==================== block 1
**Block 1: cell density map**

The die is cut into 22 by 22 equal tiles; dark blue is low, red is high, 0 to 100% covered.
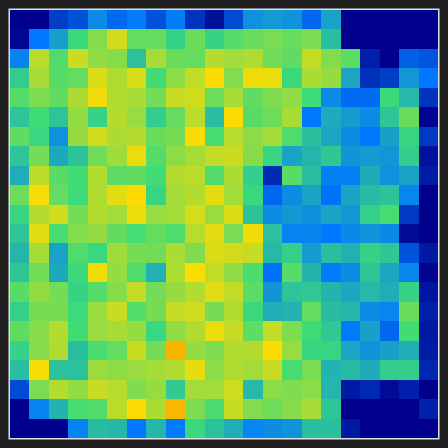
**Block 1: nets reached from selected ports**

Drawn at 1 px/µm.
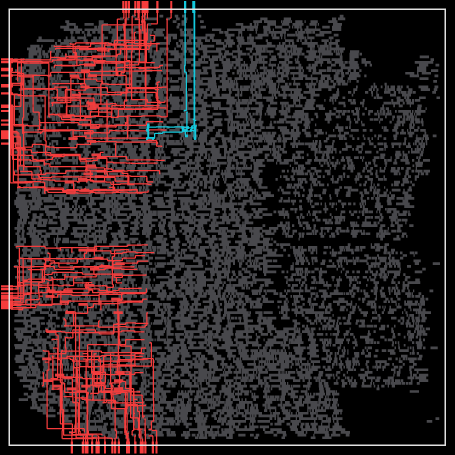
===== config.mk =====
export PLATFORM = sky130hd
export DESIGN_NAME = dds_multi_core
export DESIGN_NICKNAME = d
export VERILOG_FILES = /design/src/rtl/dds_pkg.sv /design/src/rtl/dds_sincos_lut.sv /design/src/rtl/dds_multi_core.sv
export SDC_FILE = /design/constraint.sdc
export NUM_CORES = 2
export LEC_CHECK = 0
export CAP_MARGIN = 20
export CORE_MARGIN = 4
export CORE_UTILIZATION = 45
export DETAILED_ROUTE_END_ITERATION = 6
export HOLD_SLACK_MARGIN = 0.06
export PLACE_DENSITY = 0.59
export SYNTH_ARGS = -nofsm -noshare
export SYNTH_HDL_FRONTEND = slang
export SYNTH_SLANG_ARGS = --single-unit

===== constraint.sdc =====
create_clock -name clk -period 9.3 [get_ports clk]
set_clock_uncertainty 0.05 [all_clocks]
set_input_delay 0.93 -clock clk [delete_from_list [all_inputs] [get_ports clk]]
set_output_delay 0.93 -clock clk [all_outputs]
set_load 0.03 [all_outputs]

===== src/rtl/dds_pkg.sv =====
// Shared definitions for the multi-channel DDS: mode and config-address
// encodings, pipeline latency and the offset-binary midscale helper.
package dds_pkg;

  typedef enum logic [2:0] {
    MODE_OFF    = 3'd0,
    MODE_DIRECT = 3'd1,
    MODE_SWEEP  = 3'd2,
    MODE_TRI    = 3'd3
  } mode_e;

  typedef enum logic [2:0] {
    ADDR_MODE        = 3'd0,
    ADDR_FWORD       = 3'd1,
    ADDR_PWORD       = 3'd2,
    ADDR_AMP         = 3'd3,
    ADDR_SWEEP_END   = 3'd4,
    ADDR_SWEEP_STEP  = 3'd5,
    ADDR_SWEEP_DWELL = 3'd6
  } cfg_addr_e;

  localparam int unsigned LATENCY = 4;

  function automatic logic [31:0] midscale(input int unsigned width);
    return 32'd1 << (width - 1);
  endfunction

endpackage


===== src/rtl/dds_sincos_lut.sv =====
// Full-wave sine lookup built from a quarter-wave table with symmetry folding;
// one registered output stage.
module dds_sincos_lut #(
  parameter int unsigned LUT_AW    = 10,
  parameter int unsigned DAC_WIDTH = 14
) (
  input  logic                        clk,
  input  logic                        rstn,
  input  logic [LUT_AW-1:0]           addr,
  output logic signed [DAC_WIDTH-1:0] sample
);

  localparam int unsigned QW = LUT_AW - 2;
  localparam int unsigned QN = 1 << QW;
  localparam longint PEAK_INT = (longint'(1) << (DAC_WIDTH - 1)) - 1;
  localparam logic [DAC_WIDTH-2:0] PEAK = '1;

  // Taylor series of sin(pi/2 * t) in Q30, t = k/QN in [0,1)
  function automatic longint qsin(input int unsigned k);
    longint t, t2, p, r;
    t  = longint'(k) << (30 - QW);
    t2 = (t * t) >>> 30;
    p  = 64'sd172273;
    p  = -64'sd5026995   + ((p * t2) >>> 30);
    p  = 64'sd85569306   + ((p * t2) >>> 30);
    p  = -64'sd693598668 + ((p * t2) >>> 30);
    p  = 64'sd1686629713 + ((p * t2) >>> 30);
    r  = (((p * t) >>> 30) * PEAK_INT + (longint'(1) << 29)) >>> 30;
    if (r > PEAK_INT) r = PEAK_INT;
    if (r < 0) r = 0;
    return r;
  endfunction

  logic [DAC_WIDTH-2:0] rom [QN];

  for (genvar k = 0; k < QN; k++) begin : g_rom
    assign rom[k] = (DAC_WIDTH-1)'(qsin(k));
  end

  logic [1:0]           quad;
  logic [QW-1:0]        idx;
  logic [QW-1:0]        ridx;
  logic [DAC_WIDTH-2:0] mag;

  // Odd quadrants read the table mirrored; the exact quarter point maps to PEAK
  always_comb begin
    quad = addr[LUT_AW-1:LUT_AW-2];
    idx  = addr[QW-1:0];
    ridx = '0 - idx;
    mag  = rom[idx];
    if (quad[0]) mag = (idx == '0) ? PEAK : rom[ridx];
  end

  always_ff @(posedge clk or negedge rstn) begin
    if (!rstn) sample <= '0;
    else       sample <= quad[1] ? -$signed({1'b0, mag}) : $signed({1'b0, mag});
  end

endmodule


===== src/rtl/dds_multi_core.sv =====
// Multi-channel DDS with shadow/active config, frequency sweeps and a 4-stage
// datapath. Define DDS_PHASE_DITHER_EN to add LFSR phase dither ahead of S1.
module dds_multi_core
  import dds_pkg::*;
#(
  parameter int unsigned NUM_CH    = 2,
  parameter int unsigned DAC_WIDTH = 14,
  parameter int unsigned LUT_AW    = 10,
  parameter int unsigned AMP_WIDTH = 16
) (
  input  logic                        clk,
  input  logic                        rstn,
  input  logic                        cfg_wen,
  input  logic [2:0]                  cfg_ch,
  input  logic [2:0]                  cfg_addr,
  input  logic [31:0]                 cfg_wdata,
  input  logic                        cfg_commit,
  input  logic                        phase_clr,
  output logic [NUM_CH*DAC_WIDTH-1:0] dac_data,
  output logic                        dac_valid,
  output logic [NUM_CH-1:0]           sweep_done,
  output logic [NUM_CH*32-1:0]        cur_fword
);

  localparam int unsigned PW = DAC_WIDTH + AMP_WIDTH + 1;
  localparam logic [DAC_WIDTH-1:0] MID = DAC_WIDTH'(midscale(DAC_WIDTH));

  logic [LATENCY-1:0] vld_sr;
  always_ff @(posedge clk or negedge rstn) begin
    if (!rstn) vld_sr <= '0;
    else       vld_sr <= {vld_sr[LATENCY-2:0], 1'b1};
  end
  assign dac_valid = vld_sr[LATENCY-1];

  logic [31:0] dither;
`ifdef DDS_PHASE_DITHER_EN
  localparam int unsigned DTH_W = ((32 - LUT_AW) > 16) ? 16 : (32 - LUT_AW);
  logic [15:0] lfsr;
  always_ff @(posedge clk or negedge rstn) begin
    if (!rstn) lfsr <= 16'hACE1;
    else       lfsr <= {lfsr[14:0], lfsr[15] ^ lfsr[14] ^ lfsr[12] ^ lfsr[3]};
  end
  assign dither = 32'(lfsr[DTH_W-1:0]);
`else
  assign dither = '0;
`endif

  for (genvar i = 0; i < NUM_CH; i++) begin : g_ch
    logic                        wr;
    logic [2:0]                  sh_mode, sh_mode_nx, act_mode;
    logic [31:0]                 sh_fword, sh_fword_nx, sh_pword, sh_pword_nx;
    logic [31:0]                 sh_end, sh_end_nx, sh_step, sh_step_nx, sh_dwell, sh_dwell_nx;
    logic [AMP_WIDTH-1:0]        sh_amp, sh_amp_nx, act_amp;
    logic [31:0]                 act_pword, act_start, act_end, act_step, act_dwell;
    logic [31:0]                 fw, dwell_cnt, acc, ph, tgt;
    logic                        up, to_end, done, mv_up, hit, sweeping, running;
    logic [32:0]                 nxt;
    logic [LUT_AW-1:0]           s1_addr;
    logic signed [DAC_WIDTH-1:0] s2_smp, s3_smp;
    logic signed [PW-1:0]        a_ext, b_ext, prod;
    logic                        s1_on, s2_on, s3_on;
    logic [DAC_WIDTH-1:0]        dac_q;

    assign wr = cfg_wen && (cfg_ch == 3'(i));

    // Next-shadow values let a same-cycle write be seen by the commit
    always_comb begin
      sh_mode_nx  = sh_mode;
      sh_fword_nx = sh_fword;
      sh_pword_nx = sh_pword;
      sh_amp_nx   = sh_amp;
      sh_end_nx   = sh_end;
      sh_step_nx  = sh_step;
      sh_dwell_nx = sh_dwell;
      if (wr) begin
        case (cfg_addr)
          ADDR_MODE:        sh_mode_nx  = cfg_wdata[2:0];
          ADDR_FWORD:       sh_fword_nx = cfg_wdata;
          ADDR_PWORD:       sh_pword_nx = cfg_wdata;
          ADDR_AMP:         sh_amp_nx   = cfg_wdata[AMP_WIDTH-1:0];
          ADDR_SWEEP_END:   sh_end_nx   = cfg_wdata;
          ADDR_SWEEP_STEP:  sh_step_nx  = cfg_wdata;
          ADDR_SWEEP_DWELL: sh_dwell_nx = cfg_wdata;
          default: ;
        endcase
      end
    end

    always_ff @(posedge clk or negedge rstn) begin
      if (!rstn) begin
        sh_mode <= '0; sh_fword <= '0; sh_pword <= '0; sh_amp <= '0;
        sh_end  <= '0; sh_step  <= '0; sh_dwell <= '0;
      end else begin
        sh_mode <= sh_mode_nx; sh_fword <= sh_fword_nx; sh_pword <= sh_pword_nx;
        sh_amp  <= sh_amp_nx;  sh_end   <= sh_end_nx;   sh_step  <= sh_step_nx;
        sh_dwell <= sh_dwell_nx;
      end
    end

    assign sweeping = (act_mode == MODE_SWEEP) || (act_mode == MODE_TRI);
    assign running  = (act_mode == MODE_DIRECT) || sweeping;

    // 33-bit step toward the current target; a borrow on the way down counts as passing it
    always_comb begin
      tgt   = to_end ? act_end : act_start;
      mv_up = to_end ? up : !up;
      nxt   = mv_up ? ({1'b0, fw} + {1'b0, act_step}) : ({1'b0, fw} - {1'b0, act_step});
      hit   = mv_up ? (nxt >= {1'b0, tgt}) : (nxt[32] || (nxt <= {1'b0, tgt}));
    end

    always_ff @(posedge clk or negedge rstn) begin
      if (!rstn) begin
        act_mode <= '0; act_amp <= '0; act_pword <= '0; act_start <= '0;
        act_end <= '0; act_step <= '0; act_dwell <= '0;
        fw <= '0; dwell_cnt <= '0; up <= 1'b0; to_end <= 1'b0; done <= 1'b0;
      end else if (cfg_commit) begin
        act_mode  <= sh_mode_nx;  act_amp  <= sh_amp_nx;  act_pword <= sh_pword_nx;
        act_start <= sh_fword_nx; act_end  <= sh_end_nx;  act_step  <= sh_step_nx;
        act_dwell <= sh_dwell_nx; fw       <= sh_fword_nx;
        dwell_cnt <= '0;
        up        <= (sh_end_nx >= sh_fword_nx);
        to_end    <= 1'b1;
        done      <= 1'b0;
      end else if (sweeping && (act_step != '0) && !done) begin
        if ((act_mode == MODE_SWEEP) && (fw == act_end)) begin
          done <= 1'b1;
        end else if (dwell_cnt == act_dwell) begin
          dwell_cnt <= '0;
          if (hit) begin
            fw <= tgt;
            if (act_mode == MODE_SWEEP) done <= 1'b1;
            else                        to_end <= !to_end;
          end else begin
            fw <= nxt[31:0];
          end
        end else begin
          dwell_cnt <= dwell_cnt + 32'd1;
        end
      end
    end

    always_ff @(posedge clk or negedge rstn) begin
      if (!rstn)          acc <= '0;
      else if (phase_clr) acc <= '0;
      else if (running)   acc <= acc + fw;
      else                acc <= '0;
    end

    assign ph    = acc + act_pword + dither;
    assign a_ext = PW'(s2_smp);
    assign b_ext = PW'({1'b0, act_amp});
    assign prod  = a_ext * b_ext;

    dds_sincos_lut #(.LUT_AW(LUT_AW), .DAC_WIDTH(DAC_WIDTH)) u_lut (
      .clk    (clk),
      .rstn   (rstn),
      .addr   (s1_addr),
      .sample (s2_smp)
    );

    always_ff @(posedge clk or negedge rstn) begin
      if (!rstn) begin
        s1_addr <= '0; s1_on <= 1'b0; s2_on <= 1'b0;
        s3_smp  <= '0; s3_on <= 1'b0; dac_q <= MID;
      end else begin
        s1_addr <= LUT_AW'(ph >> (32 - LUT_AW));
        s1_on   <= running;
        s2_on   <= s1_on;
        s3_smp  <= DAC_WIDTH'(prod >>> AMP_WIDTH);
        s3_on   <= s2_on;
        dac_q   <= s3_on ? {~s3_smp[DAC_WIDTH-1], s3_smp[DAC_WIDTH-2:0]} : MID;
      end
    end

    assign dac_data[i*DAC_WIDTH +: DAC_WIDTH] = dac_q;
    assign sweep_done[i]                      = done;
    assign cur_fword[i*32 +: 32]              = fw;
  end

endmodule

==> results_slide.txt <==
Synthesis and Place & Route Summary

Final layout
  • Multi-Input Combinational: 6471
  • Total of fill cells in the finished design: 16900
  • Fraction of area in multi-input gates: 58.2%
  • Post-route cell area: 89100 µm²
  • Non-clock inverter total of the final layout: 538
  • Fraction of area in registers: 28.9%

Logic synthesis
  • Count of different cell masters after synthesis: 121
  • Synth top cell by count: dfrtp_1
  • Post-synth top area share: 31.4%
  • Mapped Cells: 8598
  • Synthesis-stage register bit count: 1028

Setup path
  • Max FO, Critical Path: 39
  • CP Launch Type: register
  • Worst reg2reg startpoint: g_ch[0].act_step[0]

Outcome
  • Result of the run: complete, no violations

Pwr
  • Power density over the cells: 345 nW/µm²

Timing
  • Unrepaired setup endpoints after global routing: no

Global route
  • Gr ovfl total: 0

Die
  • Die area: 189000 µm²
About 'cell density map' of block 1:
0.60% of the tiles are over 75% full. The mean over all tiles is 46%. The fullest tile reaches 80%. 6.8% of the tiles are nearly empty.

About 'nets reached from selected ports' of block 1:
Key: red = cur_fword [bits 64, direction output, end cells 64, wire 13200 µm]; cyan = cfg_addr [bits 3, direction input, end cells 12, wire 556 µm]

-- power groups by stage --
| stage | clock [µW] | sequential [µW] | combinational [µW] |
|---|---|---|---|
| finish | 4650 | 6290 | 19800 |
| global route | 4940 | 6390 | 21800 |
| CTS | 4760 | 6280 | 19500 |
| detailed placement | 0 | 6360 | 19300 |
| global placement | 0 | 6340 | 19100 |
| floorplan | 0 | 5810 | 14200 |
-- worst max-delay path by stage --
stage,end,depth (start not counted),slack [ns]
final,g_ch[0].fw[1],26,1.50
after global routing,g_ch[0].fw[1],26,1.00
after CTS,g_ch[0].fw[9],26,1.56
after detailed placement,g_ch[0].fw[10],26,1.61
after global placement,g_ch[0].fw[10],26,1.66
after floorplan,g_ch[0].fw[10],29,2.72
-- kinds of logic after synthesis --
group / synth area share (%)
buffers and inverters: 5.43
DFF: 31.4
AOI/OAI and AO/OA: 16.6
and+or+nand+nor: 13.9
xor gates and xnor gates: 4.56
other: 0.00458
muxes: 10.5
adders and majority gates: 17.6

==================== block 2
**Block 2: cell density map**

Drawn at 2 px/µm. The die is cut into 17 by 17 equal tiles; dark blue is low, red is high, 0 to 100% covered.
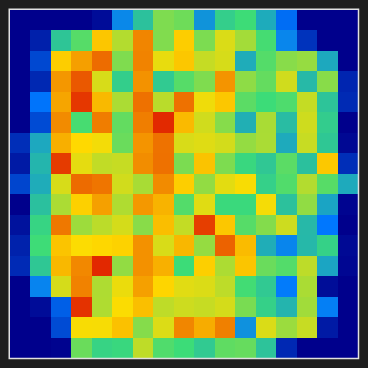
[config.mk]
export PLATFORM = sky130hd
export DESIGN_NAME = ip_call_stack_unit
export DESIGN_NICKNAME = d
export VERILOG_FILES = /design/src/rtl/ip_call_stack_unit.sv
export SDC_FILE = /design/constraint.sdc
export NUM_CORES = 1
export LEC_CHECK = 0
export CAP_MARGIN = 20
export CORE_MARGIN = 2
export CORE_UTILIZATION = 50
export CTS_CLUSTER_DIAMETER = 150
export CTS_CLUSTER_SIZE = 25
export DETAILED_ROUTE_END_ITERATION = 12
export PLACE_DENSITY = 0.69
export SKIP_LAST_GASP = 1
export SLEW_MARGIN = 20
export SYNTH_ARGS = -nofsm -noshare
export SYNTH_HDL_FRONTEND = slang
export SYNTH_SLANG_ARGS = --single-unit
[constraint.sdc]
create_clock -name clk -period 6.1 [get_ports clk]
set_clock_uncertainty 0.2 [all_clocks]
set_input_delay 1.22 -clock clk [delete_from_list [all_inputs] [get_ports clk]]
set_output_delay 1.22 -clock clk [all_outputs]
set_load 0.02 [all_outputs]
[src/rtl/ip_call_stack_unit.sv]
// ip_call_stack_unit: instruction pointer with step/jump/call/return and a LIFO return-address stack
module ip_call_stack_unit #(
    parameter int WIDTH       = 32,
    parameter int STACK_DEPTH = 8,
    parameter int STEP        = 4,
    parameter int RESET_ADDR  = 0,
    localparam int DW         = $clog2(STACK_DEPTH + 1),
    localparam int AW         = (STACK_DEPTH > 1) ? $clog2(STACK_DEPTH) : 1
) (
    input  logic             clk,
    input  logic             resetEnable,
    output logic [WIDTH-1:0] out,
    input  logic [WIDTH-1:0] adjust,
    input  logic             stepEnable,
    input  logic             updateEnable,
    input  logic             setEnable,
    input  logic             callEnable,
    input  logic             returnEnable,
    input  logic             clearErrors,
    output logic [DW-1:0]    depth,
    output logic             stackFull,
    output logic             stackEmpty,
    output logic             overflowError,
    output logic             underflowError
);
    logic [WIDTH-1:0] stack_q [STACK_DEPTH];
    logic [WIDTH-1:0] out_q, out_d, ret_addr;
    logic [DW-1:0]    depth_q, depth_d, top_idx;
    logic             ovf_q, ovf_d, unf_q, unf_d, push;
    logic             full, empty;

    assign full     = depth_q == DW'(STACK_DEPTH);
    assign empty    = depth_q == '0;
    assign top_idx  = depth_q - DW'(1);
    assign ret_addr = out_q + WIDTH'(STEP);

    // One action per cycle; a new error wins over a same-cycle clearErrors.
    always_comb begin
        out_d   = out_q;
        depth_d = depth_q;
        ovf_d   = ovf_q & ~clearErrors;
        unf_d   = unf_q & ~clearErrors;
        push    = 1'b0;
        if (returnEnable) begin
            if (empty) begin
                unf_d = 1'b1;
            end else begin
                out_d   = stack_q[top_idx[AW-1:0]];
                depth_d = top_idx;
            end
        end else if (callEnable) begin
            if (full) begin
                ovf_d = 1'b1;
            end else begin
                push    = 1'b1;
                out_d   = adjust;
                depth_d = depth_q + DW'(1);
            end
        end else if (updateEnable) begin
            out_d = out_q + adjust;
        end else if (setEnable) begin
            out_d = adjust;
        end else if (stepEnable) begin
            out_d = ret_addr;
        end
    end

    always_ff @(posedge clk) begin
        if (resetEnable) begin
            out_q   <= WIDTH'(RESET_ADDR);
            depth_q <= '0;
            ovf_q   <= 1'b0;
            unf_q   <= 1'b0;
        end else begin
            out_q   <= out_d;
            depth_q <= depth_d;
            ovf_q   <= ovf_d;
            unf_q   <= unf_d;
        end
    end

    always_ff @(posedge clk) begin
        if (push && !resetEnable)
            stack_q[depth_q[AW-1:0]] <= ret_addr;
    end

    assign out            = out_q;
    assign depth          = depth_q;
    assign stackFull      = full;
    assign stackEmpty     = empty;
    assign overflowError  = ovf_q;
    assign underflowError = unf_q;
endmodule
==> results_slide.txt <==
Synthesis and Place & Route Summary

Setup path
  • RR Endpoint: out[29]
  • Type of destination of the critical path: primary output

Final layout
  • Layout overhead on the synthesized area: 11.8%
  • Number of clock buffer instances in the layout: 24
  • Net total in the final layout: 1218
  • Final non-clock buffer share: 6.07%
  • Antenna diode instance count: 0
  • Number of buffers outside the clock class in the layout: 101

Clocking
  • Clock slew at reported path FFs: 0.11 ns
  • Clock Tree Root: clkbuf_16
  • Postcts setup bufs: 0
  • H-tree Lvls: 1
  • Insertion Delay late pin: 0.50 ns

Route
  • WL final: 40600 µm
  • Detailed route wirelength on metal3: 3240 µm
  • Routed WL per cell: 26.5 µm

Die
  • Die area: 30200 µm²

Placement
  • Pre-CTS WS: 1.51 ns
  • Instance area after placement: 15700 µm²
  • Buffers added on ports: 79

Pwr
  • Design internal power: 4360 µW
  • Combinational fraction of design power: 46.7%
  • Post-route total power: 7300 µW
  • Power density over the cells: 453 nW/µm²

Logic synthesis
  • Sequential area share after synthesis: 58.6%

Timing
  • Slew HR: 28.4%

Outcome
  • Result of the run: complete, no violations
Notes on 'cell density map' of block 2 above:
12% of the tiles are nearly empty. 23% of the tiles are over 75% full. The fullest tile reaches 96%. The mean over all tiles is 52%.

## critical path: stages (launching register included)
cell             delay, ns
dfxtp_4               0.52
inv_1                 0.20
ha_2                  0.32
nor3b_1               0.87
clkdlybuf4s50_1       0.77
## worst min-delay path by stage
stage,start,end,slack [ns],depth (start not counted)
6_report,overflowError,overflowError,0.28,2
5_1_grt,overflowError,overflowError,0.31,2
3_3_place_gp,overflowError,overflowError,0.26,2
4_1_cts,overflowError,overflowError,0.28,2
2_1_floorplan,out[0],out[0],0.32,2
3_5_place_dp,overflowError,overflowError,0.27,2
## cells in the mapped netlist, types with 8 or more instances
cell type    n
clkbuf_1    30
ha_1        34
and2_1       8
mux4_2      64
edfxtp_1   256
a21oi_1     58
mux2i_1     10
xor2_1      22
nand2_1    118
nand3_1     27
a211oi_1    17
dfxtp_1     38
nor2_1      65
buf_4        8
xnor2_1     29
o21ai_0     28
nand2b_1    13
buf_2       17
nor3_1      31
a221oi_1     9
a21o_1      16
inv_1       18
nand4_1     12
a31oi_1     10
## state kept, by name, summed over array words and instances, names as in the netlist
name and flops:
depth 4, out 32, overflowError 1, stack_q 256, underflowError 1

==================== block 3
### config.mk
export PLATFORM = sky130hd
export DESIGN_NAME = ife_dispatch_unit
export DESIGN_NICKNAME = d
export VERILOG_FILES = /design/src/rtl/ife_pkg.sv /design/src/rtl/ife_watchdog.sv /design/src/rtl/ife_dispatch_unit.sv
export SDC_FILE = /design/constraint.sdc
export NUM_CORES = 1
export LEC_CHECK = 0
export CORE_MARGIN = 4
export CORE_UTILIZATION = 44
export DETAILED_ROUTE_END_ITERATION = 7
export HOLD_SLACK_MARGIN = 0.02
export PLACE_DENSITY_LB_ADDON = 0.2
export SYNTH_ARGS = -nofsm -noshare
export SYNTH_HDL_FRONTEND = slang
export SYNTH_SLANG_ARGS = --single-unit
### constraint.sdc
create_clock -name clk -period 2.2 [get_ports clk]
set_input_delay 0.44 -clock clk [delete_from_list [all_inputs] [get_ports clk]]
set_output_delay 0.44 -clock clk [all_outputs]
set_load 0.01 [all_outputs]
### src/rtl/ife_pkg.sv
// Shared types and default widths for the IFE dispatch unit.
package ife_pkg;

  localparam int unsigned IFE_BLOCK_ID_W = 8;
  localparam int unsigned IFE_PC_W       = 64;
  localparam int unsigned IFE_CNT_W      = 16;
  localparam int unsigned IFE_TIMEOUT    = 1024;

  // Dispatch sequencing states
  typedef enum logic [2:0] {
    IDLE         = 3'd0,
    DISPATCH     = 3'd1,
    WAIT_PAR     = 3'd2,
    COMPARE      = 3'd3,
    SERIAL_START = 3'd4,
    SERIAL_WAIT  = 3'd5,
    RETIRE       = 3'd6
  } ife_disp_state_t;

  // Block descriptor at the default widths
  typedef struct packed {
    logic [IFE_BLOCK_ID_W-1:0] id;
    logic [IFE_PC_W-1:0]       pc;
  } ife_block_desc_t;

endpackage

### src/rtl/ife_watchdog.sv
// Wait-state watchdog: counts enabled cycles since the last clear and flags
// the cycle in which the LIMIT-th enabled cycle is reached.
module ife_watchdog #(
  parameter int unsigned LIMIT = 1024
) (
  input  logic clk,
  input  logic rst_n,
  input  logic clr,
  input  logic en,
  output logic expired
);

  localparam int unsigned W = $clog2(LIMIT + 1);

  logic [W-1:0] cnt;

  // expired is raised during the LIMIT-th enabled cycle
  assign expired = en && (cnt >= W'(LIMIT - 1));

  // count enabled cycles, restarting on every state entry
  always_ff @(posedge clk or negedge rst_n) begin
    if (!rst_n)              cnt <= '0;
    else if (clr)            cnt <= '0;
    else if (en && !expired) cnt <= cnt + 1'b1;
  end

endmodule

### src/rtl/ife_dispatch_unit.sv
// IFE dispatch unit: runs each block on both cores in parallel, hands it to
// the commit comparator, and on mismatch re-runs it serially on core 0.
// Optional watchdog on the wait states: define IFE_DISPATCH_WATCHDOG_EN.
module ife_dispatch_unit
  import ife_pkg::*;
#(
  parameter int unsigned BLOCK_ID_WIDTH = IFE_BLOCK_ID_W,
  parameter int unsigned PC_WIDTH       = IFE_PC_W,
  parameter int unsigned CNT_WIDTH      = IFE_CNT_W,
  parameter int unsigned TIMEOUT_CYCLES = IFE_TIMEOUT
) (
  input  logic                      clk,
  input  logic                      rst,
  input  logic                      blk_valid,
  output logic                      blk_ready,
  input  logic [BLOCK_ID_WIDTH-1:0] blk_id,
  input  logic [PC_WIDTH-1:0]       blk_pc,
  output logic                      core0_start,
  output logic                      core1_start,
  output logic [PC_WIDTH-1:0]       core_pc,
  output logic                      core_serial,
  input  logic                      core0_done,
  input  logic                      core1_done,
  output logic                      cmp_valid,
  output logic [BLOCK_ID_WIDTH-1:0] cmp_block_id,
  input  logic                      commit_ok,
  input  logic                      commit_fail,
  input  logic                      reexecute_serial,
  output logic                      retire_valid,
  output logic [BLOCK_ID_WIDTH-1:0] retire_id,
  output logic                      retire_serial,
  output logic                      busy,
  output logic [CNT_WIDTH-1:0]      serial_count,
  output logic                      timeout_err
);

  ife_disp_state_t           state, state_d;
  logic [BLOCK_ID_WIDTH-1:0] id_q;
  logic [PC_WIDTH-1:0]       pc_q;
  logic                      done0_q, done1_q, serial_q;
  logic [CNT_WIDTH-1:0]      cnt_q;
  logic                      wd_expired;
  logic                      both_done;

  // done pulses count together with earlier sticky flags
  assign both_done = (done0_q || core0_done) && (done1_q || core1_done);

`ifdef IFE_DISPATCH_WATCHDOG_EN
  logic tmo_q;
  logic tmo_fire;

  ife_watchdog #(.LIMIT(TIMEOUT_CYCLES)) u_wd (
    .clk     (clk),
    .rst_n   (rst),
    .clr     (state_d != state),
    .en      ((state == WAIT_PAR) || (state == SERIAL_WAIT)),
    .expired (wd_expired)
  );

  // a timeout only counts when it is what moves the FSM on
  assign tmo_fire = wd_expired &&
                    (((state == WAIT_PAR) && !both_done) ||
                     ((state == SERIAL_WAIT) && !core0_done));

  // registered one-cycle timeout pulse
  always_ff @(posedge clk or negedge rst) begin
    if (!rst) tmo_q <= 1'b0;
    else      tmo_q <= tmo_fire;
  end

  assign timeout_err = tmo_q;
`else
  assign wd_expired  = 1'b0;
  assign timeout_err = 1'b0;
`endif

  // next-state selection; fail/reexecute outrank ok
  always_comb begin
    state_d = state;
    unique case (state)
      IDLE:         if (blk_valid) state_d = DISPATCH;
      DISPATCH:     state_d = WAIT_PAR;
      WAIT_PAR: begin
        if (both_done)       state_d = COMPARE;
        else if (wd_expired) state_d = SERIAL_START;
      end
      COMPARE: begin
        if (commit_fail || reexecute_serial) state_d = SERIAL_START;
        else if (commit_ok)                  state_d = RETIRE;
      end
      SERIAL_START: state_d = SERIAL_WAIT;
      SERIAL_WAIT:  if (core0_done || wd_expired) state_d = RETIRE;
      RETIRE:       state_d = IDLE;
      default:      state_d = IDLE;
    endcase
  end

  // state, latched block, sticky done flags, serial flag and statistics
  always_ff @(posedge clk or negedge rst) begin
    if (!rst) begin
      state    <= IDLE;
      id_q     <= '0;
      pc_q     <= '0;
      done0_q  <= 1'b0;
      done1_q  <= 1'b0;
      serial_q <= 1'b0;
      cnt_q    <= '0;
    end else begin
      state <= state_d;
      unique case (state)
        IDLE: if (blk_valid) begin
          id_q <= blk_id;
          pc_q <= blk_pc;
        end
        DISPATCH: begin
          done0_q  <= 1'b0;
          done1_q  <= 1'b0;
          serial_q <= 1'b0;
        end
        WAIT_PAR: begin
          if (core0_done) done0_q <= 1'b1;
          if (core1_done) done1_q <= 1'b1;
        end
        SERIAL_START: begin
          serial_q <= 1'b1;
          if (cnt_q != {CNT_WIDTH{1'b1}}) cnt_q <= cnt_q + 1'b1;
        end
        default: ;
      endcase
    end
  end

  // outputs decoded from state and latched registers only
  assign blk_ready     = (state == IDLE);
  assign busy          = (state != IDLE);
  assign core0_start   = (state == DISPATCH) || (state == SERIAL_START);
  assign core1_start   = (state == DISPATCH);
  assign core_serial   = (state == SERIAL_START) || (state == SERIAL_WAIT);
  assign core_pc       = (state == IDLE) ? '0 : pc_q;
  assign cmp_valid     = (state == COMPARE);
  assign cmp_block_id  = (state == COMPARE) ? id_q : '0;
  assign retire_valid  = (state == RETIRE);
  assign retire_id     = (state == RETIRE) ? id_q : '0;
  assign retire_serial = (state == RETIRE) && serial_q;
  assign serial_count  = cnt_q;

endmodule

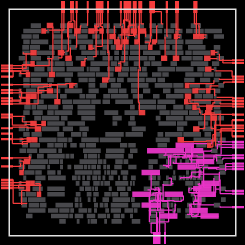
**Above:** block 3 (nets reached from selected ports).
Drawn at 2 px/µm.
Key: red = core_pc [bits 64, direction output, end cells 64, wire 1330 µm]; magenta = serial_count [bits 16, direction output, end cells 16, wire 690 µm]

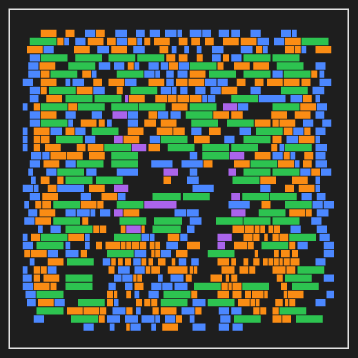
**Above:** block 3 (cells colored by class).
Drawn at 3 px/µm.
Key: orange = remaining logic cells [cells 255]; blue = remaining buffers and delay cells [cells 224]; purple = clock drivers and dummy loads [cells 16]; green = registers [cells 94]

==> results_slide.txt <==
Synthesis and Place & Route Summary

Pwr
  • Combinational power: 6080 µW
  • Sequential cell power: 3030 µW
  • Worst IR drop on VDD: 0.710 mV

Logic synthesis
  • Count of different cell masters after synthesis: 41
  • Largest logic family: multiplexers
  • Synth top cell by count: dfrtp_1
  • Number of cell instances after yosys synthesis: 366

Final layout
  • Final non-clock buffer share: 28.8%
  • Layout overhead on the synthesized area: 49.9%
  • Clock network area share: 2.76%
  • Number of clock buffer instances in the layout: 10
  • Total of fill cells in the finished design: 821

Placement
  • Post-Place Cells: 674

Timing
  • Max-slew violation count: 0
  • # setup viols final: 22
  • Tcrit/Tclk final: 104%
  • FMAX: 0.436 GHz
  • Least setup slack across all paths after layout: -0.0960 ns

Setup path
  • Crit-path slowest cell: or3_4
  • Type of destination of the critical path: primary output

Job
  • Number of maximum-capacitance constraint violations: 0

Global route
  • Combined global-route utilization of all metal layers: 19.8%
  • Initial antenna violation count: 0
  • Gr ovfl total: 0

Route
  • 1st-iter DRT viols: 149
  • Count of nets left with antenna violations after detail routing: 0

Die
  • Floorplan die width: 113 µm

Outcome
  • Result of the run: finished, violations left
  • Failing checks: setup timing

Clocking
  • CTS tree: yes
## path summary, 6_finish.rpt
check,slack [ns],cells past startpoint,end,start
setup / recovery,-0.1,4,core_pc[62],state[1]
hold / removal,0.1,1,pc_q[26],rst
setup reg to reg,0.03,8,pc_q[28],state[1]
hold reg to reg,0.49,1,serial_count[10],serial_count[10]
max in group asynchronous,1.46,2,pc_q[46],rst
min in group clk,0.49,1,serial_count[10],serial_count[10]
## placed cells by master (no fill, tap or decap), drive strengths merged, types with 2 or more instances in the layout
cell and instances:
clkinvlp 2, nand3 4, dfrtp 94, dlygate4sd2 12, nor4 2, a31oi 3, inv 3, clkdlybuf4s50 94
buf 71, or3 10, nand2 11, dlymetal6s2s 11, clkbuf 45, mux2 79, o31ai 2, xor2 3
nor3b 2, o21ai 10, clkinv 2, and2 79, nor3 3, a21oi 7, nand2b 2, nor2 4
o22ai 2, and3 11, and4 4, nand4 6
## state kept, by name, summed over array words and instances, names as in the netlist
| register | cells |
|---|---|
| pc_q | 64 |
| serial_count | 16 |
| id_q | 8 |
| state | 3 |
| done0_q | 1 |
| done1_q | 1 |
| serial_q | 1 |

==================== block 4
==> config.mk <==
export PLATFORM = sky130hd
export DESIGN_NAME = xeng_acc_sched
export DESIGN_NICKNAME = d
export VERILOG_FILES = /design/src/rtl/xeng_pkg.sv /design/src/rtl/delay.sv /design/src/rtl/xeng_rd_seq.sv /design/src/rtl/xeng_acc_sched.sv
export SDC_FILE = /design/constraint.sdc
export NUM_CORES = 1
export LEC_CHECK = 0
export CAP_MARGIN = 10
export CORE_MARGIN = 10
export CORE_UTILIZATION = 40
export CTS_CLUSTER_SIZE = 25
export DETAILED_ROUTE_END_ITERATION = 12
export PLACE_DENSITY_LB_ADDON = 0.3
export SLEW_MARGIN = 40
export SYNTH_ARGS = -nofsm -noshare
export SYNTH_HDL_FRONTEND = slang
export SYNTH_HIERARCHICAL = 1
export SYNTH_SLANG_ARGS = --single-unit
==> constraint.sdc <==
create_clock -name clk -period 1.8 [get_ports clk]
set_input_delay 0.27 -clock clk [delete_from_list [all_inputs] [get_ports clk]]
set_output_delay 0.27 -clock clk [all_outputs]
set_load 0.01 [all_outputs]
==> src/rtl/xeng_pkg.sv <==
// Shared X-engine definitions: scheduler FSM states, tap-index width helper,
// and the serial accumulation window length that the cmac chain also uses.
// Combinational content only, so it has no latency and no backpressure.
package xeng_pkg;

    // log2 of the cmac serial accumulation window; the cmac instances and the
    // scheduler must agree on this value.
    localparam int XENG_SERIAL_ACC_LEN_BITS = 7;

    typedef enum logic [1:0] {
        IDLE  = 2'd0,
        ARMED = 2'd1,
        RUN   = 2'd2,
        DRAIN = 2'd3
    } xeng_state_e;

    // ceil(log2(n)), but never less than 1, so that a single-tap chain still
    // gets a 1-bit index port.
    function automatic int xeng_clog2(input int n);
        int w;
        w = 0;
        while ((1 << w) < n) begin
            w = w + 1;
        end
        return (w < 1) ? 1 : w;
    endfunction

endpackage

==> src/rtl/delay.sv <==
// Single-bit pulse delay line with flush.
// Latency: dout follows din by exactly DEPTH cycles.
// No backpressure; flush discards every pulse accepted up to and including the flush cycle.
//
// Ports: clk, rst (async, active-high), flush (synchronous discard),
//        din (pulse in), dout (pulse out, DEPTH cycles later).
module delay #(
    parameter int DEPTH     = 1,
    parameter     ALLOW_SRL = "YES"
) (
    input  logic clk,
    input  logic rst,
    input  logic flush,
    input  logic din,
    output logic dout
);

    generate
        if (ALLOW_SRL == "YES") begin : g_srl
            // The shift data carries no reset or clear so it can map onto
            // shift-register primitives. Stale contents (after rst or flush)
            // are hidden by a small guard counter instead: once DEPTH edges
            // have passed, every bit in the chain was shifted in afterwards.
            localparam int GW = $clog2(DEPTH + 1);

            logic [DEPTH-1:0] sr;
            logic [GW-1:0]    guard;

            always_ff @(posedge clk) begin
                sr <= (sr << 1) | DEPTH'(din);
            end

            always_ff @(posedge clk or posedge rst) begin
                if (rst) begin
                    guard <= '0;
                end else if (flush) begin
                    guard <= '0;
                end else if (guard != GW'(DEPTH)) begin
                    guard <= guard + GW'(1);
                end
            end

            assign dout = sr[DEPTH-1] & (guard == GW'(DEPTH));
        end else begin : g_ff
            logic [DEPTH-1:0] sr;

            always_ff @(posedge clk or posedge rst) begin
                if (rst) begin
                    sr <= '0;
                end else if (flush) begin
                    sr <= '0;
                end else begin
                    sr <= (sr << 1) | DEPTH'(din);
                end
            end

            assign dout = sr[DEPTH-1];
        end
    endgenerate

endmodule

==> src/rtl/xeng_rd_seq.sv <==
// Readout sequencer: turns each window end into N_TAPS rd_valid strobes with a tap index.
// Latency: first rd_valid RD_OFFSET cycles after the registered window_end (win_end_nxt + RD_OFFSET + 1).
// No backpressure; abort drops both the pending start and any readout in progress.
//
// Ports: clk, rst (async, active-high), win_end_nxt (window_end one cycle
//        early), abort (misaligned resync), rd_valid, rd_tap (0 first).
module xeng_rd_seq import xeng_pkg::*; #(
    parameter int N_TAPS    = 8,
    parameter int RD_OFFSET = 4,
    parameter int TAP_W     = xeng_clog2(N_TAPS)
) (
    input  logic             clk,
    input  logic             rst,
    input  logic             win_end_nxt,
    input  logic             abort,
    output logic             rd_valid,
    output logic [TAP_W-1:0] rd_tap
);

    logic start;

    // The input is the pre-register window_end, so RD_OFFSET stages plus the
    // rd_valid register land the first strobe RD_OFFSET cycles after the
    // registered window_end.
    delay #(
        .DEPTH     (RD_OFFSET),
        .ALLOW_SRL ("YES")
    ) u_start_dly (
        .clk   (clk),
        .rst   (rst),
        .flush (abort),
        .din   (win_end_nxt),
        .dout  (start)
    );

    always_ff @(posedge clk or posedge rst) begin
        if (rst) begin
            rd_valid <= 1'b0;
            rd_tap   <= '0;
        end else if (abort) begin
            rd_valid <= 1'b0;
            rd_tap   <= '0;
        end else if (start) begin
            rd_valid <= 1'b1;
            rd_tap   <= '0;
        end else if (rd_valid) begin
            if (rd_tap == TAP_W'(N_TAPS - 1)) begin
                rd_valid <= 1'b0;
                rd_tap   <= '0;
            end else begin
                rd_tap <= rd_tap + TAP_W'(1);
            end
        end
    end

endmodule

==> src/rtl/xeng_acc_sched.sv <==
// X-engine accumulation scheduler: arms on host command, aligns to sync_in, drives cmac sync, sequences readout.
// Latency: cmac_sync 1 cycle after sync_in; window_end at cmac_sync + 2^S - 1; rd_valid RD_OFFSET after window_end.
// No backpressure: host pulses and sync_in are sampled every cycle, outputs are free-running strobes.
//
// Ports: clk, rst (async, active-high); arm, stop, sync_in, clear_err in;
//        cmac_sync, window_end, win_count, rd_valid, rd_tap, running,
//        resync_err out (all registered).
module xeng_acc_sched import xeng_pkg::*; #(
    parameter  int SERIAL_ACC_LEN_BITS = XENG_SERIAL_ACC_LEN_BITS,
    parameter  int N_TAPS              = 8,
    parameter  int RD_OFFSET           = 4,
    parameter  int WIN_CNT_BITS        = 16,
    localparam int TAP_W               = xeng_clog2(N_TAPS)
) (
    input  logic                    clk,
    input  logic                    rst,
    input  logic                    arm,
    input  logic                    stop,
    input  logic                    sync_in,
    input  logic                    clear_err,
    output logic                    cmac_sync,
    output logic                    window_end,
    output logic [WIN_CNT_BITS-1:0] win_count,
    output logic                    rd_valid,
    output logic [TAP_W-1:0]        rd_tap,
    output logic                    running,
    output logic                    resync_err
);

    localparam logic [SERIAL_ACC_LEN_BITS-1:0] CTR_LAST = '1;

    xeng_state_e                    state_q, state_d;
    logic [SERIAL_ACC_LEN_BITS-1:0] win_ctr_q, win_ctr_d;
    logic                           sync_fire;
    logic                           misalign;
    logic                           running_d;
    logic                           window_end_d;
    logic                           resync_err_d;

    always_ff @(posedge clk or posedge rst) begin
        if (rst) begin
            state_q    <= IDLE;
            win_ctr_q  <= '0;
            cmac_sync  <= 1'b0;
            window_end <= 1'b0;
            win_count  <= '0;
            running    <= 1'b0;
            resync_err <= 1'b0;
        end else begin
            state_q    <= state_d;
            win_ctr_q  <= win_ctr_d;
            cmac_sync  <= sync_fire;
            window_end <= window_end_d;
            running    <= running_d;
            resync_err <= resync_err_d;
            if (window_end) begin
                win_count <= win_count + WIN_CNT_BITS'(1);
            end
        end
    end

    always_comb begin
        state_d   = state_q;
        win_ctr_d = win_ctr_q;
        sync_fire = 1'b0;
        misalign  = 1'b0;

        case (state_q)
            IDLE: begin
                if (arm) begin
                    state_d = ARMED;
                end
            end
            ARMED: begin
                if (stop) begin
                    state_d = IDLE;
                end else if (sync_in) begin
                    state_d   = RUN;
                    sync_fire = 1'b1;
                    win_ctr_d = '0;
                end
            end
            RUN, DRAIN: begin
                win_ctr_d = win_ctr_q + SERIAL_ACC_LEN_BITS'(1);
                // window_end is high exactly when win_ctr is all-ones in
                // RUN/DRAIN, so it doubles as the "sync is aligned" test.
                if (sync_in && !window_end) begin
                    misalign  = 1'b1;
                    sync_fire = 1'b1;
                    win_ctr_d = '0;
                end
                if (state_q == RUN && stop) begin
                    state_d = DRAIN;
                end else if (state_q == DRAIN && window_end) begin
                    state_d = IDLE;
                end
            end
            default: state_d = IDLE;
        endcase

        running_d    = (state_d == RUN) || (state_d == DRAIN);
        window_end_d = running_d && (win_ctr_d == CTR_LAST);

        // A new misalignment beats a simultaneous clear.
        if (misalign) begin
            resync_err_d = 1'b1;
        end else if (clear_err) begin
            resync_err_d = 1'b0;
        end else begin
            resync_err_d = resync_err;
        end
    end

    xeng_rd_seq #(
        .N_TAPS    (N_TAPS),
        .RD_OFFSET (RD_OFFSET),
        .TAP_W     (TAP_W)
    ) u_rd_seq (
        .clk         (clk),
        .rst         (rst),
        .win_end_nxt (window_end_d),
        .abort       (misalign),
        .rd_valid    (rd_valid),
        .rd_tap      (rd_tap)
    );

endmodule

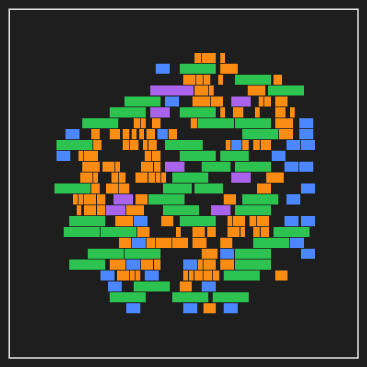
**Above:** block 4 (cells colored by class).
Drawn at 4 px/µm.
Key: purple = clock drivers and dummy loads [cells 8]; orange = remaining logic cells [cells 114]; green = registers [cells 40]; blue = remaining buffers and delay cells [cells 31]
Std-Cell Rows: 24
fraction of area in registers: 43.3%
utilization of the core after routing: 52.4%
post-route cell area: 2270 µm²

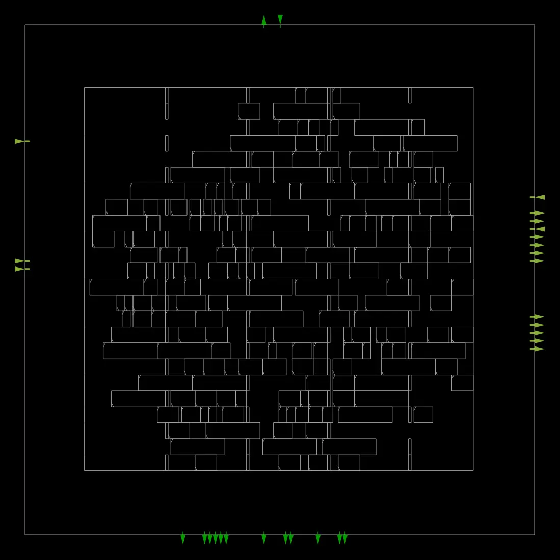
**Above:** block 4 (placement view).
total core area: 4320 µm²
tapcells inserted: 52

==> results_slide.txt <==
Synthesis and Place & Route Summary

Clocking
  • Clock Tree Root: clkbuf_8
  • Clock sink count: 40
  • Post-cts hold buffer count: 0

Timing
  • Post-Route Hold Slack: 0.237 ns
  • Tcrit/Tclk final: 92.0%
  • Number of hold-slack violations in the final timing report: 0

Route
  • 1st-iter DRT viols: 46
  • Number of iterations in the first detailed-routing pass: 6

Setup path
  • Crit-path slowest cell: clkdlybuf4s50_1
  • Critical path type: reg -> out
  • Worst stage delay on the critical path: 0.59 ns
  • Type of destination of the critical path: primary output

Logic synthesis
  • Synth warnings: 6
  • Number of cell instances after yosys synthesis: 156
  • Flip-flops with a built-in enable: 0
  • Basic Gates by Area: 18.4%
  • Mapped Cells: 156
  • Cell area after technology mapping: 1780 µm²
  • Synthesis-stage register bit count: 40

Pwr
  • Main power-consuming group: sequential cells
  • Power density over the cells: 807 nW/µm²
  • Part of the power in registers: 51.0%

Final layout
  • Total of fill cells in the finished design: 388
  • Net total in the final layout: 204

Outcome
  • Result of the run: complete, no violations

Job
  • Number of maximum-capacitance constraint violations: 0

Global route
  • Initial antenna violation count: 0
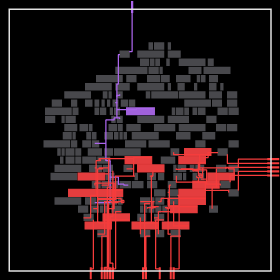
**Above:** block 4 (nets reached from selected ports).
Drawn at 3 px/µm.
Key: purple = window_end [bits 1, direction output, end cells 1, wire 103 µm]; red = win_count [bits 16, direction output, end cells 16, wire 735 µm]
# IOs: 30
buffers added on ports: 29

through the flow:
stage	setup slack, ns	std cells	cell area [µm²]
6_report	0.144	245	2270
5_1_grt	0.0908	245	2270
2_1_floorplan	0.248	156	1780
3_5_place_dp	0.135	237	2140
4_1_cts	0.122	245	2270
3_3_place_gp	0.204	237	2140
placed cells by master, fill, tap and decap left out, types with 5 or more instances in the layout:
master            n
dfrtp_1          35
clkdlybuf4s50_1  29
xnor2_1          12
xor2_1           10
nor2_1           10
inv_1             9
nand2_1           8
nand3_1           8
clkbuf_8          7
ha_1              6
a21oi_1           5
routing by layer:
metal | part of all wire, % | global-route usage, %
met2 | 48 | 15.8
met3 | 7.2 | 4.50
met5 | 0 | 0
met4 | 0.94 | 3.39
met1 | 43 | 11.8
logic make-up after synthesis:
family	Yosys count
buf+inv	12
simple gates	55
flops	40
xor+xnor	22
fa+ha+maj	6
mux	4
compound gates	17
area by class of cell:
type	instances	area share, %
inverter	10	1.66
clock buffer	7	4.25
tap	52	2.87
multi-input combinational	104	33.1
timing repair buffer	31	13.5
sequential	40	43.3
clock inverter	1	1.33

==================== block 5
**Block 5: cell density map**

Drawn at 3 px/µm. The die is cut into 12 by 10 equal tiles; dark blue is low, red is high, 0 to 100% covered.
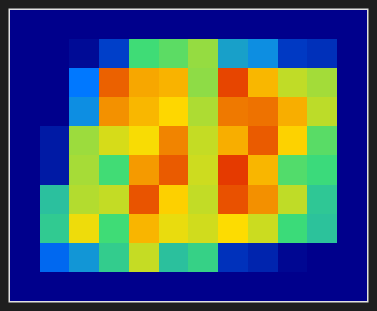
**Block 5: met1 routing**

Drawn at 4 px/µm. Supply wires on this layer in gray. Cells faint in the background.
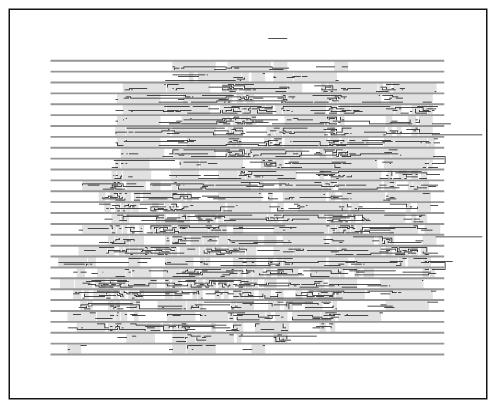
===== src/rtl/ps2_pkg.sv =====
// ps2_pkg: shared PS/2 frame constants and byte type
package ps2_pkg;
  localparam int PS2_FRAME_BITS = 11;
  localparam logic PS2_START = 1'b0;
  localparam logic PS2_STOP = 1'b1;
  typedef logic [7:0] ps2_byte_t;
endpackage


===== src/rtl/ps2_sync_fifo.sv =====
// ps2_sync_fifo: scan-code byte FIFO with wrap-bit pointers and sticky overflow
module ps2_sync_fifo
  import ps2_pkg::*;
#(
  parameter int FIFO_AW = 3
) (
  input  logic      clk,
  input  logic      clr,
  input  logic      push_i,
  input  logic      pop_i,
  input  ps2_byte_t din_i,
  output ps2_byte_t dout_o,
  output logic      empty_o,
  output logic      full_o,
  output logic      overflow_o
);
  localparam int DEPTH = 2 ** FIFO_AW;
  ps2_byte_t mem_q [DEPTH];
  logic [FIFO_AW:0] wptr_q, rptr_q;
  logic overflow_q, do_push, do_pop;
  assign empty_o = wptr_q == rptr_q;
  assign full_o = (wptr_q[FIFO_AW] != rptr_q[FIFO_AW]) && (wptr_q[FIFO_AW-1:0] == rptr_q[FIFO_AW-1:0]);
  assign do_pop = pop_i && !empty_o;
  // a pop frees the slot in the same cycle, so a push into a full FIFO is accepted then
  assign do_push = push_i && (!full_o || do_pop);
  assign dout_o = empty_o ? '0 : mem_q[rptr_q[FIFO_AW-1:0]];
  assign overflow_o = overflow_q;
  always_ff @(posedge clk) begin
    if (clr) begin
      wptr_q <= '0;
      rptr_q <= '0;
      overflow_q <= 1'b0;
    end else begin
      wptr_q <= do_push ? wptr_q + 1'b1 : wptr_q;
      rptr_q <= do_pop ? rptr_q + 1'b1 : rptr_q;
      overflow_q <= overflow_q | (push_i && !do_push);
    end
  end
  always_ff @(posedge clk) begin
    if (do_push) mem_q[wptr_q[FIFO_AW-1:0]] <= din_i;
  end
endmodule


===== src/rtl/ps2_frame_rx.sv =====
// ps2_frame_rx: PS/2 frame receiver and byte FIFO; PS2_RX_TIMEOUT_EN adds partial-frame timeout
module ps2_frame_rx
  import ps2_pkg::*;
#(
  parameter int FIFO_AW     = 3,
  parameter int TIMEOUT_CYC = 50000
) (
  input  logic      clk,
  input  logic      clr,
  input  logic      ps2_clk,
  input  logic      ps2_data,
  input  logic      nextdata_n,
  output ps2_byte_t data,
  output logic      ready,
  output logic      overflow,
  output logic      frame_err
);
  logic [2:0] ps2c_q;
  logic [1:0] ps2d_q;
  logic [3:0] cnt_q, cnt_d;
  logic [9:0] frame_q, frame_d;
  logic frame_err_q, frame_err_d;
  logic fall, bit_in, last, good, push, empty, timeout;
  assign fall = ps2c_q[2] & ~ps2c_q[1];
  assign bit_in = ps2d_q[1];
  assign last = fall && (cnt_q == 4'(PS2_FRAME_BITS - 1));
  assign good = (frame_q[0] == PS2_START) && (bit_in == PS2_STOP) && (^frame_q[9:1]);
  assign push = last && good;
  always_comb begin
    cnt_d = last ? 4'd0 : fall ? cnt_q + 4'd1 : timeout ? 4'd0 : cnt_q;
    frame_d = (fall && !last) ? {bit_in, frame_q[9:1]} : frame_q;
    frame_err_d = last && !good;
  end
  always_ff @(posedge clk) begin
    if (clr) begin
      ps2c_q <= '1;
      ps2d_q <= '1;
      cnt_q <= '0;
      frame_q <= '0;
      frame_err_q <= 1'b0;
    end else begin
      ps2c_q <= {ps2c_q[1:0], ps2_clk};
      ps2d_q <= {ps2d_q[0], ps2_data};
      cnt_q <= cnt_d;
      frame_q <= frame_d;
      frame_err_q <= frame_err_d;
    end
  end
`ifdef PS2_RX_TIMEOUT_EN
  localparam int IDLE_W = $clog2(TIMEOUT_CYC + 1);
  logic [IDLE_W-1:0] idle_q;
  assign timeout = idle_q == IDLE_W'(TIMEOUT_CYC);
  always_ff @(posedge clk) begin
    if (clr || fall || timeout || cnt_q == 4'd0) idle_q <= '0;
    else idle_q <= idle_q + 1'b1;
  end
`else
  assign timeout = TIMEOUT_CYC < 0;
`endif
  ps2_sync_fifo #(.FIFO_AW(FIFO_AW)) u_fifo (
    .clk       (clk),
    .clr       (clr),
    .push_i    (push),
    .pop_i     (!nextdata_n),
    .din_i     (frame_q[8:1]),
    .dout_o    (data),
    .empty_o   (empty),
    .full_o    (),
    .overflow_o(overflow)
  );
  assign ready = !empty;
  assign frame_err = frame_err_q;
endmodule

===== config.mk =====
export PLATFORM = sky130hd
export DESIGN_NAME = ps2_frame_rx
export DESIGN_NICKNAME = d
export VERILOG_FILES = /design/src/rtl/ps2_pkg.sv /design/src/rtl/ps2_sync_fifo.sv /design/src/rtl/ps2_frame_rx.sv
export SDC_FILE = /design/constraint.sdc
export NUM_CORES = 1
export LEC_CHECK = 0
export ABC_AREA = 1
export CORE_AREA = 10 10 109 87
export DETAILED_ROUTE_END_ITERATION = 12
export DIE_AREA = 0 0 119 97
export GPL_ROUTABILITY_DRIVEN = 0
export PLACE_DENSITY = 0.77
export SLEW_MARGIN = 20
export SYNTH_ARGS = -nofsm -noshare
export SYNTH_HDL_FRONTEND = slang
export SYNTH_SLANG_ARGS = --single-unit

===== constraint.sdc =====
create_clock -name clk -period 2.8 [get_ports clk]
set_clock_uncertainty 0.1 [all_clocks]
set_input_delay 0.28 -clock clk [delete_from_list [all_inputs] [get_ports clk]]
set_output_delay 0.28 -clock clk [all_outputs]
set_load 0.01 [all_outputs]

==> results_slide.txt <==
Synthesis and Place & Route Summary

Logic synthesis
  • Post-synthesis average cell area: 10.4 µm²
  • Flip-flops with a built-in enable: 64
  • Post-Synth XOR/XNOR Area: 2.01%
  • Commonest cells in the netlist: nor2_1 (72), edfxtp_1 (64), o21ai_0 (53), nand2_1 (39), dfxtp_1 (32)

Outcome
  • Result of the run: complete, no violations

Global route
  • Combined global-route utilization of all metal layers: 13.9%
  • Met3 Use GR: 3.48%

Min path
  • Worst min-delay path class: reg -> reg

Pwr
  • Design internal power: 1970 µW
  • Worst IR drop on VDD: 0.311 mV

Timing
  • Tcrit/Tclk final: 94.0%
  • # setup viols final: 0

Final layout
  • Layout cells sized above 1: 10.8%

Setup path
  • Cell breakdown of the critical path: inv_1 > buf_4 > o21ai_0 > o22ai_1 > o21ai_0 > a31oi_1 > clkdlybuf4s50_1
  • Cell count of the worst reg-to-reg path: 11

Route
  • DRC violations left: 0
  • Count of nets left with antenna violations after detail routing: 0
  • DR vias/cell: 5.28

Clocking
  • Clock Tree Root: clkbuf_8
  • H-tree Lvls: 3

Placement
  • Detailed placer's ending HPWL: 5150 µm
## Picture notes: 'cell density map' of block 5
38% of the tiles are nearly empty. The emptiest ninth of the die: top left. The fullest tile reaches 93%. The mean over all tiles is 37%. The densest ninth of the die: middle.
fraction of the core area occupied by cells at floorplan: 54.3%
total core area: 7230 µm²
utilization of the core after routing: 61.0%

## Picture notes: 'met1 routing' of block 5
The layer carries 3480 µm of wire. 393 nets have wire on it. The longest straight run is 36.3 µm. The wires run mostly horizontal. The layer holds 46% of the routed length.

through the flow:
step                instances  hold slack [ns]  area [µm²]  util, %
finish                    510            0.313        4410     61.0
global route              510            0.344        4410     61.0
CTS                       510            0.315        4410     61.0
detailed placement        494            0.295        4240     58.6
global placement          494            0.293        4240     58.6
floorplan                 378            0.249        3930        -
state kept, by name, summed over array words and instances (netlist names), named ones only:
register           count
frame_err              1
ps2c_q                 3
u_fifo.wptr_q          4
u_fifo.rptr_q          4
frame_q               10
ps2d_q                 2
cnt_q                  4
u_fifo.mem_q          64
u_fifo.overflow_o      1
final timing paths:
kind / from / end / slack, ns
hold / removal: ps2d_q[0] / ps2d_q[1] / 0.31
hold reg to reg: ps2d_q[0] / ps2d_q[1] / 0.31
setup reg to reg: frame_q[8] / u_fifo.mem_q[4][0] / 0.42
setup / recovery: register / data[2] / 0.17
area by class of cell:
cell class | instances | area [µm²]
clock buffers | 10 | 128
clock inverters | 6 | 43.8
fillers | 602 | 2820
inverters | 31 | 119
multi-input cells | 239 | 1190
flip-flops and latches | 96 | 2560
well taps | 101 | 126
repair buffers | 27 | 244

==================== block 6
**Block 6: cells colored by class**

Drawn at 4 px/µm.
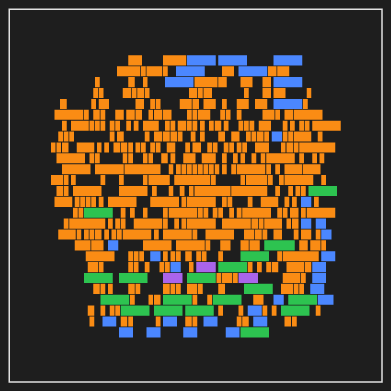
**Block 6: cell density map**

Drawn at 4 px/µm. The die is cut into 9 by 9 equal tiles; dark blue is low, red is high, 0 to 100% covered.
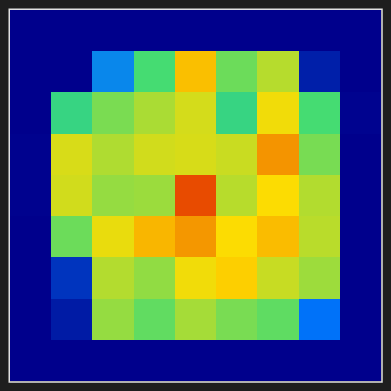
--- src/rtl/fir_interp2.sv ---
// rtl/fir_interp2.sv - 2x polyphase interpolating FIR, 4-tap prototype, valid/ready streaming
//
// Purpose: each accepted input sample is shifted into a two-deep delay line
// (x0 newest, x1 previous). Two output samples follow: the even phase
// (COEF0*x0 + COEF2*x1) first, then the odd phase (COEF1*x0 + COEF3*x1).
// Each result is rounded half-up, shifted right by ROUND_SHIFT and saturated
// to OUT_WIDTH.
//
// Ports:
//   clk        clock
//   rst        synchronous active-high reset
//   in_valid   in_data is valid
//   in_ready   block accepts in_data this cycle
//   in_data    signed input sample, IN_WIDTH bits
//   out_valid  out_data is valid
//   out_ready  downstream accepts out_data this cycle
//   out_data   signed interpolated sample, OUT_WIDTH bits (0 while idle)
module fir_interp2 #(
   parameter int IN_WIDTH    = 8,
   parameter int OUT_WIDTH   = 8,
   parameter int COEF_WIDTH  = 3,
   parameter int COEF0       = 1,
   parameter int COEF1       = 2,
   parameter int COEF2       = 3,
   parameter int COEF3       = 4,
   parameter int ROUND_SHIFT = 2
) (
   input  logic                        clk,
   input  logic                        rst,
   input  logic                        in_valid,
   output logic                        in_ready,
   input  logic signed [IN_WIDTH-1:0]  in_data,
   output logic                        out_valid,
   input  logic                        out_ready,
   output logic signed [OUT_WIDTH-1:0] out_data
);

   localparam int PROD_W = IN_WIDTH + COEF_WIDTH + 1;
   localparam int SUM_W  = IN_WIDTH + COEF_WIDTH + 2;
   // One extra bit so adding the rounding constant can never wrap.
   localparam int RND_W  = SUM_W + 1;

   // Coefficients are unsigned magnitudes; a zero sign bit makes them
   // usable directly in signed multiplies.
   localparam logic [COEF_WIDTH-1:0] C0_U = COEF_WIDTH'(COEF0);
   localparam logic [COEF_WIDTH-1:0] C1_U = COEF_WIDTH'(COEF1);
   localparam logic [COEF_WIDTH-1:0] C2_U = COEF_WIDTH'(COEF2);
   localparam logic [COEF_WIDTH-1:0] C3_U = COEF_WIDTH'(COEF3);

   localparam logic signed [COEF_WIDTH:0] C0 = signed'({1'b0, C0_U});
   localparam logic signed [COEF_WIDTH:0] C1 = signed'({1'b0, C1_U});
   localparam logic signed [COEF_WIDTH:0] C2 = signed'({1'b0, C2_U});
   localparam logic signed [COEF_WIDTH:0] C3 = signed'({1'b0, C3_U});

   localparam logic signed [RND_W-1:0] HALF    = RND_W'(1) <<< (ROUND_SHIFT - 1);
   localparam logic signed [RND_W-1:0] SAT_MAX = RND_W'((1 << (OUT_WIDTH - 1)) - 1);
   localparam logic signed [RND_W-1:0] SAT_MIN = ~SAT_MAX;

   typedef enum logic [1:0] {
      IDLE = 2'd0,
      PH0  = 2'd1,
      PH1  = 2'd2
   } state_t;

   state_t                     state_q, state_d;
   logic signed [IN_WIDTH-1:0] x0_q, x0_d;
   logic signed [IN_WIDTH-1:0] x1_q, x1_d;

   logic signed [COEF_WIDTH:0] coef_new, coef_old;
   logic signed [PROD_W-1:0]   prod_new, prod_old;
   logic signed [SUM_W-1:0]    sum;
   logic signed [RND_W-1:0]    biased;
   logic signed [RND_W-1:0]    rounded;

   always_ff @(posedge clk) begin
      if (rst) begin
         state_q <= IDLE;
         x0_q    <= '0;
         x1_q    <= '0;
      end else begin
         state_q <= state_d;
         x0_q    <= x0_d;
         x1_q    <= x1_d;
      end
   end

   always_comb begin
      state_d   = state_q;
      x0_d      = x0_q;
      x1_d      = x1_q;
      in_ready  = 1'b0;
      out_valid = 1'b0;

      case (state_q)
         IDLE: begin
            in_ready = 1'b1;
         end
         PH0: begin
            out_valid = 1'b1;
            if (out_ready) begin
               state_d = PH1;
            end
         end
         PH1: begin
            out_valid = 1'b1;
            // Taking a new sample while the odd phase drains keeps the
            // output stream free of bubbles.
            in_ready  = out_ready;
            if (out_ready) begin
               state_d = IDLE;
            end
         end
         default: begin
            state_d = IDLE;
         end
      endcase

      // An accept always overrides the phase transition chosen above.
      if (in_valid && in_ready) begin
         x1_d    = x0_q;
         x0_d    = in_data;
         state_d = PH0;
      end
   end

   // Share one multiplier pair between the phases by selecting coefficients.
   always_comb begin
      coef_new = C0;
      coef_old = C2;
      if (state_q == PH1) begin
         coef_new = C1;
         coef_old = C3;
      end
   end

   always_comb begin
      prod_new = PROD_W'(x0_q) * PROD_W'(coef_new);
      prod_old = PROD_W'(x1_q) * PROD_W'(coef_old);
      sum      = SUM_W'(prod_new) + SUM_W'(prod_old);
      biased   = RND_W'(sum) + HALF;
      rounded  = biased >>> ROUND_SHIFT;
   end

   always_comb begin
      out_data = '0;
      if (state_q != IDLE) begin
         if (rounded > SAT_MAX) begin
            out_data = OUT_WIDTH'(SAT_MAX);
         end else if (rounded < SAT_MIN) begin
            out_data = OUT_WIDTH'(SAT_MIN);
         end else begin
            out_data = OUT_WIDTH'(rounded);
         end
      end
   end

endmodule

--- config.mk ---
export PLATFORM = sky130hd
export DESIGN_NAME = fir_interp2
export DESIGN_NICKNAME = d
export VERILOG_FILES = /design/src/rtl/fir_interp2.sv
export SDC_FILE = /design/constraint.sdc
export NUM_CORES = 1
export LEC_CHECK = 0
export ABC_AREA = 1
export CORE_MARGIN = 10
export CORE_UTILIZATION = 47
export CTS_CLUSTER_DIAMETER = 150
export DETAILED_ROUTE_END_ITERATION = 6
export PLACE_DENSITY = 0.67
export SLEW_MARGIN = 20
export SYNTH_ARGS = -nofsm -noshare
export SYNTH_HDL_FRONTEND = slang
export SYNTH_SLANG_ARGS = --single-unit
--- constraint.sdc ---
create_clock -name clk -period 6.1 [get_ports clk]
set_clock_uncertainty 0.2 [all_clocks]
set_input_delay 0.915 -clock clk [delete_from_list [all_inputs] [get_ports clk]]
set_output_delay 0.915 -clock clk [all_outputs]
set_load 0.05 [all_outputs]
==> results_slide.txt <==
Synthesis and Place & Route Summary

Job
  • Number of maximum-capacitance constraint violations: 0

Die
  • Std-Cell Rows: 26
  • Total core area: 5140 µm²

Route
  • Uppermost layer routed: met4
  • DRC violations left: 0

Logic synthesis
  • Adder Area Share: 30.9%
  • Share of synthesized area spent on multiplexers: 0%
  • Mapped Cells: 375
  • Basic Gates by Area: 26.8%

Pwr
  • Worst IR drop on VDD: 0.228 mV
  • Power in the clock group: 80.8 µW
  • Clock group share of total power: 5.8%
  • LEAKAGE: 0.00165 µW

Timing
  • FMAX: 0.171 GHz
  • Post-Route Hold Slack: 0.277 ns

Clocking
  • # resized after CTS: 2
  • TritonCTS Buffers: 3

Final layout
  • Largest cell class: multi-input combinational cells
  • Total of fill cells in the finished design: 516
  • Top Layout Cells: nand2_1 (104), inv_1 (86), fa_1 (26), a21oi_1 (22), dfxtp_1 (17)

Placement
  • Pre-CTS WS: 0.0723 ns
  • Routability Congestion: 0.880

Global route
  • Most utilized layer in the global route result: met2

Outcome
  • Result of the run: complete, no violations
Notes on 'cells colored by class' of block 6 above:
Key: purple = clock-net drivers [cells 3]; green = registers [cells 18]; orange = remaining logic cells [cells 361]; blue = remaining buffers and delay cells [cells 31]

Notes on 'cell density map' of block 6 above:
The mean over all tiles is 36%. The densest ninth of the die: middle. 41% of the tiles are nearly empty. The fullest tile reaches 92%.

[worst max-delay path, stage by stage (launching register included)]
cell	delay, ns
dfxtp_2	0.34
inv_1	0.08
ha_4	0.19
clkbuf_4	0.17
nor2_4	0.13
inv_2	0.07
ha_4	0.24
fa_1	0.46
fa_1	0.51
inv_1	0.05
fa_1	0.50
inv_1	0.07
ha_4	0.29
nand2_1	0.09
nor2_2	0.15
nand3_2	0.12
nand3_1	0.10
nand2_1	0.06
nand2_2	0.07
nand2_2	0.07
o21ai_4	0.26
nand2_1	0.11
a21oi_2	0.19
buf_12	0.16
[synth_stat cells]
master,count,share of area [%]
o21ai_0,1,0.20
xnor2_1,4,1.4
inv_1,87,13
inv_2,2,0.30
o21bai_1,3,0.90
or2_1,1,0.25
xor2_1,3,1.1
nand3_2,1,0.40
fa_1,26,21
nand2_2,5,1.3
nand3b_1,1,0.30
a2111oi_0,1,0.35
conb_1,2,0.30
o21ai_4,1,0.65
dfxtp_1,18,14
clkbuf_1,4,0.60
nand2_1,111,17
nor2_1,19,2.9
buf_1,2,0.30
a21oi_1,31,6.2
nor2_2,6,1.5
buf_2,3,0.60
nand4_1,3,0.75
a211oi_1,6,1.8
nand3_1,14,2.8
ha_1,20,10

==================== block 7
**Block 7: placement view**

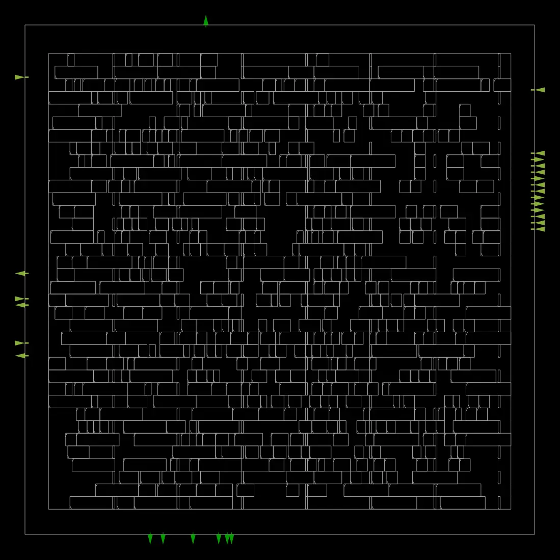
## config.mk

```make
export PLATFORM = sky130hd
export DESIGN_NAME = ps2_kb_matrix
export DESIGN_NICKNAME = d
export VERILOG_FILES = /design/src/rtl/ps2_kb_matrix.sv
export SDC_FILE = /design/constraint.sdc
export NUM_CORES = 1
export LEC_CHECK = 0
export CAP_MARGIN = 30
export CORE_MARGIN = 5
export CORE_UTILIZATION = 55
export CTS_CLUSTER_DIAMETER = 120
export DETAILED_ROUTE_END_ITERATION = 8
export PLACE_DENSITY_LB_ADDON = 0.12
export SLEW_MARGIN = 30
export SYNTH_ARGS = -nofsm -noshare
export SYNTH_HDL_FRONTEND = slang
export SYNTH_SLANG_ARGS = --single-unit
```

## constraint.sdc

```tcl
create_clock -name CLK14 -period 8.4 [get_ports CLK14]
set_input_delay 2.1 -clock CLK14 [delete_from_list [all_inputs] [get_ports CLK14]]
set_output_delay 2.1 -clock CLK14 [all_outputs]
set_load 0.02 [all_outputs]
```

## src/rtl/ps2_kb_matrix.sv

```systemverilog
// ps2_kb_matrix: PS/2 set-2 keyboard receiver driving a 40-key ZX matrix on KB[4:0].
// Define PS2_CURSOR_KEYS_EN to map cursor keys and Backspace onto CS+digit virtual presses.
module ps2_kb_matrix #(
    parameter int FILTER_LEN  = 8,
    parameter int TIMEOUT_CYC = 14000
) (
    input  logic       CLK14,
    input  logic       RESET,
    input  logic       PS2_CLK,
    input  logic       PS2_DAT,
    input  logic [7:0] A,
    output logic [4:0] KB,
    output logic       SCAN_VALID,
    output logic [7:0] SCAN_CODE,
    output logic       FRAME_ERR
);
    localparam int FW = $clog2(FILTER_LEN + 1);
    localparam int TW = $clog2(TIMEOUT_CYC + 1);

    typedef enum logic [1:0] {IDLE, DATA, PARITY, STOP} state_t;
    state_t state, state_n;

    logic [1:0]    clk_sync, dat_sync;
    logic          clk_filt, clk_filt_d;
    logic [FW-1:0] filt_cnt;
    logic          edge_ev, dat, tmo, accept, err, hit, ovr;
    logic [2:0]    bit_cnt;
    logic [7:0]    shift;
    logic          par;
    logic [TW-1:0] tmo_cnt;
    logic          ext, brk;
    logic [5:0]    idx;
    logic [39:0]   mat, eff;

    assign edge_ev = clk_filt_d & ~clk_filt;
    assign dat     = dat_sync[1];
    assign tmo     = (state != IDLE) && (tmo_cnt == TW'(TIMEOUT_CYC - 1));
    assign ovr     = (shift == 8'h00) || (shift == 8'hFF);

    always_ff @(posedge CLK14 or posedge RESET) begin
        if (RESET) begin
            clk_sync   <= 2'b11;
            dat_sync   <= 2'b11;
            clk_filt   <= 1'b1;
            clk_filt_d <= 1'b1;
            filt_cnt   <= '0;
        end else begin
            clk_sync   <= {clk_sync[0], PS2_CLK};
            dat_sync   <= {dat_sync[0], PS2_DAT};
            clk_filt_d <= clk_filt;
            if (clk_sync[1] == clk_filt)
                filt_cnt <= '0;
            else if (filt_cnt == FW'(FILTER_LEN - 1)) begin
                clk_filt <= clk_sync[1];
                filt_cnt <= '0;
            end else
                filt_cnt <= filt_cnt + 1'b1;
        end
    end

    always_ff @(posedge CLK14 or posedge RESET) begin
        if (RESET) state <= IDLE;
        else       state <= state_n;
    end

    // An edge in the same cycle as the timeout takes priority.
    always_comb begin
        state_n = state;
        accept  = 1'b0;
        err     = 1'b0;
        if (edge_ev) begin
            case (state)
                IDLE:    if (dat) err = 1'b1; else state_n = DATA;
                DATA:    if (bit_cnt == 3'd7) state_n = PARITY;
                PARITY:  state_n = STOP;
                default: begin
                    state_n = IDLE;
                    accept  = dat & (^{shift, par});
                    err     = ~accept;
                end
            endcase
        end else if (tmo) begin
            err     = 1'b1;
            state_n = IDLE;
        end
    end

    always_ff @(posedge CLK14 or posedge RESET) begin
        if (RESET) begin
            bit_cnt <= '0;
            shift   <= '0;
            par     <= 1'b0;
            tmo_cnt <= '0;
        end else begin
            tmo_cnt <= (state_n == IDLE || edge_ev) ? '0 : tmo_cnt + 1'b1;
            if (state == IDLE) bit_cnt <= '0;
            if (edge_ev && state == DATA) begin
                shift   <= {dat, shift[7:1]};
                bit_cnt <= bit_cnt + 1'b1;
            end
            if (edge_ev && state == PARITY) par <= dat;
        end
    end

    always_comb begin
        hit = ~ext;
        idx = 6'd0;
        case (shift)
            8'h12: idx = 6'd0;   8'h1A: idx = 6'd1;   8'h22: idx = 6'd2;   8'h21: idx = 6'd3;   8'h2A: idx = 6'd4;
            8'h1C: idx = 6'd5;   8'h1B: idx = 6'd6;   8'h23: idx = 6'd7;   8'h2B: idx = 6'd8;   8'h34: idx = 6'd9;
            8'h15: idx = 6'd10;  8'h1D: idx = 6'd11;  8'h24: idx = 6'd12;  8'h2D: idx = 6'd13;  8'h2C: idx = 6'd14;
            8'h16: idx = 6'd15;  8'h1E: idx = 6'd16;  8'h26: idx = 6'd17;  8'h25: idx = 6'd18;  8'h2E: idx = 6'd19;
            8'h45: idx = 6'd20;  8'h46: idx = 6'd21;  8'h3E: idx = 6'd22;  8'h3D: idx = 6'd23;  8'h36: idx = 6'd24;
            8'h4D: idx = 6'd25;  8'h44: idx = 6'd26;  8'h43: idx = 6'd27;  8'h3C: idx = 6'd28;  8'h35: idx = 6'd29;
            8'h5A: idx = 6'd30;  8'h4B: idx = 6'd31;  8'h42: idx = 6'd32;  8'h3B: idx = 6'd33;  8'h33: idx = 6'd34;
            8'h29: idx = 6'd35;  8'h14: idx = 6'd36;  8'h3A: idx = 6'd37;  8'h31: idx = 6'd38;  8'h32: idx = 6'd39;
            default: hit = 1'b0;
        endcase
    end

    always_ff @(posedge CLK14 or posedge RESET) begin
        if (RESET) begin
            mat        <= '1;
            ext        <= 1'b0;
            brk        <= 1'b0;
            SCAN_VALID <= 1'b0;
            SCAN_CODE  <= 8'h00;
            FRAME_ERR  <= 1'b0;
        end else begin
            SCAN_VALID <= accept;
            FRAME_ERR  <= err;
            if (accept) SCAN_CODE <= shift;
            if (err) begin
                ext <= 1'b0;
                brk <= 1'b0;
            end else if (accept) begin
                if (shift == 8'hE0)
                    ext <= 1'b1;
                else if (shift == 8'hF0)
                    brk <= 1'b1;
                else begin
                    ext <= 1'b0;
                    brk <= 1'b0;
                    if (ovr)      mat      <= '1;
                    else if (hit) mat[idx] <= brk;
                end
            end
        end
    end

`ifdef PS2_CURSOR_KEYS_EN
    // vk bits (1 = held): Left, Down, Up, Right, Backspace -> CS plus digit 5, 6, 7, 8, 0.
    logic [4:0] vk;
    logic [2:0] vidx;
    logic       vhit;

    always_comb begin
        vhit = 1'b1;
        vidx = 3'd0;
        case ({ext, shift})
            9'h16B:  vidx = 3'd0;
            9'h172:  vidx = 3'd1;
            9'h175:  vidx = 3'd2;
            9'h174:  vidx = 3'd3;
            9'h066:  vidx = 3'd4;
            default: vhit = 1'b0;
        endcase
    end

    always_ff @(posedge CLK14 or posedge RESET) begin
        if (RESET)                 vk       <= '0;
        else if (accept && ovr)    vk       <= '0;
        else if (accept && vhit)   vk[vidx] <= ~brk;
    end

    always_comb begin
        eff     = mat;
        eff[0]  = mat[0]  & ~(|vk);
        eff[19] = mat[19] & ~vk[0];
        eff[24] = mat[24] & ~vk[1];
        eff[23] = mat[23] & ~vk[2];
        eff[22] = mat[22] & ~vk[3];
        eff[20] = mat[20] & ~vk[4];
    end
`else
    assign eff = mat;
`endif

    always_comb begin
        KB = 5'b11111;
        for (int r = 0; r < 8; r++)
            for (int c = 0; c < 5; c++)
                if (!A[r]) KB[c] = KB[c] & eff[r*5+c];
    end
endmodule

```

==> results_slide.txt <==
Synthesis and Place & Route Summary

Global route
  • Met1 layer usage reported by global route: 35.2%
  • Global-route wire length before repair: 24200 µm

Route
  • WL final: 14900 µm
  • DRC violations left: 0

Timing
  • Transition time at the pin with the least slew margin: 0.988 ns
  • Number of hold-slack violations in the final timing report: 0
  • Worst Clk Skew: 0.0132 ns
  • Post-Route Hold Slack: 0.361 ns

Die
  • # IOs: 27
  • Die area: 12000 µm²
  • Std-Cell Rows: 36
  • Die boundary height: 109 µm
  • Fraction of the core area occupied by cells at floorplan: 56.0%

Logic synthesis
  • Post-synth top area share: 22.2%
  • Top cell type by total area after synthesis: dfstp_2
  • Async set-reset flop share out of synthesis: 100%
  • Leading post-synthesis cells by cell area: dfstp_2 (22%), dfrtp_1 (20%), a31oi_1 (8.0%)
  • Synth warnings: 0
  • Largest logic family: AND-OR/OR-AND gates
  • Commonest cells in the netlist: a31oi_1 (70), nand2_1 (48), dfstp_2 (46), dfrtp_1 (44), nor2_1 (41)
  • Post-synthesis net count: 585

Clocking
  • CTS tree: yes

Outcome
  • Result of the run: complete, no violations

Setup path
  • Worst reg2reg startpoint: shift[1]

Min path
  • Startpoint of the most critical hold path: dat_sync[0]

Pwr
  • Clock group share of total power: 26.4%

Placement
  • Routability Congestion: 0.912
## Picture notes: 'placement view' of block 7
utilization of the core after routing: 60.5%
total core area: 9730 µm²

-- cell usage in the layout, fill, tap and decap left out, types with 4 or more instances in the layout --
master and n:
a22o_1 6, o22ai_1 20, and3_1 6, o21ai_0 36
clkbuf_8 9, nand2_1 48, nand4_1 4, nor4_1 9
and2_1 4, nand3_1 15, a22oi_1 4, xor2_1 10
dfstp_2 46, clkdlybuf4s50_1 26, buf_4 12, mux2_2 15
nor4b_2 4, a31oi_1 70, nor2b_1 5, inv_1 8
a21oi_1 14, nor2_1 41, dfrtp_1 44, xnor2_1 14
o211ai_1 4, ha_1 4, nor3_1 7, nand2b_1 5
-- cell type report --
cell class / count / area [µm²] / area share [%]
clock inverters: 7 / 61.3 / 1.04
multi-input cells: 418 / 2810 / 47.7
well taps: 133 / 166 / 2.83
clock buffers: 9 / 124 / 2.10
inverters: 10 / 38.8 / 0.659
repair buffers: 40 / 377 / 6.40
flip-flops and latches: 90 / 2310 / 39.2
-- routing by layer --
metal	routed length, µm	share of wire, %
met2	6970	47
met1	6330	42
met3	1030	6.9
met5	0	0
met4	612	4.1
-- worst max-delay path, stage by stage --
cell and delay [ns]:
clkdlybuf4s50_1 0.60, o22ai_1 0.12, nor4_1 0.37, clkdlybuf4s50_1 0.68

==================== block 8
$ cat src/rtl/program_memory_loader_pkg.sv
// Shared widths and state encoding for the program memory loader
// and the CPU top that consumes its fetch port.
package program_memory_loader_pkg;

  localparam int ADDR_W = 8;
  localparam int DATA_W = 8;

  typedef enum logic [1:0] {
    ST_IDLE = 2'b00,
    ST_LOAD = 2'b01,
    ST_RUN  = 2'b10
  } state_e;

endpackage

$ cat src/rtl/program_memory_loader_rise_detect.sv
// Rising-edge detector for a level input such as a board button.
// Reusable for any synchronous single-clock button.
module program_memory_loader_rise_detect (
  input  logic clk_i,
  input  logic rst_i,
  input  logic level_i,
  output logic rise_o
);

  logic level_q;

  always_ff @(posedge clk_i) begin
    if (rst_i) level_q <= 1'b0;
    else       level_q <= level_i;
  end

  assign rise_o = level_i & ~level_q;

endmodule

$ cat src/rtl/program_memory_loader.sv
// Instruction-side responder: byte-wise program load from switches,
// combinational fetch, and CPU hold until the program is started.
module program_memory_loader
  import program_memory_loader_pkg::*;
#(
  parameter int ADDR_W_P = ADDR_W,
  parameter int DATA_W_P = DATA_W,
  parameter int DEPTH    = 2 ** ADDR_W_P
) (
  input  logic                clk_in,
  input  logic                reset,
  input  logic [ADDR_W_P-1:0] read_address,
  output logic [DATA_W_P-1:0] instruction,
  input  logic                load_mode,
  input  logic [DATA_W_P-1:0] load_data,
  input  logic                load_strobe,
  output logic                cpu_hold,
  output logic [ADDR_W_P:0]   load_count,
  output logic                mem_full,
  output logic [1:0]          state
);

  localparam logic [ADDR_W_P:0] FULL_CNT = (ADDR_W_P+1)'(DEPTH);

  state_e              state_q, state_d;
  logic [ADDR_W_P:0]   cnt_q, cnt_d;
  logic                we;
  logic                strobe_rise;
  logic [DATA_W_P-1:0] mem [0:DEPTH-1];

  program_memory_loader_rise_detect u_rise (
    .clk_i   (clk_in),
    .rst_i   (reset),
    .level_i (load_strobe),
    .rise_o  (strobe_rise)
  );

  assign mem_full = (cnt_q == FULL_CNT);

  always_comb begin
    state_d = state_q;
    cnt_d   = cnt_q;
    we      = 1'b0;
    unique case (state_q)
      ST_IDLE: begin
        if (load_mode) begin
          state_d = ST_LOAD;
          cnt_d   = '0;
        end else if (strobe_rise) begin
          state_d = ST_RUN;
        end
      end
      // A mode drop outranks a simultaneous strobe edge.
      ST_LOAD: begin
        if (!load_mode) begin
          state_d = ST_IDLE;
        end else if (strobe_rise && !mem_full) begin
          we    = 1'b1;
          cnt_d = cnt_q + 1'b1;
        end
      end
      ST_RUN: begin
        if (load_mode) begin
          state_d = ST_LOAD;
          cnt_d   = '0;
        end
      end
      default: state_d = ST_IDLE;
    endcase
  end

  always_ff @(posedge clk_in) begin
    if (reset) begin
      state_q <= ST_IDLE;
      cnt_q   <= '0;
    end else begin
      state_q <= state_d;
      cnt_q   <= cnt_d;
    end
  end

  // Contents deliberately survive reset; load_count gates visibility.
  always_ff @(posedge clk_in) begin
    if (we) mem[cnt_q[ADDR_W_P-1:0]] <= load_data;
  end

  assign cpu_hold   = (state_q != ST_RUN);
  assign load_count = cnt_q;
  assign state      = state_q;

  always_comb begin
    instruction = '0;
    if (!cpu_hold && ({1'b0, read_address} < cnt_q))
      instruction = mem[read_address];
  end

endmodule

$ cat config.mk
export PLATFORM = sky130hd
export DESIGN_NAME = program_memory_loader
export DESIGN_NICKNAME = d
export VERILOG_FILES = /design/src/rtl/program_memory_loader_pkg.sv /design/src/rtl/program_memory_loader_rise_detect.sv /design/src/rtl/program_memory_loader.sv
export SDC_FILE = /design/constraint.sdc
export NUM_CORES = 2
export LEC_CHECK = 0
export ABC_CLOCK_PERIOD_IN_PS = 7200
export CAP_MARGIN = 0
export CORE_MARGIN = 3
export CORE_UTILIZATION = 42
export CTS_CLUSTER_SIZE = 24
export DETAILED_ROUTE_END_ITERATION = 16
export HOLD_SLACK_MARGIN = 0.03
export SLEW_MARGIN = 20
export SYNTH_ARGS = -nofsm -noshare
export SYNTH_HDL_FRONTEND = slang
export SYNTH_SLANG_ARGS = --single-unit
$ cat constraint.sdc
create_clock -name clk_in -period 7.2 [get_ports clk_in]
set_input_delay 2.16 -clock clk_in [delete_from_list [all_inputs] [get_ports clk_in]]
set_output_delay 2.16 -clock clk_in [all_outputs]
set_load 0.005 [all_outputs]
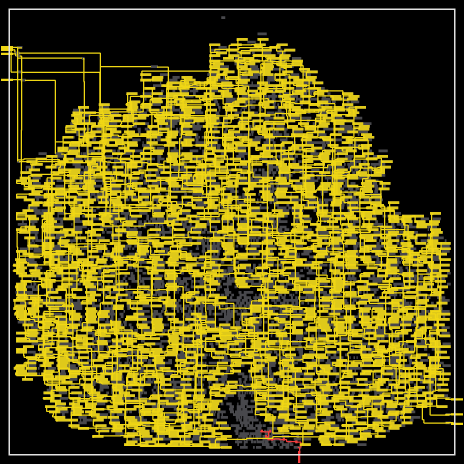
**Above:** block 8 (nets reached from selected ports).
Drawn at 1 px/µm.
Key: yellow = load_data [bits 8, direction input, end cells 2048, wire 33.3 mm]; red = reset [bits 1, direction input, end cells 6, wire 72.4 µm]

==> results_slide.txt <==
Synthesis and Place & Route Summary

Outcome
  • Result of the run: finished, violations left
  • Failing checks: setup timing

Global route
  • Combined global-route utilization of all metal layers: 23.6%

Route
  • Post-Route M1 WL: 94200 µm
  • WL final: 233000 µm
  • Via count of the routed design: 43800
  • Uppermost layer routed: met5

Logic synthesis
  • Main flop type after synthesis: edfxtp_1
  • Top cell type by total area after synthesis: edfxtp_1
  • Share of synthesized area spent on multiplexers: 14.2%
  • Leading post-synthesis cells by cell area: edfxtp_1 (76%), mux4_2 (10%), mux2i_1 (3.9%)

Final layout
  • Top Layout Cells: edfxtp_1 (2048), buf_4 (476), mux4_2 (359), nor2_1 (320), mux2i_1 (311)
  • Top cell excl fill/tap: edfxtp_1
  • Combined flip-flop and latch cell area: 61700 µm²

Placement
  • Routability Congestion: 0.891

Clocking
  • Clock sink count: 2060

Timing
  • Slew HR: 21.0%
  • Least setup slack across all paths after layout: -0.0191 ns
  • # setup viols final: 3

Pwr
  • Net switching component of the power: 5420 µW

Die
  • Fraction of the core area occupied by cells at floorplan: 42.3%
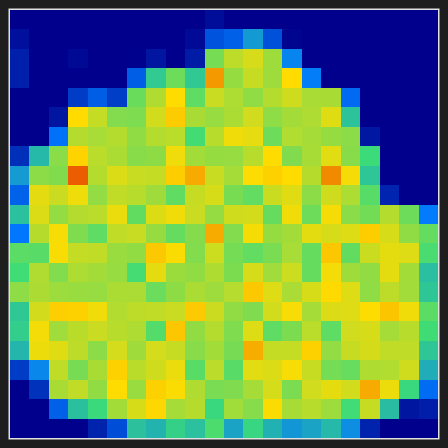
**Above:** block 8 (cell density map).
The die is cut into 22 by 22 equal tiles; dark blue is low, red is high, 0 to 100% covered.
5.8% of the tiles are over 75% full. The fullest tile reaches 90%. The emptiest ninth of the die: top right. The mean over all tiles is 47%. 20% of the tiles are nearly empty.

==> state kept, by name, summed over array words and instances (netlist names) <==
signal,cells
mem,2048
state,2
load_count,9
u_rise.level_q,1
==> power groups by stage <==
stage	registers, µW	logic [µW]	clock network (µW)
global placement	13400	1400	0
CTS	13200	1510	10300
global route	13200	1600	10800
finish	13200	1540	10200
detailed placement	13400	1420	0
floorplan	13400	614	0
==> final cells by class <==
cell class	count	share of cell area, %
flip-flops and latches	2060	64.4
multi-input cells	1743	18.9
repair buffers	643	6.76
clock buffers	261	5.64
well taps	2511	3.28
clock inverters	105	0.967
inverters	13	0.0561
diodes	1	0.00261
==> through the flow <==
| stage | hold WS (ns) | setup WS (ns) | utilization [%] | TNS [ns] | instance area [µm²] |
|---|---|---|---|---|---|
| detailed placement | 0.541 | -1.14 | 46.0 | -6.94 | 87700 |
| global placement | 0.535 | -1.18 | 46.0 | -7.26 | 87700 |
| CTS | 0.549 | -0.0371 | 50.1 | -0.101 | 95400 |
| finish | 0.558 | -0.0191 | 50.3 | -0.0319 | 95900 |
| global route | 0.578 | -0.0761 | 50.3 | -0.157 | 95900 |
| floorplan | 0.499 | 0.661 | - | 0 | 80600 |

==================== block 9
--- src/rtl/dsp_sop2_pkg.sv ---
// Shared widths and types for int_sop_2_dspchain users.
// Operand bundle type used by the chain scheduler skew lines.
package dsp_sop2_pkg;

  localparam int A_W      = 18;
  localparam int B_W      = 19;
  localparam int ACC_W    = 37;
  localparam int MODE_W   = 11;
  localparam int SOP2_LAT = 2;

  typedef struct packed {
    logic [A_W-1:0] ax;
    logic [B_W-1:0] ay;
    logic [A_W-1:0] bx;
    logic [B_W-1:0] by;
  } sop2_ops_t;

endpackage

--- src/rtl/sop2_result_fifo.sv ---
// Show-ahead sync FIFO for chain results.
// Ports: push_i/data_i write, pop_i/valid_o/data_o read, count_o occupancy.
module sop2_result_fifo
  import dsp_sop2_pkg::*;
#(
  parameter int DEPTH = 8,
  parameter int CW    = $clog2(DEPTH + 1)
) (
  input  logic             clk,
  input  logic             reset,
  input  logic             push_i,
  input  logic [ACC_W-1:0] data_i,
  input  logic             pop_i,
  output logic             valid_o,
  output logic [ACC_W-1:0] data_o,
  output logic [CW-1:0]    count_o
);

  localparam int AW = $clog2(DEPTH);

  logic [ACC_W-1:0] mem_q [DEPTH];
  logic [AW-1:0]    wr_q, rd_q;
  logic [CW-1:0]    cnt_q;
  logic             do_pop;

  assign do_pop  = pop_i & (cnt_q != '0);
  assign valid_o = (cnt_q != '0);
  assign data_o  = mem_q[rd_q];
  assign count_o = cnt_q;

  always_ff @(posedge clk) begin
    if (push_i) mem_q[wr_q] <= data_i;
  end

  always_ff @(posedge clk) begin
    if (reset) begin
      wr_q  <= '0;
      rd_q  <= '0;
      cnt_q <= '0;
    end else begin
      if (push_i) wr_q <= wr_q + AW'(1);
      if (do_pop) rd_q <= rd_q + AW'(1);
      cnt_q <= cnt_q + CW'(push_i) - CW'(do_pop);
    end
  end

  a_no_overflow: assert property (
    @(posedge clk) disable iff (reset)
    !(push_i && cnt_q == CW'(DEPTH))
  );

endmodule

--- src/rtl/sop2_chain_sched.sv ---
// Scheduler for a cascade of sop2 units: operand skew, in-flight
// tracking, credit-gated result FIFO and chain mode register.
// Ports: in_* job handshake, ch_* chain side, out_* results, cfg_* mode.
module sop2_chain_sched
  import dsp_sop2_pkg::*;
#(
  parameter int NUM_STAGES = 4,
  parameter int OUT_DEPTH  = 8
) (
  input  logic                      clk,
  input  logic                      reset,
  input  logic                      in_valid,
  output logic                      in_ready,
  input  logic [NUM_STAGES*A_W-1:0] in_ax,
  input  logic [NUM_STAGES*B_W-1:0] in_ay,
  input  logic [NUM_STAGES*A_W-1:0] in_bx,
  input  logic [NUM_STAGES*B_W-1:0] in_by,
  input  logic [ACC_W-1:0]          in_bias,
  output logic [NUM_STAGES*A_W-1:0] ch_ax,
  output logic [NUM_STAGES*B_W-1:0] ch_ay,
  output logic [NUM_STAGES*A_W-1:0] ch_bx,
  output logic [NUM_STAGES*B_W-1:0] ch_by,
  output logic [ACC_W-1:0]          ch_bias,
  output logic [MODE_W-1:0]         ch_mode,
  input  logic [ACC_W-1:0]          ch_result,
  output logic                      out_valid,
  input  logic                      out_ready,
  output logic [ACC_W-1:0]          out_data,
  input  logic                      cfg_we,
  input  logic [MODE_W-1:0]         cfg_mode,
  output logic                      cfg_err,
  output logic                      busy
);

  // Last stage result lands SOP2_LAT cycles after its operands,
  // which arrive NUM_STAGES-1 cycles after accept.
  localparam int PIPE = NUM_STAGES + SOP2_LAT - 1;
  localparam int CW   = $clog2(OUT_DEPTH + 1);

  logic              accept;
  logic              pop;
  logic              push;
  logic [CW-1:0]     credit_q, credit_d;
  logic [CW-1:0]     fifo_count;
  logic [PIPE-1:0]   vp_q;
  logic [ACC_W-1:0]  bias_q;
  logic [MODE_W-1:0] mode_q;
  logic              err_q;

  assign in_ready = !reset && (credit_q != '0);
  assign accept   = in_valid & in_ready;
  assign pop      = out_valid & out_ready;
  assign push     = vp_q[PIPE-1];
  assign busy     = (|vp_q) | accept;
  assign ch_bias  = bias_q;
  assign ch_mode  = mode_q;
  assign cfg_err  = err_q;

  assign credit_d = credit_q - CW'(accept) + CW'(pop);

  for (genvar i = 0; i < NUM_STAGES; i++) begin : g_stage
    sop2_ops_t op_in;
    // Idle slots carry zeros so the chain never sees stale operands.
    assign op_in = accept ? {in_ax[A_W*i +: A_W],
                             in_ay[B_W*i +: B_W],
                             in_bx[A_W*i +: A_W],
                             in_by[B_W*i +: B_W]} : '0;
    if (i == 0) begin : g_nodly
      assign ch_ax[0 +: A_W] = op_in.ax;
      assign ch_ay[0 +: B_W] = op_in.ay;
      assign ch_bx[0 +: A_W] = op_in.bx;
      assign ch_by[0 +: B_W] = op_in.by;
    end else begin : g_dly
      sop2_ops_t dly_q [i];
      always_ff @(posedge clk) begin
        if (reset) begin
          for (int k = 0; k < i; k++) dly_q[k] <= '0;
        end else begin
          dly_q[0] <= op_in;
          for (int k = 1; k < i; k++) dly_q[k] <= dly_q[k-1];
        end
      end
      assign ch_ax[A_W*i +: A_W] = dly_q[i-1].ax;
      assign ch_ay[B_W*i +: B_W] = dly_q[i-1].ay;
      assign ch_bx[A_W*i +: A_W] = dly_q[i-1].bx;
      assign ch_by[B_W*i +: B_W] = dly_q[i-1].by;
    end
  end

  always_ff @(posedge clk) begin
    if (reset) begin
      credit_q <= CW'(OUT_DEPTH);
      vp_q     <= '0;
      bias_q   <= '0;
      mode_q   <= '0;
      err_q    <= 1'b0;
    end else begin
      credit_q <= credit_d;
      vp_q     <= {vp_q[PIPE-2:0], accept};
      bias_q   <= accept ? in_bias : '0;
      err_q    <= cfg_we & busy;
      if (cfg_we && !busy) mode_q <= cfg_mode;
    end
  end

  sop2_result_fifo #(
    .DEPTH (OUT_DEPTH),
    .CW    (CW)
  ) u_fifo (
    .clk     (clk),
    .reset   (reset),
    .push_i  (push),
    .data_i  (ch_result),
    .pop_i   (pop),
    .valid_o (out_valid),
    .data_o  (out_data),
    .count_o (fifo_count)
  );

  // Every credit is either free, in flight, or parked in the FIFO.
  a_credit_sum: assert property (
    @(posedge clk) disable iff (reset)
    int'(credit_q) + int'(fifo_count) + $countones(vp_q) == OUT_DEPTH
  );

endmodule

--- config.mk ---
export PLATFORM = sky130hd
export DESIGN_NAME = sop2_chain_sched
export DESIGN_NICKNAME = d
export VERILOG_FILES = /design/src/rtl/dsp_sop2_pkg.sv /design/src/rtl/sop2_result_fifo.sv /design/src/rtl/sop2_chain_sched.sv
export SDC_FILE = /design/constraint.sdc
export NUM_CORES = 1
export LEC_CHECK = 0
export CORE_AREA = 2 2 297 299
export DETAILED_ROUTE_END_ITERATION = 8
export DIE_AREA = 0 0 299 301
export PLACE_DENSITY = 0.66
export SYNTH_ARGS = -nofsm -noshare
export SYNTH_HDL_FRONTEND = slang
export SYNTH_SLANG_ARGS = --single-unit
--- constraint.sdc ---
create_clock -name clk -period 3.9 [get_ports clk]
set_input_delay 0.78 -clock clk [delete_from_list [all_inputs] [get_ports clk]]
set_output_delay 0.78 -clock clk [all_outputs]
set_load 0.05 [all_outputs]
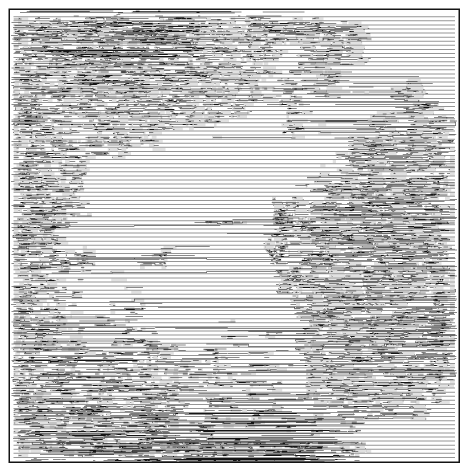
**Above:** block 9 (met1 routing).
Drawn at 1.5 px/µm. Supply wires on this layer in gray. Cells faint in the background.
The wires run mostly horizontal. The layer holds 42% of the routed length. The layer carries 36.9 mm of wire.
met1 layer usage reported by global route: 25.4%
WL final: 88100 µm
via count of the routed design: 15900

==> results_slide.txt <==
Synthesis and Place & Route Summary

Clocking
  • TritonCTS Buffers: 86
  • Insertion Delay late pin: 0.64 ns

Final layout
  • Layout overhead on the synthesized area: 42.5%
  • Clock network area share: 7.29%
  • Net total in the final layout: 2888
  • Antenna diode instance count: 15
  • Combinational Area: 6380 µm²

Logic synthesis
  • Leading post-synthesis cells by cell area: dfxtp_1 (38%), edfxtp_1 (33%), and2_1 (7.7%)
  • Post-synth top area share: 38.0%
  • Synthesis-stage register bit count: 811

Setup path
  • Type of destination of the critical path: primary output

Pwr
  • Net switching component of the power: 6290 µW

Timing
  • Shortest clock period the worst path allows after layout: 3.79 ns

Die
  • Die boundary height: 301 µm
  • Die area: 90000 µm²

Outcome
  • Result of the run: complete, no violations

Route
  • DR vias/cell: 4.27
## kinds of logic (layout without fill, tap and decap cells)
kind of cell | count (synthesis) | in the layout | synth area share, %
mux | 123 | 123 | 8.12
xor+xnor | 7 | 7 | 0.226
simple gates | 622 | 622 | 14.1
compound gates | 7 | 7 | 0.161
other cells | 0 | 15 | 0
flops | 811 | 811 | 70.8
fa+ha+maj | 14 | 14 | 0.701
buf+inv | 252 | 972 | 5.93
## critical path, cell delays in order, from the launching register on
cell,delay [ns]
dfxtp_4,0.36
buf_12,0.29
mux4_2,0.56
mux2_2,0.27
clkdlybuf4s50_1,0.79
## what timing repair did
| item | in CTS | in global routing |
|---|---|---|
| resized | 1 | 1 |
| setup endpoints to repair | 8 | 1 |
| endpoints found under the hold margin | 0 | 0 |
## path summary, 6_finish.rpt
path | endpoint | cells after the start | start
max | out_data[30] | 4 | register
min | g_stage[2].g_dly.dly_q[0][141] | 1 | g_stage[2].g_dly.dly_q[0][67]
max reg2reg | credit_q[2] | 12 | credit_q[2]
min reg2reg | g_stage[2].g_dly.dly_q[0][141] | 1 | g_stage[2].g_dly.dly_q[0][67]

==================== block 10
**Block 10: cells colored by class**

Drawn at 6 px/µm.
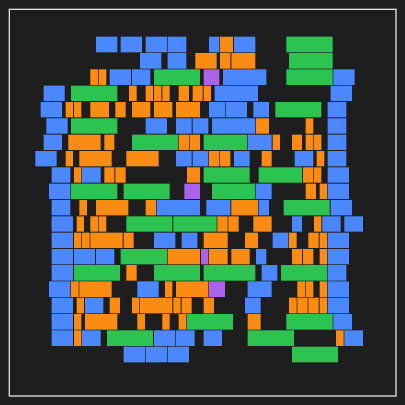
===== config.mk =====
export PLATFORM = sky130hd
export DESIGN_NAME = mem_arbiter
export DESIGN_NICKNAME = d
export VERILOG_FILES = /design/src/rtl/mem_arbiter.sv
export SDC_FILE = /design/constraint.sdc
export NUM_CORES = 1
export LEC_CHECK = 0
export CORE_MARGIN = 4
export CORE_UTILIZATION = 38
export CTS_CLUSTER_SIZE = 10
export DETAILED_ROUTE_END_ITERATION = 10
export PLACE_DENSITY = 0.78
export SYNTH_ARGS = -nofsm -noshare
export SYNTH_HDL_FRONTEND = slang
export SYNTH_SLANG_ARGS = --single-unit
export TNS_END_PERCENT = 100

===== constraint.sdc =====
create_clock -name clk -period 1.5 [get_ports clk]
set_input_delay 0.375 -clock clk [delete_from_list [all_inputs] [get_ports clk]]
set_output_delay 0.375 -clock clk [all_outputs]
set_load 0.005 [all_outputs]

===== src/rtl/mem_arbiter.sv =====
// Two-requester round-robin arbiter in front of a single-port memory with registered read.
// Each access is latched in IDLE, issued for one cycle, and reads spend one extra cycle in READ.
module mem_arbiter #(
   parameter int AW = 4,
   parameter int DW = 8
) (
   input  logic          clk,
   input  logic          rst_n,
   input  logic          req0,
   input  logic          we0,
   input  logic [AW-1:0] addr0,
   input  logic [DW-1:0] wdata0,
   output logic          gnt0,
   output logic          rvalid0,
   input  logic          req1,
   input  logic          we1,
   input  logic [AW-1:0] addr1,
   input  logic [DW-1:0] wdata1,
   output logic          gnt1,
   output logic          rvalid1,
   output logic [DW-1:0] rdata,
   output logic          busy,
   output logic          mem_we,
   output logic [AW-1:0] mem_address,
   output logic [DW-1:0] mem_data_in,
   input  logic [DW-1:0] mem_data_out
);

   localparam logic [1:0] IDLE  = 2'd0;
   localparam logic [1:0] ISSUE = 2'd1;
   localparam logic [1:0] READ  = 2'd2;

   logic [1:0]    state;
   logic          owner;
   logic          last_gnt;
   logic          lat_we;
   logic [AW-1:0] lat_addr;
   logic [DW-1:0] lat_wdata;
   logic          win;

   // A tie goes to whoever was not served last; a lone requester always wins.
   assign win = (req0 && req1) ? ~last_gnt : req1;

   // The latched registers only change on a grant, so the memory bus holds its last values.
   assign mem_address = lat_addr;
   assign mem_data_in = lat_wdata;
   assign mem_we      = (state == ISSUE) && lat_we;
   assign gnt0        = (state == ISSUE) && !owner;
   assign gnt1        = (state == ISSUE) && owner;
   assign busy        = (state != IDLE);

   always_ff @(posedge clk) begin
      if (!rst_n) begin
         state     <= IDLE;
         owner     <= 1'b0;
         last_gnt  <= 1'b1;
         lat_we    <= 1'b0;
         lat_addr  <= '0;
         lat_wdata <= '0;
         rdata     <= '0;
         rvalid0   <= 1'b0;
         rvalid1   <= 1'b0;
      end else begin
         rvalid0 <= 1'b0;
         rvalid1 <= 1'b0;
         case (state)
            IDLE: begin
               if (req0 || req1) begin
                  owner     <= win;
                  last_gnt  <= win;
                  lat_we    <= win ? we1 : we0;
                  lat_addr  <= win ? addr1 : addr0;
                  lat_wdata <= win ? wdata1 : wdata0;
                  state     <= ISSUE;
               end
            end
            ISSUE: state <= lat_we ? IDLE : READ;
            READ: begin
               // Memory output became valid this cycle, one edge after the address was issued.
               rdata   <= mem_data_out;
               rvalid0 <= ~owner;
               rvalid1 <= owner;
               state   <= IDLE;
            end
            default: state <= IDLE;
         endcase
      end
   end

endmodule

==> results_slide.txt <==
Synthesis and Place & Route Summary

Outcome
  • Result of the run: complete, no violations

Pwr
  • Combinational fraction of design power: 30.8%
  • Net switching component of the power: 468 µW

Logic synthesis
  • Number of cell instances after yosys synthesis: 135
  • Largest logic family: AND-OR/OR-AND gates
  • Compound-Gate Fraction of Synth Area: 26.5%
  • Post-synthesis net count: 173

Route
  • Uppermost layer routed: met4

Timing
  • Least setup slack across all paths after layout: 0.0208 ns
  • Worst Clk Skew: 0.00232 ns
  • Slew HR: 77.4%

Global route
  • Met3 Use GR: 5.10%

Setup path
  • Type of destination of the critical path: primary output
  • Worst reg2reg startpoint: state[0]

Placement
  • Pre-CTS WS: -0.207 ns

Final layout
  • Final non-clock buffer share: 38.7%
  • Antenna diode instance count: 0
About 'cells colored by class' of block 10:
Key: blue = remaining buffers and delay cells [cells 82]; green = registers [cells 27]; purple = clock drivers and dummy loads [cells 4]; orange = remaining logic cells [cells 98]
total core area: 3030 µm²
Std-Cell Rows: 20
utilization of the core after routing: 67.2%

[cell usage after synthesis (all sizes together)]
master / n / area (µm²)
a311oi: 13 / 176
a21boi: 1 / 11.3
nor4b: 1 / 8.76
o21ai: 2 / 10.0
or2: 1 / 6.26
nand3: 2 / 10.0
nor3b: 1 / 7.51
nor2b: 1 / 6.26
a21oi: 22 / 110
nand2: 42 / 158
and3b: 2 / 17.5
and3: 1 / 6.26
inv: 2 / 10.0
nor2: 3 / 26.3
nor3: 2 / 10.0
nand2b: 1 / 6.26
a21bo: 1 / 10.0
clkbuf: 1 / 3.75
buf: 9 / 66.3
dfxtp: 27 / 541
[through the flow]
| stage | utilization [%] | TNS (ns) | hold WS (ns) |
|---|---|---|---|
| 2_1_floorplan | - | 0 | 0.417 |
| 3_3_place_gp | 64.5 | -2.01 | 0.433 |
| 3_5_place_dp | 64.5 | -2.68 | 0.435 |
| 4_1_cts | 66.0 | 0 | 0.446 |
| 5_1_grt | 67.2 | -0.0408 | 0.492 |
| 6_report | 67.2 | 0 | 0.446 |
[timing repair]
item                       CTS  global route
pin swaps                    1             2
gates resized               63             2
setup endpoints to repair   28            17
buffers inserted             4             2

==================== block 11
### config.mk
export PLATFORM = sky130hd
export DESIGN_NAME = uart_fifo_bridge
export DESIGN_NICKNAME = d
export VERILOG_FILES = /design/src/rtl/uart_fifo_bridge.sv
export SDC_FILE = /design/constraint.sdc
export NUM_CORES = 1
export LEC_CHECK = 0
export CAP_MARGIN = 40
export CORE_UTILIZATION = 30
export CTS_BUF_LIST = sky130_fd_sc_hd__clkbuf_8
export DETAILED_ROUTE_END_ITERATION = 8
export GPL_TIMING_DRIVEN = 0
export HOLD_SLACK_MARGIN = 0.12
export SYNTH_ARGS = -nofsm -noshare
export SYNTH_HDL_FRONTEND = slang
export SYNTH_SLANG_ARGS = --single-unit
### constraint.sdc
create_clock -name clk -period 6.6 [get_ports clk]
set_input_delay 1.32 -clock clk [delete_from_list [all_inputs] [get_ports clk]]
set_output_delay 1.32 -clock clk [all_outputs]
set_load 0.01 [all_outputs]
### src/rtl/uart_fifo_bridge.sv
// UART byte bridge: RX/TX FIFOs between a serial receiver/transmitter pair and a bus,
// with a TX start sequencer and sticky overrun. Define UART_LOOPBACK_EN to add the loopback path.
module uart_fifo_bridge #(
  parameter int DATA_W   = 8,
  parameter int RX_DEPTH = 16,
  parameter int TX_DEPTH = 16
) (
  input  logic                        clk,
  input  logic                        rst,
  input  logic                        rx_ready_i,
  input  logic [DATA_W-1:0]           rx_data_i,
  output logic                        rx_clear_o,
  input  logic                        tx_busy_i,
  output logic                        tx_start_o,
  output logic [DATA_W-1:0]           tx_data_o,
  input  logic                        rx_pop_i,
  output logic [DATA_W-1:0]           rx_dout_o,
  output logic                        rx_empty_o,
  output logic [$clog2(RX_DEPTH):0]   rx_count_o,
  input  logic                        tx_push_i,
  input  logic [DATA_W-1:0]           tx_din_i,
  output logic                        tx_full_o,
  output logic [$clog2(TX_DEPTH):0]   tx_count_o,
  output logic                        overrun_o,
  input  logic                        overrun_clr_i
`ifdef UART_LOOPBACK_EN
  ,
  input  logic                        loopback_i
`endif
);

  localparam int RX_AW = $clog2(RX_DEPTH);
  localparam int TX_AW = $clog2(TX_DEPTH);
  localparam logic [RX_AW:0] RX_CNT_MAX = RX_DEPTH[RX_AW:0];
  localparam logic [TX_AW:0] TX_CNT_MAX = TX_DEPTH[TX_AW:0];

  typedef enum logic [1:0] {
    S_IDLE,
    S_START,
    S_HOLD,
    S_WAIT
  } tx_state_t;

  // ---------------------------------------------------------------- storage/state
  logic [DATA_W-1:0] rx_mem [RX_DEPTH];
  logic [DATA_W-1:0] tx_mem [TX_DEPTH];

  logic [RX_AW-1:0]  rx_wr_ptr, rx_rd_ptr;
  logic [RX_AW:0]    rx_count_q, rx_count_nxt;
  logic              rx_empty_q, rx_clear_q, overrun_q;

  logic [TX_AW-1:0]  tx_wr_ptr, tx_rd_ptr;
  logic [TX_AW:0]    tx_count_q, tx_count_nxt;
  logic              tx_empty_q, tx_full_q, tx_start_q;
  logic [DATA_W-1:0] tx_data_q;

  tx_state_t         state_q, state_nxt;

  logic              lb_mode, lb_move;
  logic              capture, rx_full, rx_wr, rx_rd;
  logic              tx_wr, tx_rd;
  logic [DATA_W-1:0] rx_head, tx_wdata;

`ifdef UART_LOOPBACK_EN
  assign lb_mode = loopback_i;
`else
  assign lb_mode = 1'b0;
`endif

  // ---------------------------------------------------------------- datapath control
  // The receiver flag is still high during the clear cycle, so that cycle must not capture.
  assign capture  = rx_ready_i & ~rx_clear_q;
  assign rx_full  = (rx_count_q == RX_CNT_MAX);
  assign rx_wr    = capture & ~rx_full;
  assign rx_head  = rx_mem[rx_rd_ptr];

  assign lb_move  = lb_mode & ~rx_empty_q & ~tx_full_q;
  assign rx_rd    = lb_mode ? lb_move : (rx_pop_i & ~rx_empty_q);
  assign tx_wr    = lb_mode ? lb_move : (tx_push_i & ~tx_full_q);
  assign tx_wdata = lb_mode ? rx_head : tx_din_i;

  assign rx_count_nxt = rx_count_q + {{RX_AW{1'b0}}, rx_wr} - {{RX_AW{1'b0}}, rx_rd};
  assign tx_count_nxt = tx_count_q + {{TX_AW{1'b0}}, tx_wr} - {{TX_AW{1'b0}}, tx_rd};

  // ---------------------------------------------------------------- FIFO storage
  // NOTE: the data arrays carry no reset; occupancy and pointers alone define validity,
  // which keeps the arrays mappable onto plain RAM.
  always_ff @(posedge clk) begin
    if (rx_wr) rx_mem[rx_wr_ptr] <= rx_data_i;
    if (tx_wr) tx_mem[tx_wr_ptr] <= tx_wdata;
  end

  // ---------------------------------------------------------------- RX side
  // NOTE: sequential state uses non-blocking assignments so every register samples
  // pre-edge values regardless of statement order.
  always_ff @(posedge clk) begin
    if (rst) begin
      rx_wr_ptr  <= '0;
      rx_rd_ptr  <= '0;
      rx_count_q <= '0;
      rx_empty_q <= 1'b1;
      rx_clear_q <= 1'b0;
      overrun_q  <= 1'b0;
    end else begin
      rx_clear_q <= capture;
      if (rx_wr) rx_wr_ptr <= rx_wr_ptr + 1'b1;
      if (rx_rd) rx_rd_ptr <= rx_rd_ptr + 1'b1;
      rx_count_q <= rx_count_nxt;
      rx_empty_q <= (rx_count_nxt == '0);
      if (capture && rx_full) overrun_q <= 1'b1;
      else if (overrun_clr_i) overrun_q <= 1'b0;
    end
  end

  // ---------------------------------------------------------------- TX FIFO
  always_ff @(posedge clk) begin
    if (rst) begin
      tx_wr_ptr  <= '0;
      tx_rd_ptr  <= '0;
      tx_count_q <= '0;
      tx_empty_q <= 1'b1;
      tx_full_q  <= 1'b0;
    end else begin
      if (tx_wr) tx_wr_ptr <= tx_wr_ptr + 1'b1;
      if (tx_rd) tx_rd_ptr <= tx_rd_ptr + 1'b1;
      tx_count_q <= tx_count_nxt;
      tx_empty_q <= (tx_count_nxt == '0);
      tx_full_q  <= (tx_count_nxt == TX_CNT_MAX);
    end
  end

  // ---------------------------------------------------------------- TX sequencer
  // HOLD gives the transmitter one cycle to raise busy before WAIT starts watching it.
  // NOTE: every combinational output gets a default first so no path infers a latch.
  always_comb begin
    state_nxt = state_q;
    tx_rd     = 1'b0;
    case (state_q)
      S_IDLE: begin
        if (!tx_empty_q && !tx_busy_i) begin
          state_nxt = S_START;
          tx_rd     = 1'b1;
        end
      end
      S_START: state_nxt = S_HOLD;
      S_HOLD:  state_nxt = S_WAIT;
      S_WAIT:  if (!tx_busy_i) state_nxt = S_IDLE;
      default: state_nxt = S_IDLE;
    endcase
  end

  always_ff @(posedge clk) begin
    if (rst) begin
      state_q    <= S_IDLE;
      tx_start_q <= 1'b0;
      tx_data_q  <= '0;
    end else begin
      state_q    <= state_nxt;
      tx_start_q <= tx_rd;
      if (tx_rd) tx_data_q <= tx_mem[tx_rd_ptr];
    end
  end

  // ---------------------------------------------------------------- outputs
  assign rx_clear_o = rx_clear_q;
  assign rx_dout_o  = rx_empty_q ? '0 : rx_head;
  assign rx_empty_o = rx_empty_q;
  assign rx_count_o = rx_count_q;
  assign overrun_o  = overrun_q;
  assign tx_start_o = tx_start_q;
  assign tx_data_o  = tx_data_q;
  assign tx_full_o  = tx_full_q;
  assign tx_count_o = tx_count_q;

endmodule

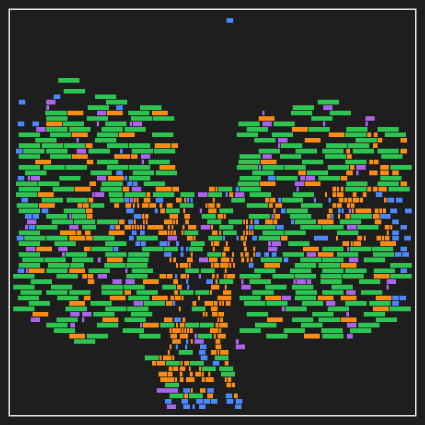
**Above:** block 11 (cells colored by class).
Drawn at 2 px/µm.
Key: purple = clock drivers and dummy loads [cells 91]; orange = remaining logic cells [cells 346]; blue = remaining buffers and delay cells [cells 109]; green = registers [cells 302]

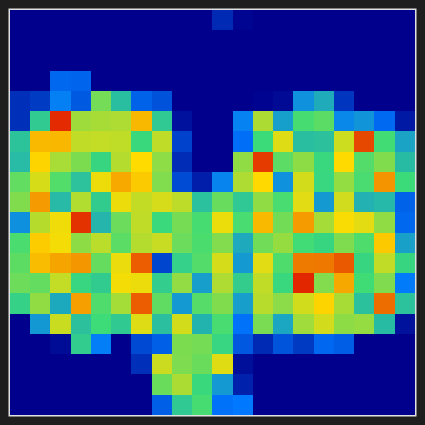
**Above:** block 11 (cell density map).
Drawn at 2 px/µm. The die is cut into 20 by 20 equal tiles; dark blue is low, red is high, 0 to 100% covered.
The fullest tile reaches 96%. 36% of the tiles are nearly empty. The densest ninth of the die: left middle.
total core area: 39600 µm²
fraction of the core area occupied by cells at floorplan: 30.4%
utilization of the core after routing: 36.1%

==> results_slide.txt <==
Synthesis and Place & Route Summary

Outcome
  • Result of the run: complete, no violations

Placement
  • Buffers added on ports: 52
  • Post-Place Cells: 1280
  • Instance area after placement: 13400 µm²

Min path
  • Destination of the worst hold path: overrun_o

Logic synthesis
  • Top cell type by total area after synthesis: edfxtp_1
  • Post-synthesis average cell area: 17.7 µm²
  • Flip-flops with a built-in enable: 256
  • Compound-Gate Fraction of Synth Area: 3.29%
  • Share of synthesized area spent on multiplexers: 13.0%
  • Number of cell instances after yosys synthesis: 683
  • Mapped Cells: 683
  • Post-synthesis net count: 733

Timing
  • Transition time at the pin with the least slew margin: 0.932 ns
  • Tcrit/Tclk final: 62.8%
  • Unrepaired setup endpoints after global routing: no

Route
  • Via count of the routed design: 6398
  • DRC violations left: 0

Clocking
  • Largest buffer count on any clock path: 3
  • Clock slew at reported path FFs: 0.06 ns

Setup path
  • CP arrival: 2.83 ns
  • Critical path type: reg -> out
  • Type of destination of the critical path: primary output
  • WP data required: 5.28 ns

Final layout
  • Top Layout Cells: edfxtp_1 (256), nor2_1 (55), mux4_2 (55), clkdlybuf4s50_1 (52), clkbuf_8 (49)

Pwr
  • LEAKAGE: 0.00468 µW

Job
  • Number of maximum-capacitance constraint violations: 0

Global route
  • Gr ovfl total: 0
[where the power goes]
| group | internal [µW] | switching, µW | total [µW] |
|---|---|---|---|
| clock | 738 | 742 | 1480 |
| combinational | 480 | 529 | 1010 |
| sequential | 2190 | 72.4 | 2260 |
[layout make-up]
class	count	area (µm²)	area share, %
multi-input combinational	325	3170	22.2
tap	525	657	4.59
sequential	302	8610	60.2
clock buffer	49	674	4.71
inverter	21	78.8	0.551
buffer	35	215	1.50
timing repair buffer	74	687	4.80
antenna	1	2.50	0.0175
clock inverter	42	213	1.49
[routing by layer]
metal | track usage, % | wire length [µm] | up-vias
met3 | 3.07 | 1510 | 63
met2 | 21.8 | 13000 | 198
met1 | 15.6 | 10700 | 3242
met5 | 0 | 0 | -
met4 | 4.99 | 806 | 0
li1 | - | - | 2895
[kinds of logic after synthesis]
logic type | Yosys count
flip-flops | 302
XOR/XNOR | 20
AND/OR/NAND/NOR | 136
adder cells (fa/ha/maj) | 27
multiplexers | 88
buffers and inverters | 56
AND-OR/OR-AND | 54
[critical path: stages, from the launching register on]
cell	delay [ns]
dfxtp_1	0.39
clkbuf_1	0.62
mux4_2	0.47
a22oi_1	0.19
nand2_1	0.10
clkdlybuf4s50_1	0.48

==================== block 12
**Block 12: nets reached from selected ports**

Drawn at 2 px/µm.
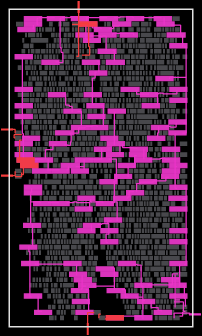
**Block 12: cell density map**

Drawn at 3 px/µm. The die is cut into 9 by 16 equal tiles; dark blue is low, red is high, 0 to 100% covered.
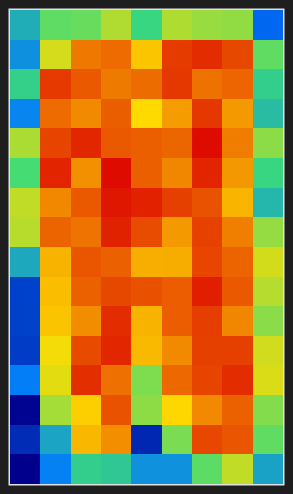
[config.mk]
export PLATFORM = sky130hd
export DESIGN_NAME = paddle_buttons
export DESIGN_NICKNAME = d
export VERILOG_FILES = /design/src/rtl/paddle_pkg.sv /design/src/rtl/btn_debounce.sv /design/src/rtl/paddle_buttons.sv
export SDC_FILE = /design/constraint.sdc
export NUM_CORES = 1
export LEC_CHECK = 0
export ABC_AREA = 1
export CORE_AREA = 2 2 89 156
export CTS_BUF_LIST = sky130_fd_sc_hd__clkbuf_2
export CTS_CLUSTER_DIAMETER = 40
export CTS_CLUSTER_SIZE = 30
export DETAILED_ROUTE_END_ITERATION = 6
export DIE_AREA = 0 0 91 158
export HOLD_SLACK_MARGIN = 0.05
export PLACE_DENSITY_LB_ADDON = 0.25
export SYNTH_ARGS = -nofsm -noshare
export SYNTH_HDL_FRONTEND = slang
export SYNTH_HIERARCHICAL = 1
export SYNTH_SLANG_ARGS = --single-unit
[constraint.sdc]
create_clock -name clk -period 1.6 [get_ports clk]
set_clock_uncertainty 0.15 [all_clocks]
set_input_delay 0.32 -clock clk [delete_from_list [all_inputs] [get_ports clk]]
set_output_delay 0.32 -clock clk [all_outputs]
set_load 0.02 [all_outputs]
[src/rtl/paddle_pkg.sv]
// Shared definitions for the paddle button front end: per-channel FSM state
// encoding, channel index constants and default timing parameters.
package paddle_pkg;

    typedef enum logic [2:0] {
        IDLE      = 3'd0,
        PRESS_CHK = 3'd1,
        HELD      = 3'd2,
        REPEAT    = 3'd3,
        REL_CHK   = 3'd4
    } btn_state_e;

    localparam int NUM_CH = 4;
    localparam int LU     = 0;
    localparam int LD     = 1;
    localparam int RU     = 2;
    localparam int RD     = 3;

    localparam int DEF_DEBOUNCE_CYCLES = 250000;
    localparam int DEF_REPEAT_DELAY    = 6250000;
    localparam int DEF_REPEAT_PERIOD   = 416667;
    localparam int DEF_CNT_W           = 23;

endpackage

[src/rtl/btn_debounce.sv]
// Single button channel: 2-flop synchronizer, debounce/hold FSM and counter.
// evt_o is a one-clock event raised on the transition that accepts a press
// (and, when PADDLE_AUTO_REPEAT_EN is defined, on each auto-repeat tick).
module btn_debounce
    import paddle_pkg::*;
#(
    parameter int DEBOUNCE_CYCLES = DEF_DEBOUNCE_CYCLES,
`ifdef PADDLE_AUTO_REPEAT_EN
    parameter int REPEAT_DELAY    = DEF_REPEAT_DELAY,
    parameter int REPEAT_PERIOD   = DEF_REPEAT_PERIOD,
`endif
    parameter int CNT_W           = DEF_CNT_W
) (
    input  logic clk,
    input  logic rst_n,
    input  logic btn_i,
    output logic evt_o
);

    localparam logic [CNT_W-1:0] DEB_LAST = CNT_W'(DEBOUNCE_CYCLES - 1);
`ifdef PADDLE_AUTO_REPEAT_EN
    localparam logic [CNT_W-1:0] DLY_LAST = CNT_W'(REPEAT_DELAY - 1);
    localparam logic [CNT_W-1:0] PER_LAST = CNT_W'(REPEAT_PERIOD - 1);
`endif

    logic             sync1_q;
    logic             sync2_q;
    btn_state_e       state_q, state_d;
    logic [CNT_W-1:0] cnt_q, cnt_d;

    // Bring the raw asynchronous button into the clock domain.
    always_ff @(posedge clk or negedge rst_n) begin
        if (!rst_n) begin
            sync1_q <= 1'b0;
            sync2_q <= 1'b0;
        end else begin
            sync1_q <= btn_i;
            sync2_q <= sync1_q;
        end
    end

    // FSM state and counter registers.
    always_ff @(posedge clk or negedge rst_n) begin
        if (!rst_n) begin
            state_q <= IDLE;
            cnt_q   <= '0;
        end else begin
            state_q <= state_d;
            cnt_q   <= cnt_d;
        end
    end

    // Next-state, counter and event decode; every compare is an equality test.
    always_comb begin
        state_d = state_q;
        cnt_d   = cnt_q;
        evt_o   = 1'b0;
        case (state_q)
            IDLE: begin
                cnt_d = '0;
                if (sync2_q) begin
                    state_d = PRESS_CHK;
                end
            end
            PRESS_CHK: begin
                if (!sync2_q) begin
                    state_d = IDLE;
                    cnt_d   = '0;
                end else if (cnt_q == DEB_LAST) begin
                    state_d = HELD;
                    cnt_d   = '0;
                    evt_o   = 1'b1;
                end else begin
                    cnt_d = cnt_q + CNT_W'(1);
                end
            end
            HELD: begin
                if (!sync2_q) begin
                    state_d = REL_CHK;
                    cnt_d   = '0;
                end
`ifdef PADDLE_AUTO_REPEAT_EN
                else if (cnt_q == DLY_LAST) begin
                    state_d = REPEAT;
                    cnt_d   = '0;
                    evt_o   = 1'b1;
                end else begin
                    cnt_d = cnt_q + CNT_W'(1);
                end
`endif
            end
`ifdef PADDLE_AUTO_REPEAT_EN
            REPEAT: begin
                if (!sync2_q) begin
                    state_d = REL_CHK;
                    cnt_d   = '0;
                end else if (cnt_q == PER_LAST) begin
                    cnt_d = '0;
                    evt_o = 1'b1;
                end else begin
                    cnt_d = cnt_q + CNT_W'(1);
                end
            end
`endif
            REL_CHK: begin
                if (sync2_q) begin
                    // Bounce during release: back to held, repeat delay restarts.
                    state_d = HELD;
                    cnt_d   = '0;
                end else if (cnt_q == DEB_LAST) begin
                    state_d = IDLE;
                    cnt_d   = '0;
                end else begin
                    cnt_d = cnt_q + CNT_W'(1);
                end
            end
            default: begin
                state_d = IDLE;
                cnt_d   = '0;
            end
        endcase
    end

endmodule

[src/rtl/paddle_buttons.sv]
// Paddle button front end: four debounced channels, same-paddle conflict
// filter, per-channel pending flags and a fixed-priority one-hot arbiter.
// Outputs are one-clock pulses straight from flops.
// Build option: define PADDLE_AUTO_REPEAT_EN to enable hold-to-repeat.
module paddle_buttons
    import paddle_pkg::*;
#(
    parameter int DEBOUNCE_CYCLES = DEF_DEBOUNCE_CYCLES,
    parameter int REPEAT_DELAY    = DEF_REPEAT_DELAY,
    parameter int REPEAT_PERIOD   = DEF_REPEAT_PERIOD,
    parameter int CNT_W           = DEF_CNT_W
) (
    input  logic       clk,
    input  logic       rst_n,
    input  logic [3:0] btn_raw,
    output logic       left_up,
    output logic       left_down,
    output logic       right_up,
    output logic       right_down
);

    if (DEBOUNCE_CYCLES < 2 || REPEAT_PERIOD < 8 || REPEAT_DELAY >= (1 << CNT_W)) begin : g_bad_params
        $error("paddle_buttons: unsupported timing parameters");
    end

    logic [NUM_CH-1:0] evt;
    logic [NUM_CH-1:0] evt_ok;
    logic [NUM_CH-1:0] pend_q, pend_d;
    logic [NUM_CH-1:0] out_q, out_d;

    for (genvar ch = 0; ch < NUM_CH; ch++) begin : g_ch
        btn_debounce #(
            .DEBOUNCE_CYCLES (DEBOUNCE_CYCLES),
`ifdef PADDLE_AUTO_REPEAT_EN
            .REPEAT_DELAY    (REPEAT_DELAY),
            .REPEAT_PERIOD   (REPEAT_PERIOD),
`endif
            .CNT_W           (CNT_W)
        ) u_deb (
            .clk   (clk),
            .rst_n (rst_n),
            .btn_i (btn_raw[ch]),
            .evt_o (evt[ch])
        );
    end

    // Opposite directions of one paddle in the same clock cancel each other.
    always_comb begin
        evt_ok     = '0;
        evt_ok[LU] = evt[LU] & ~evt[LD];
        evt_ok[LD] = evt[LD] & ~evt[LU];
        evt_ok[RU] = evt[RU] & ~evt[RD];
        evt_ok[RD] = evt[RD] & ~evt[RU];
    end

    // Fixed-priority grant from pending flags; an event on an already pending
    // channel (including the clock it is granted) merges into that flag.
    always_comb begin
        out_d = '0;
        if (pend_q[LU]) begin
            out_d[LU] = 1'b1;
        end else if (pend_q[LD]) begin
            out_d[LD] = 1'b1;
        end else if (pend_q[RU]) begin
            out_d[RU] = 1'b1;
        end else if (pend_q[RD]) begin
            out_d[RD] = 1'b1;
        end
        pend_d = (pend_q & ~out_d) | (~pend_q & evt_ok);
    end

    // Pending flags and registered output pulses.
    always_ff @(posedge clk or negedge rst_n) begin
        if (!rst_n) begin
            pend_q <= '0;
            out_q  <= '0;
        end else begin
            pend_q <= pend_d;
            out_q  <= out_d;
        end
    end

    assign left_up    = out_q[LU];
    assign left_down  = out_q[LD];
    assign right_up   = out_q[RU];
    assign right_down = out_q[RD];

endmodule

==> results_slide.txt <==
Synthesis and Place & Route Summary

Logic synthesis
  • Commonest cells in the netlist: nand2_1 (337), nor2_1 (198), inv_1 (122), dfrtp_1 (120), nand3_1 (91)
  • Adder Area Share: 0.657%
  • Post-synthesis net count: 1103
  • Number of cell instances after yosys synthesis: 1093
  • Main flop type after synthesis: dfrtp_1

Timing
  • # setup viols final: 87
  • Least setup slack across all paths after layout: -0.199 ns

Outcome
  • Failing checks: setup timing
  • Result of the run: finished, violations left

Setup path
  • Critical path type: reg -> reg
  • CP arrival: 2.26 ns
  • Worst Setup SP: g_ch[2].u_deb/cnt_q[18]

Clocking
  • Clock slew at reported path FFs: 0.19 ns
  • Largest buffer count on any clock path: 2

Global route
  • Met2 Track Usage GR: 55.3%

Final layout
  • Layout overhead on the synthesized area: 39.8%

Route
  • Count of nets left with antenna violations after detail routing: 0
## Picture notes: 'nets reached from selected ports' of block 12
Key: red = btn_raw [bits 4, direction input, end cells 4, wire 104 µm]; magenta = rst_n [bits 1, direction input, end cells 120, wire 1020 µm]

## Picture notes: 'cell density map' of block 12
The emptiest ninth of the die: bottom left. 62% of the tiles are over 75% full. 1.4% of the tiles are nearly empty. The mean over all tiles is 73%.

==> stage by stage <==
stage | setup TNS [ns] | hold slack (ns) | cells | worst slack, ns | util [%]
after global routing | -12.27 | 0.223 | 1499 | -0.231 | 80.8
final | -6.38 | 0.219 | 1499 | -0.199 | 80.8
after global placement | -0.376 | 0.182 | 1407 | -0.0285 | 67.9
after detailed placement | -1.63 | 0.185 | 1407 | -0.0679 | 67.9
after floorplan | 0 | -0.126 | 1093 | 0.00120 | -
after CTS | -3.00 | 0.211 | 1472 | -0.137 | 74.2
==> power groups by stage <==
stage | combinational (µW) | sequential [µW] | clock [µW]
3_3_place_gp | 2020 | 3460 | 0
2_1_floorplan | 1390 | 3470 | 0
5_1_grt | 3510 | 3440 | 2030
6_report | 3280 | 3410 | 1880
3_5_place_dp | 2050 | 3460 | 0
4_1_cts | 2620 | 3400 | 1890
==> repair_timing <==
item                                    in CTS  in global routing
hold buffers                                 6                  0
endpoints found under the setup margin      83                104
hold endpoints to repair                   124                  0
pin swaps                                   41                 69
gates resized                              112                208
gates cloned                                 3                  2
buffers inserted                            26                 27


==> notes/layouts.md <==
Pictures saved along the way, in no particular order.

Met1 routing.
image #1
Drawn at 4 px/µm. Supply wires on this layer in gray. Cells faint in the background.
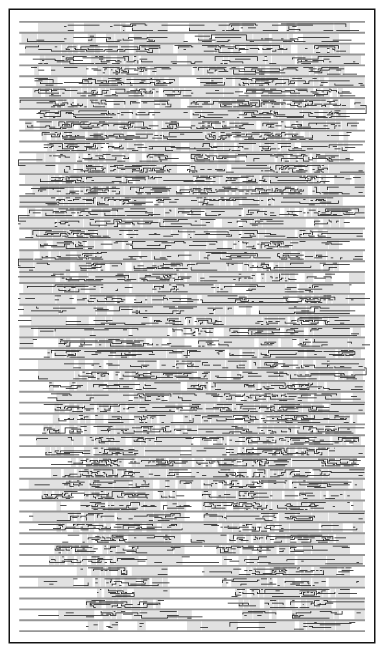
image #2
Drawn at 3 px/µm. Supply wires on this layer in gray. Cells faint in the background.
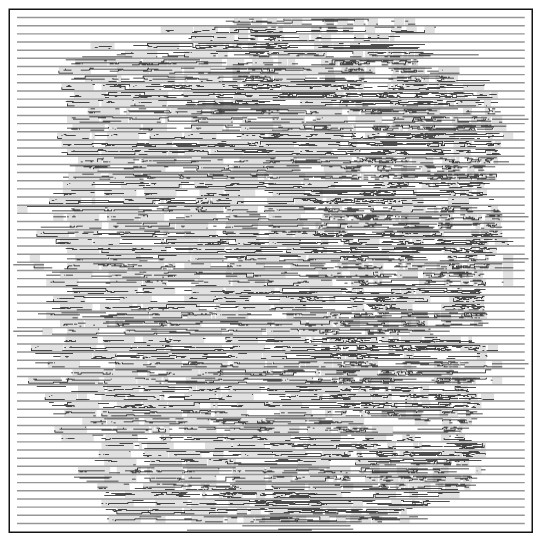
image #3
Drawn at 2 px/µm. Supply wires on this layer in gray. Cells faint in the background.
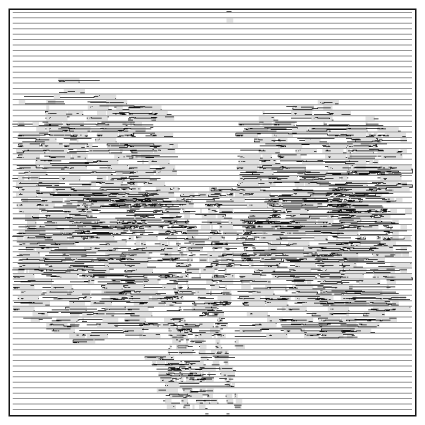
image #4
Drawn at 4 px/µm. Supply wires on this layer in gray. Cells faint in the background.
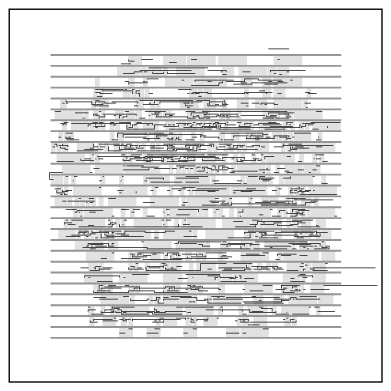
image #5
Drawn at 1 px/µm. Supply wires on this layer in gray. Cells faint in the background.
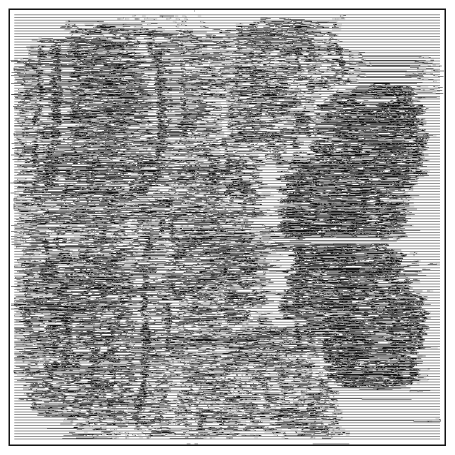
image #6
Drawn at 8 px/µm. Supply wires on this layer in gray. Cells faint in the background.
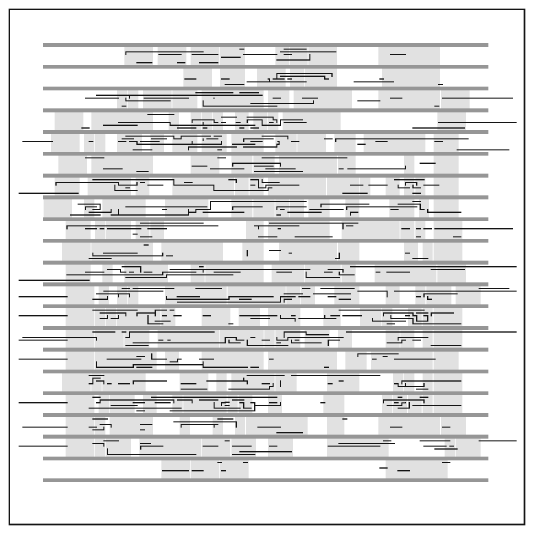
Image #4 is block 6.
Image #2 is block 2.
Image #6 is block 10.
Image #3 is block 11.
Image #1 is block 12.
Image #5 is block 1.


==> notes/layouts.md <==
Pictures saved along the way, in no particular order.

Met1 routing.
Plate I
Drawn at 4 px/µm. Supply wires on this layer in gray. Cells faint in the background.
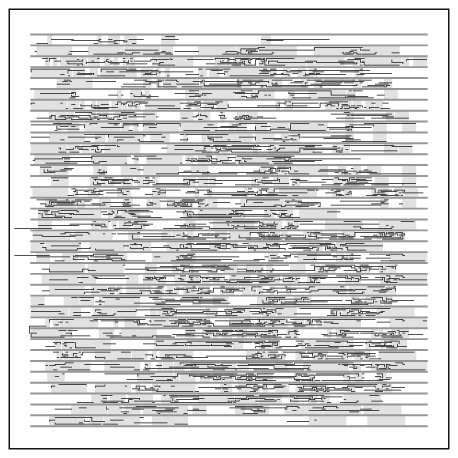
Plate II
Drawn at 1 px/µm. Supply wires on this layer in gray. Cells faint in the background.
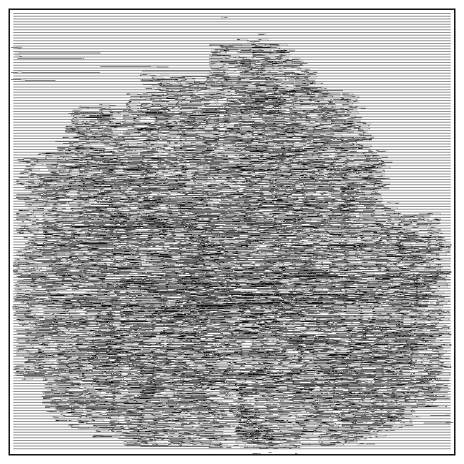
Plate III
Drawn at 6 px/µm. Supply wires on this layer in gray. Cells faint in the background.
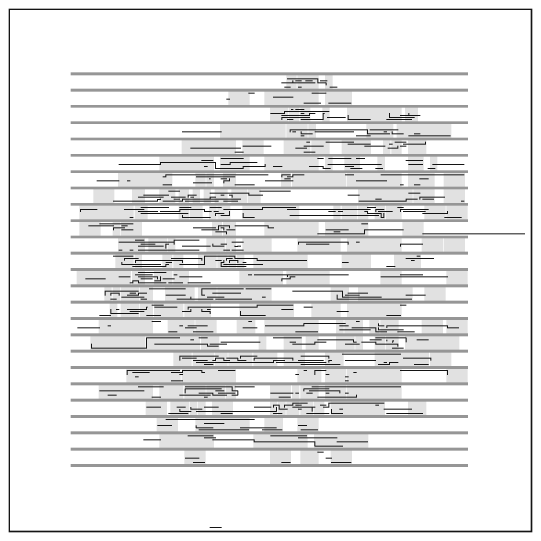
Plate IV
Drawn at 4 px/µm. Supply wires on this layer in gray. Cells faint in the background.
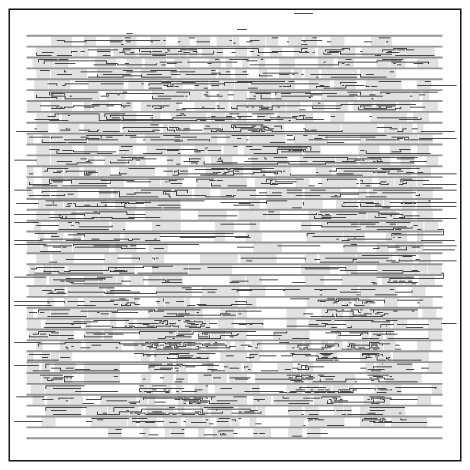
- smallest die: Plate III
- largest die: Plate II
Plate IV -> block 3
Plate I -> block 7
Plate III -> block 4
Plate II -> block 8

Key to Plate III:
The longest straight run is 17.0 µm. The layer carries 1520 µm of wire.

Power is estimated from default activity; no workload was simulated.
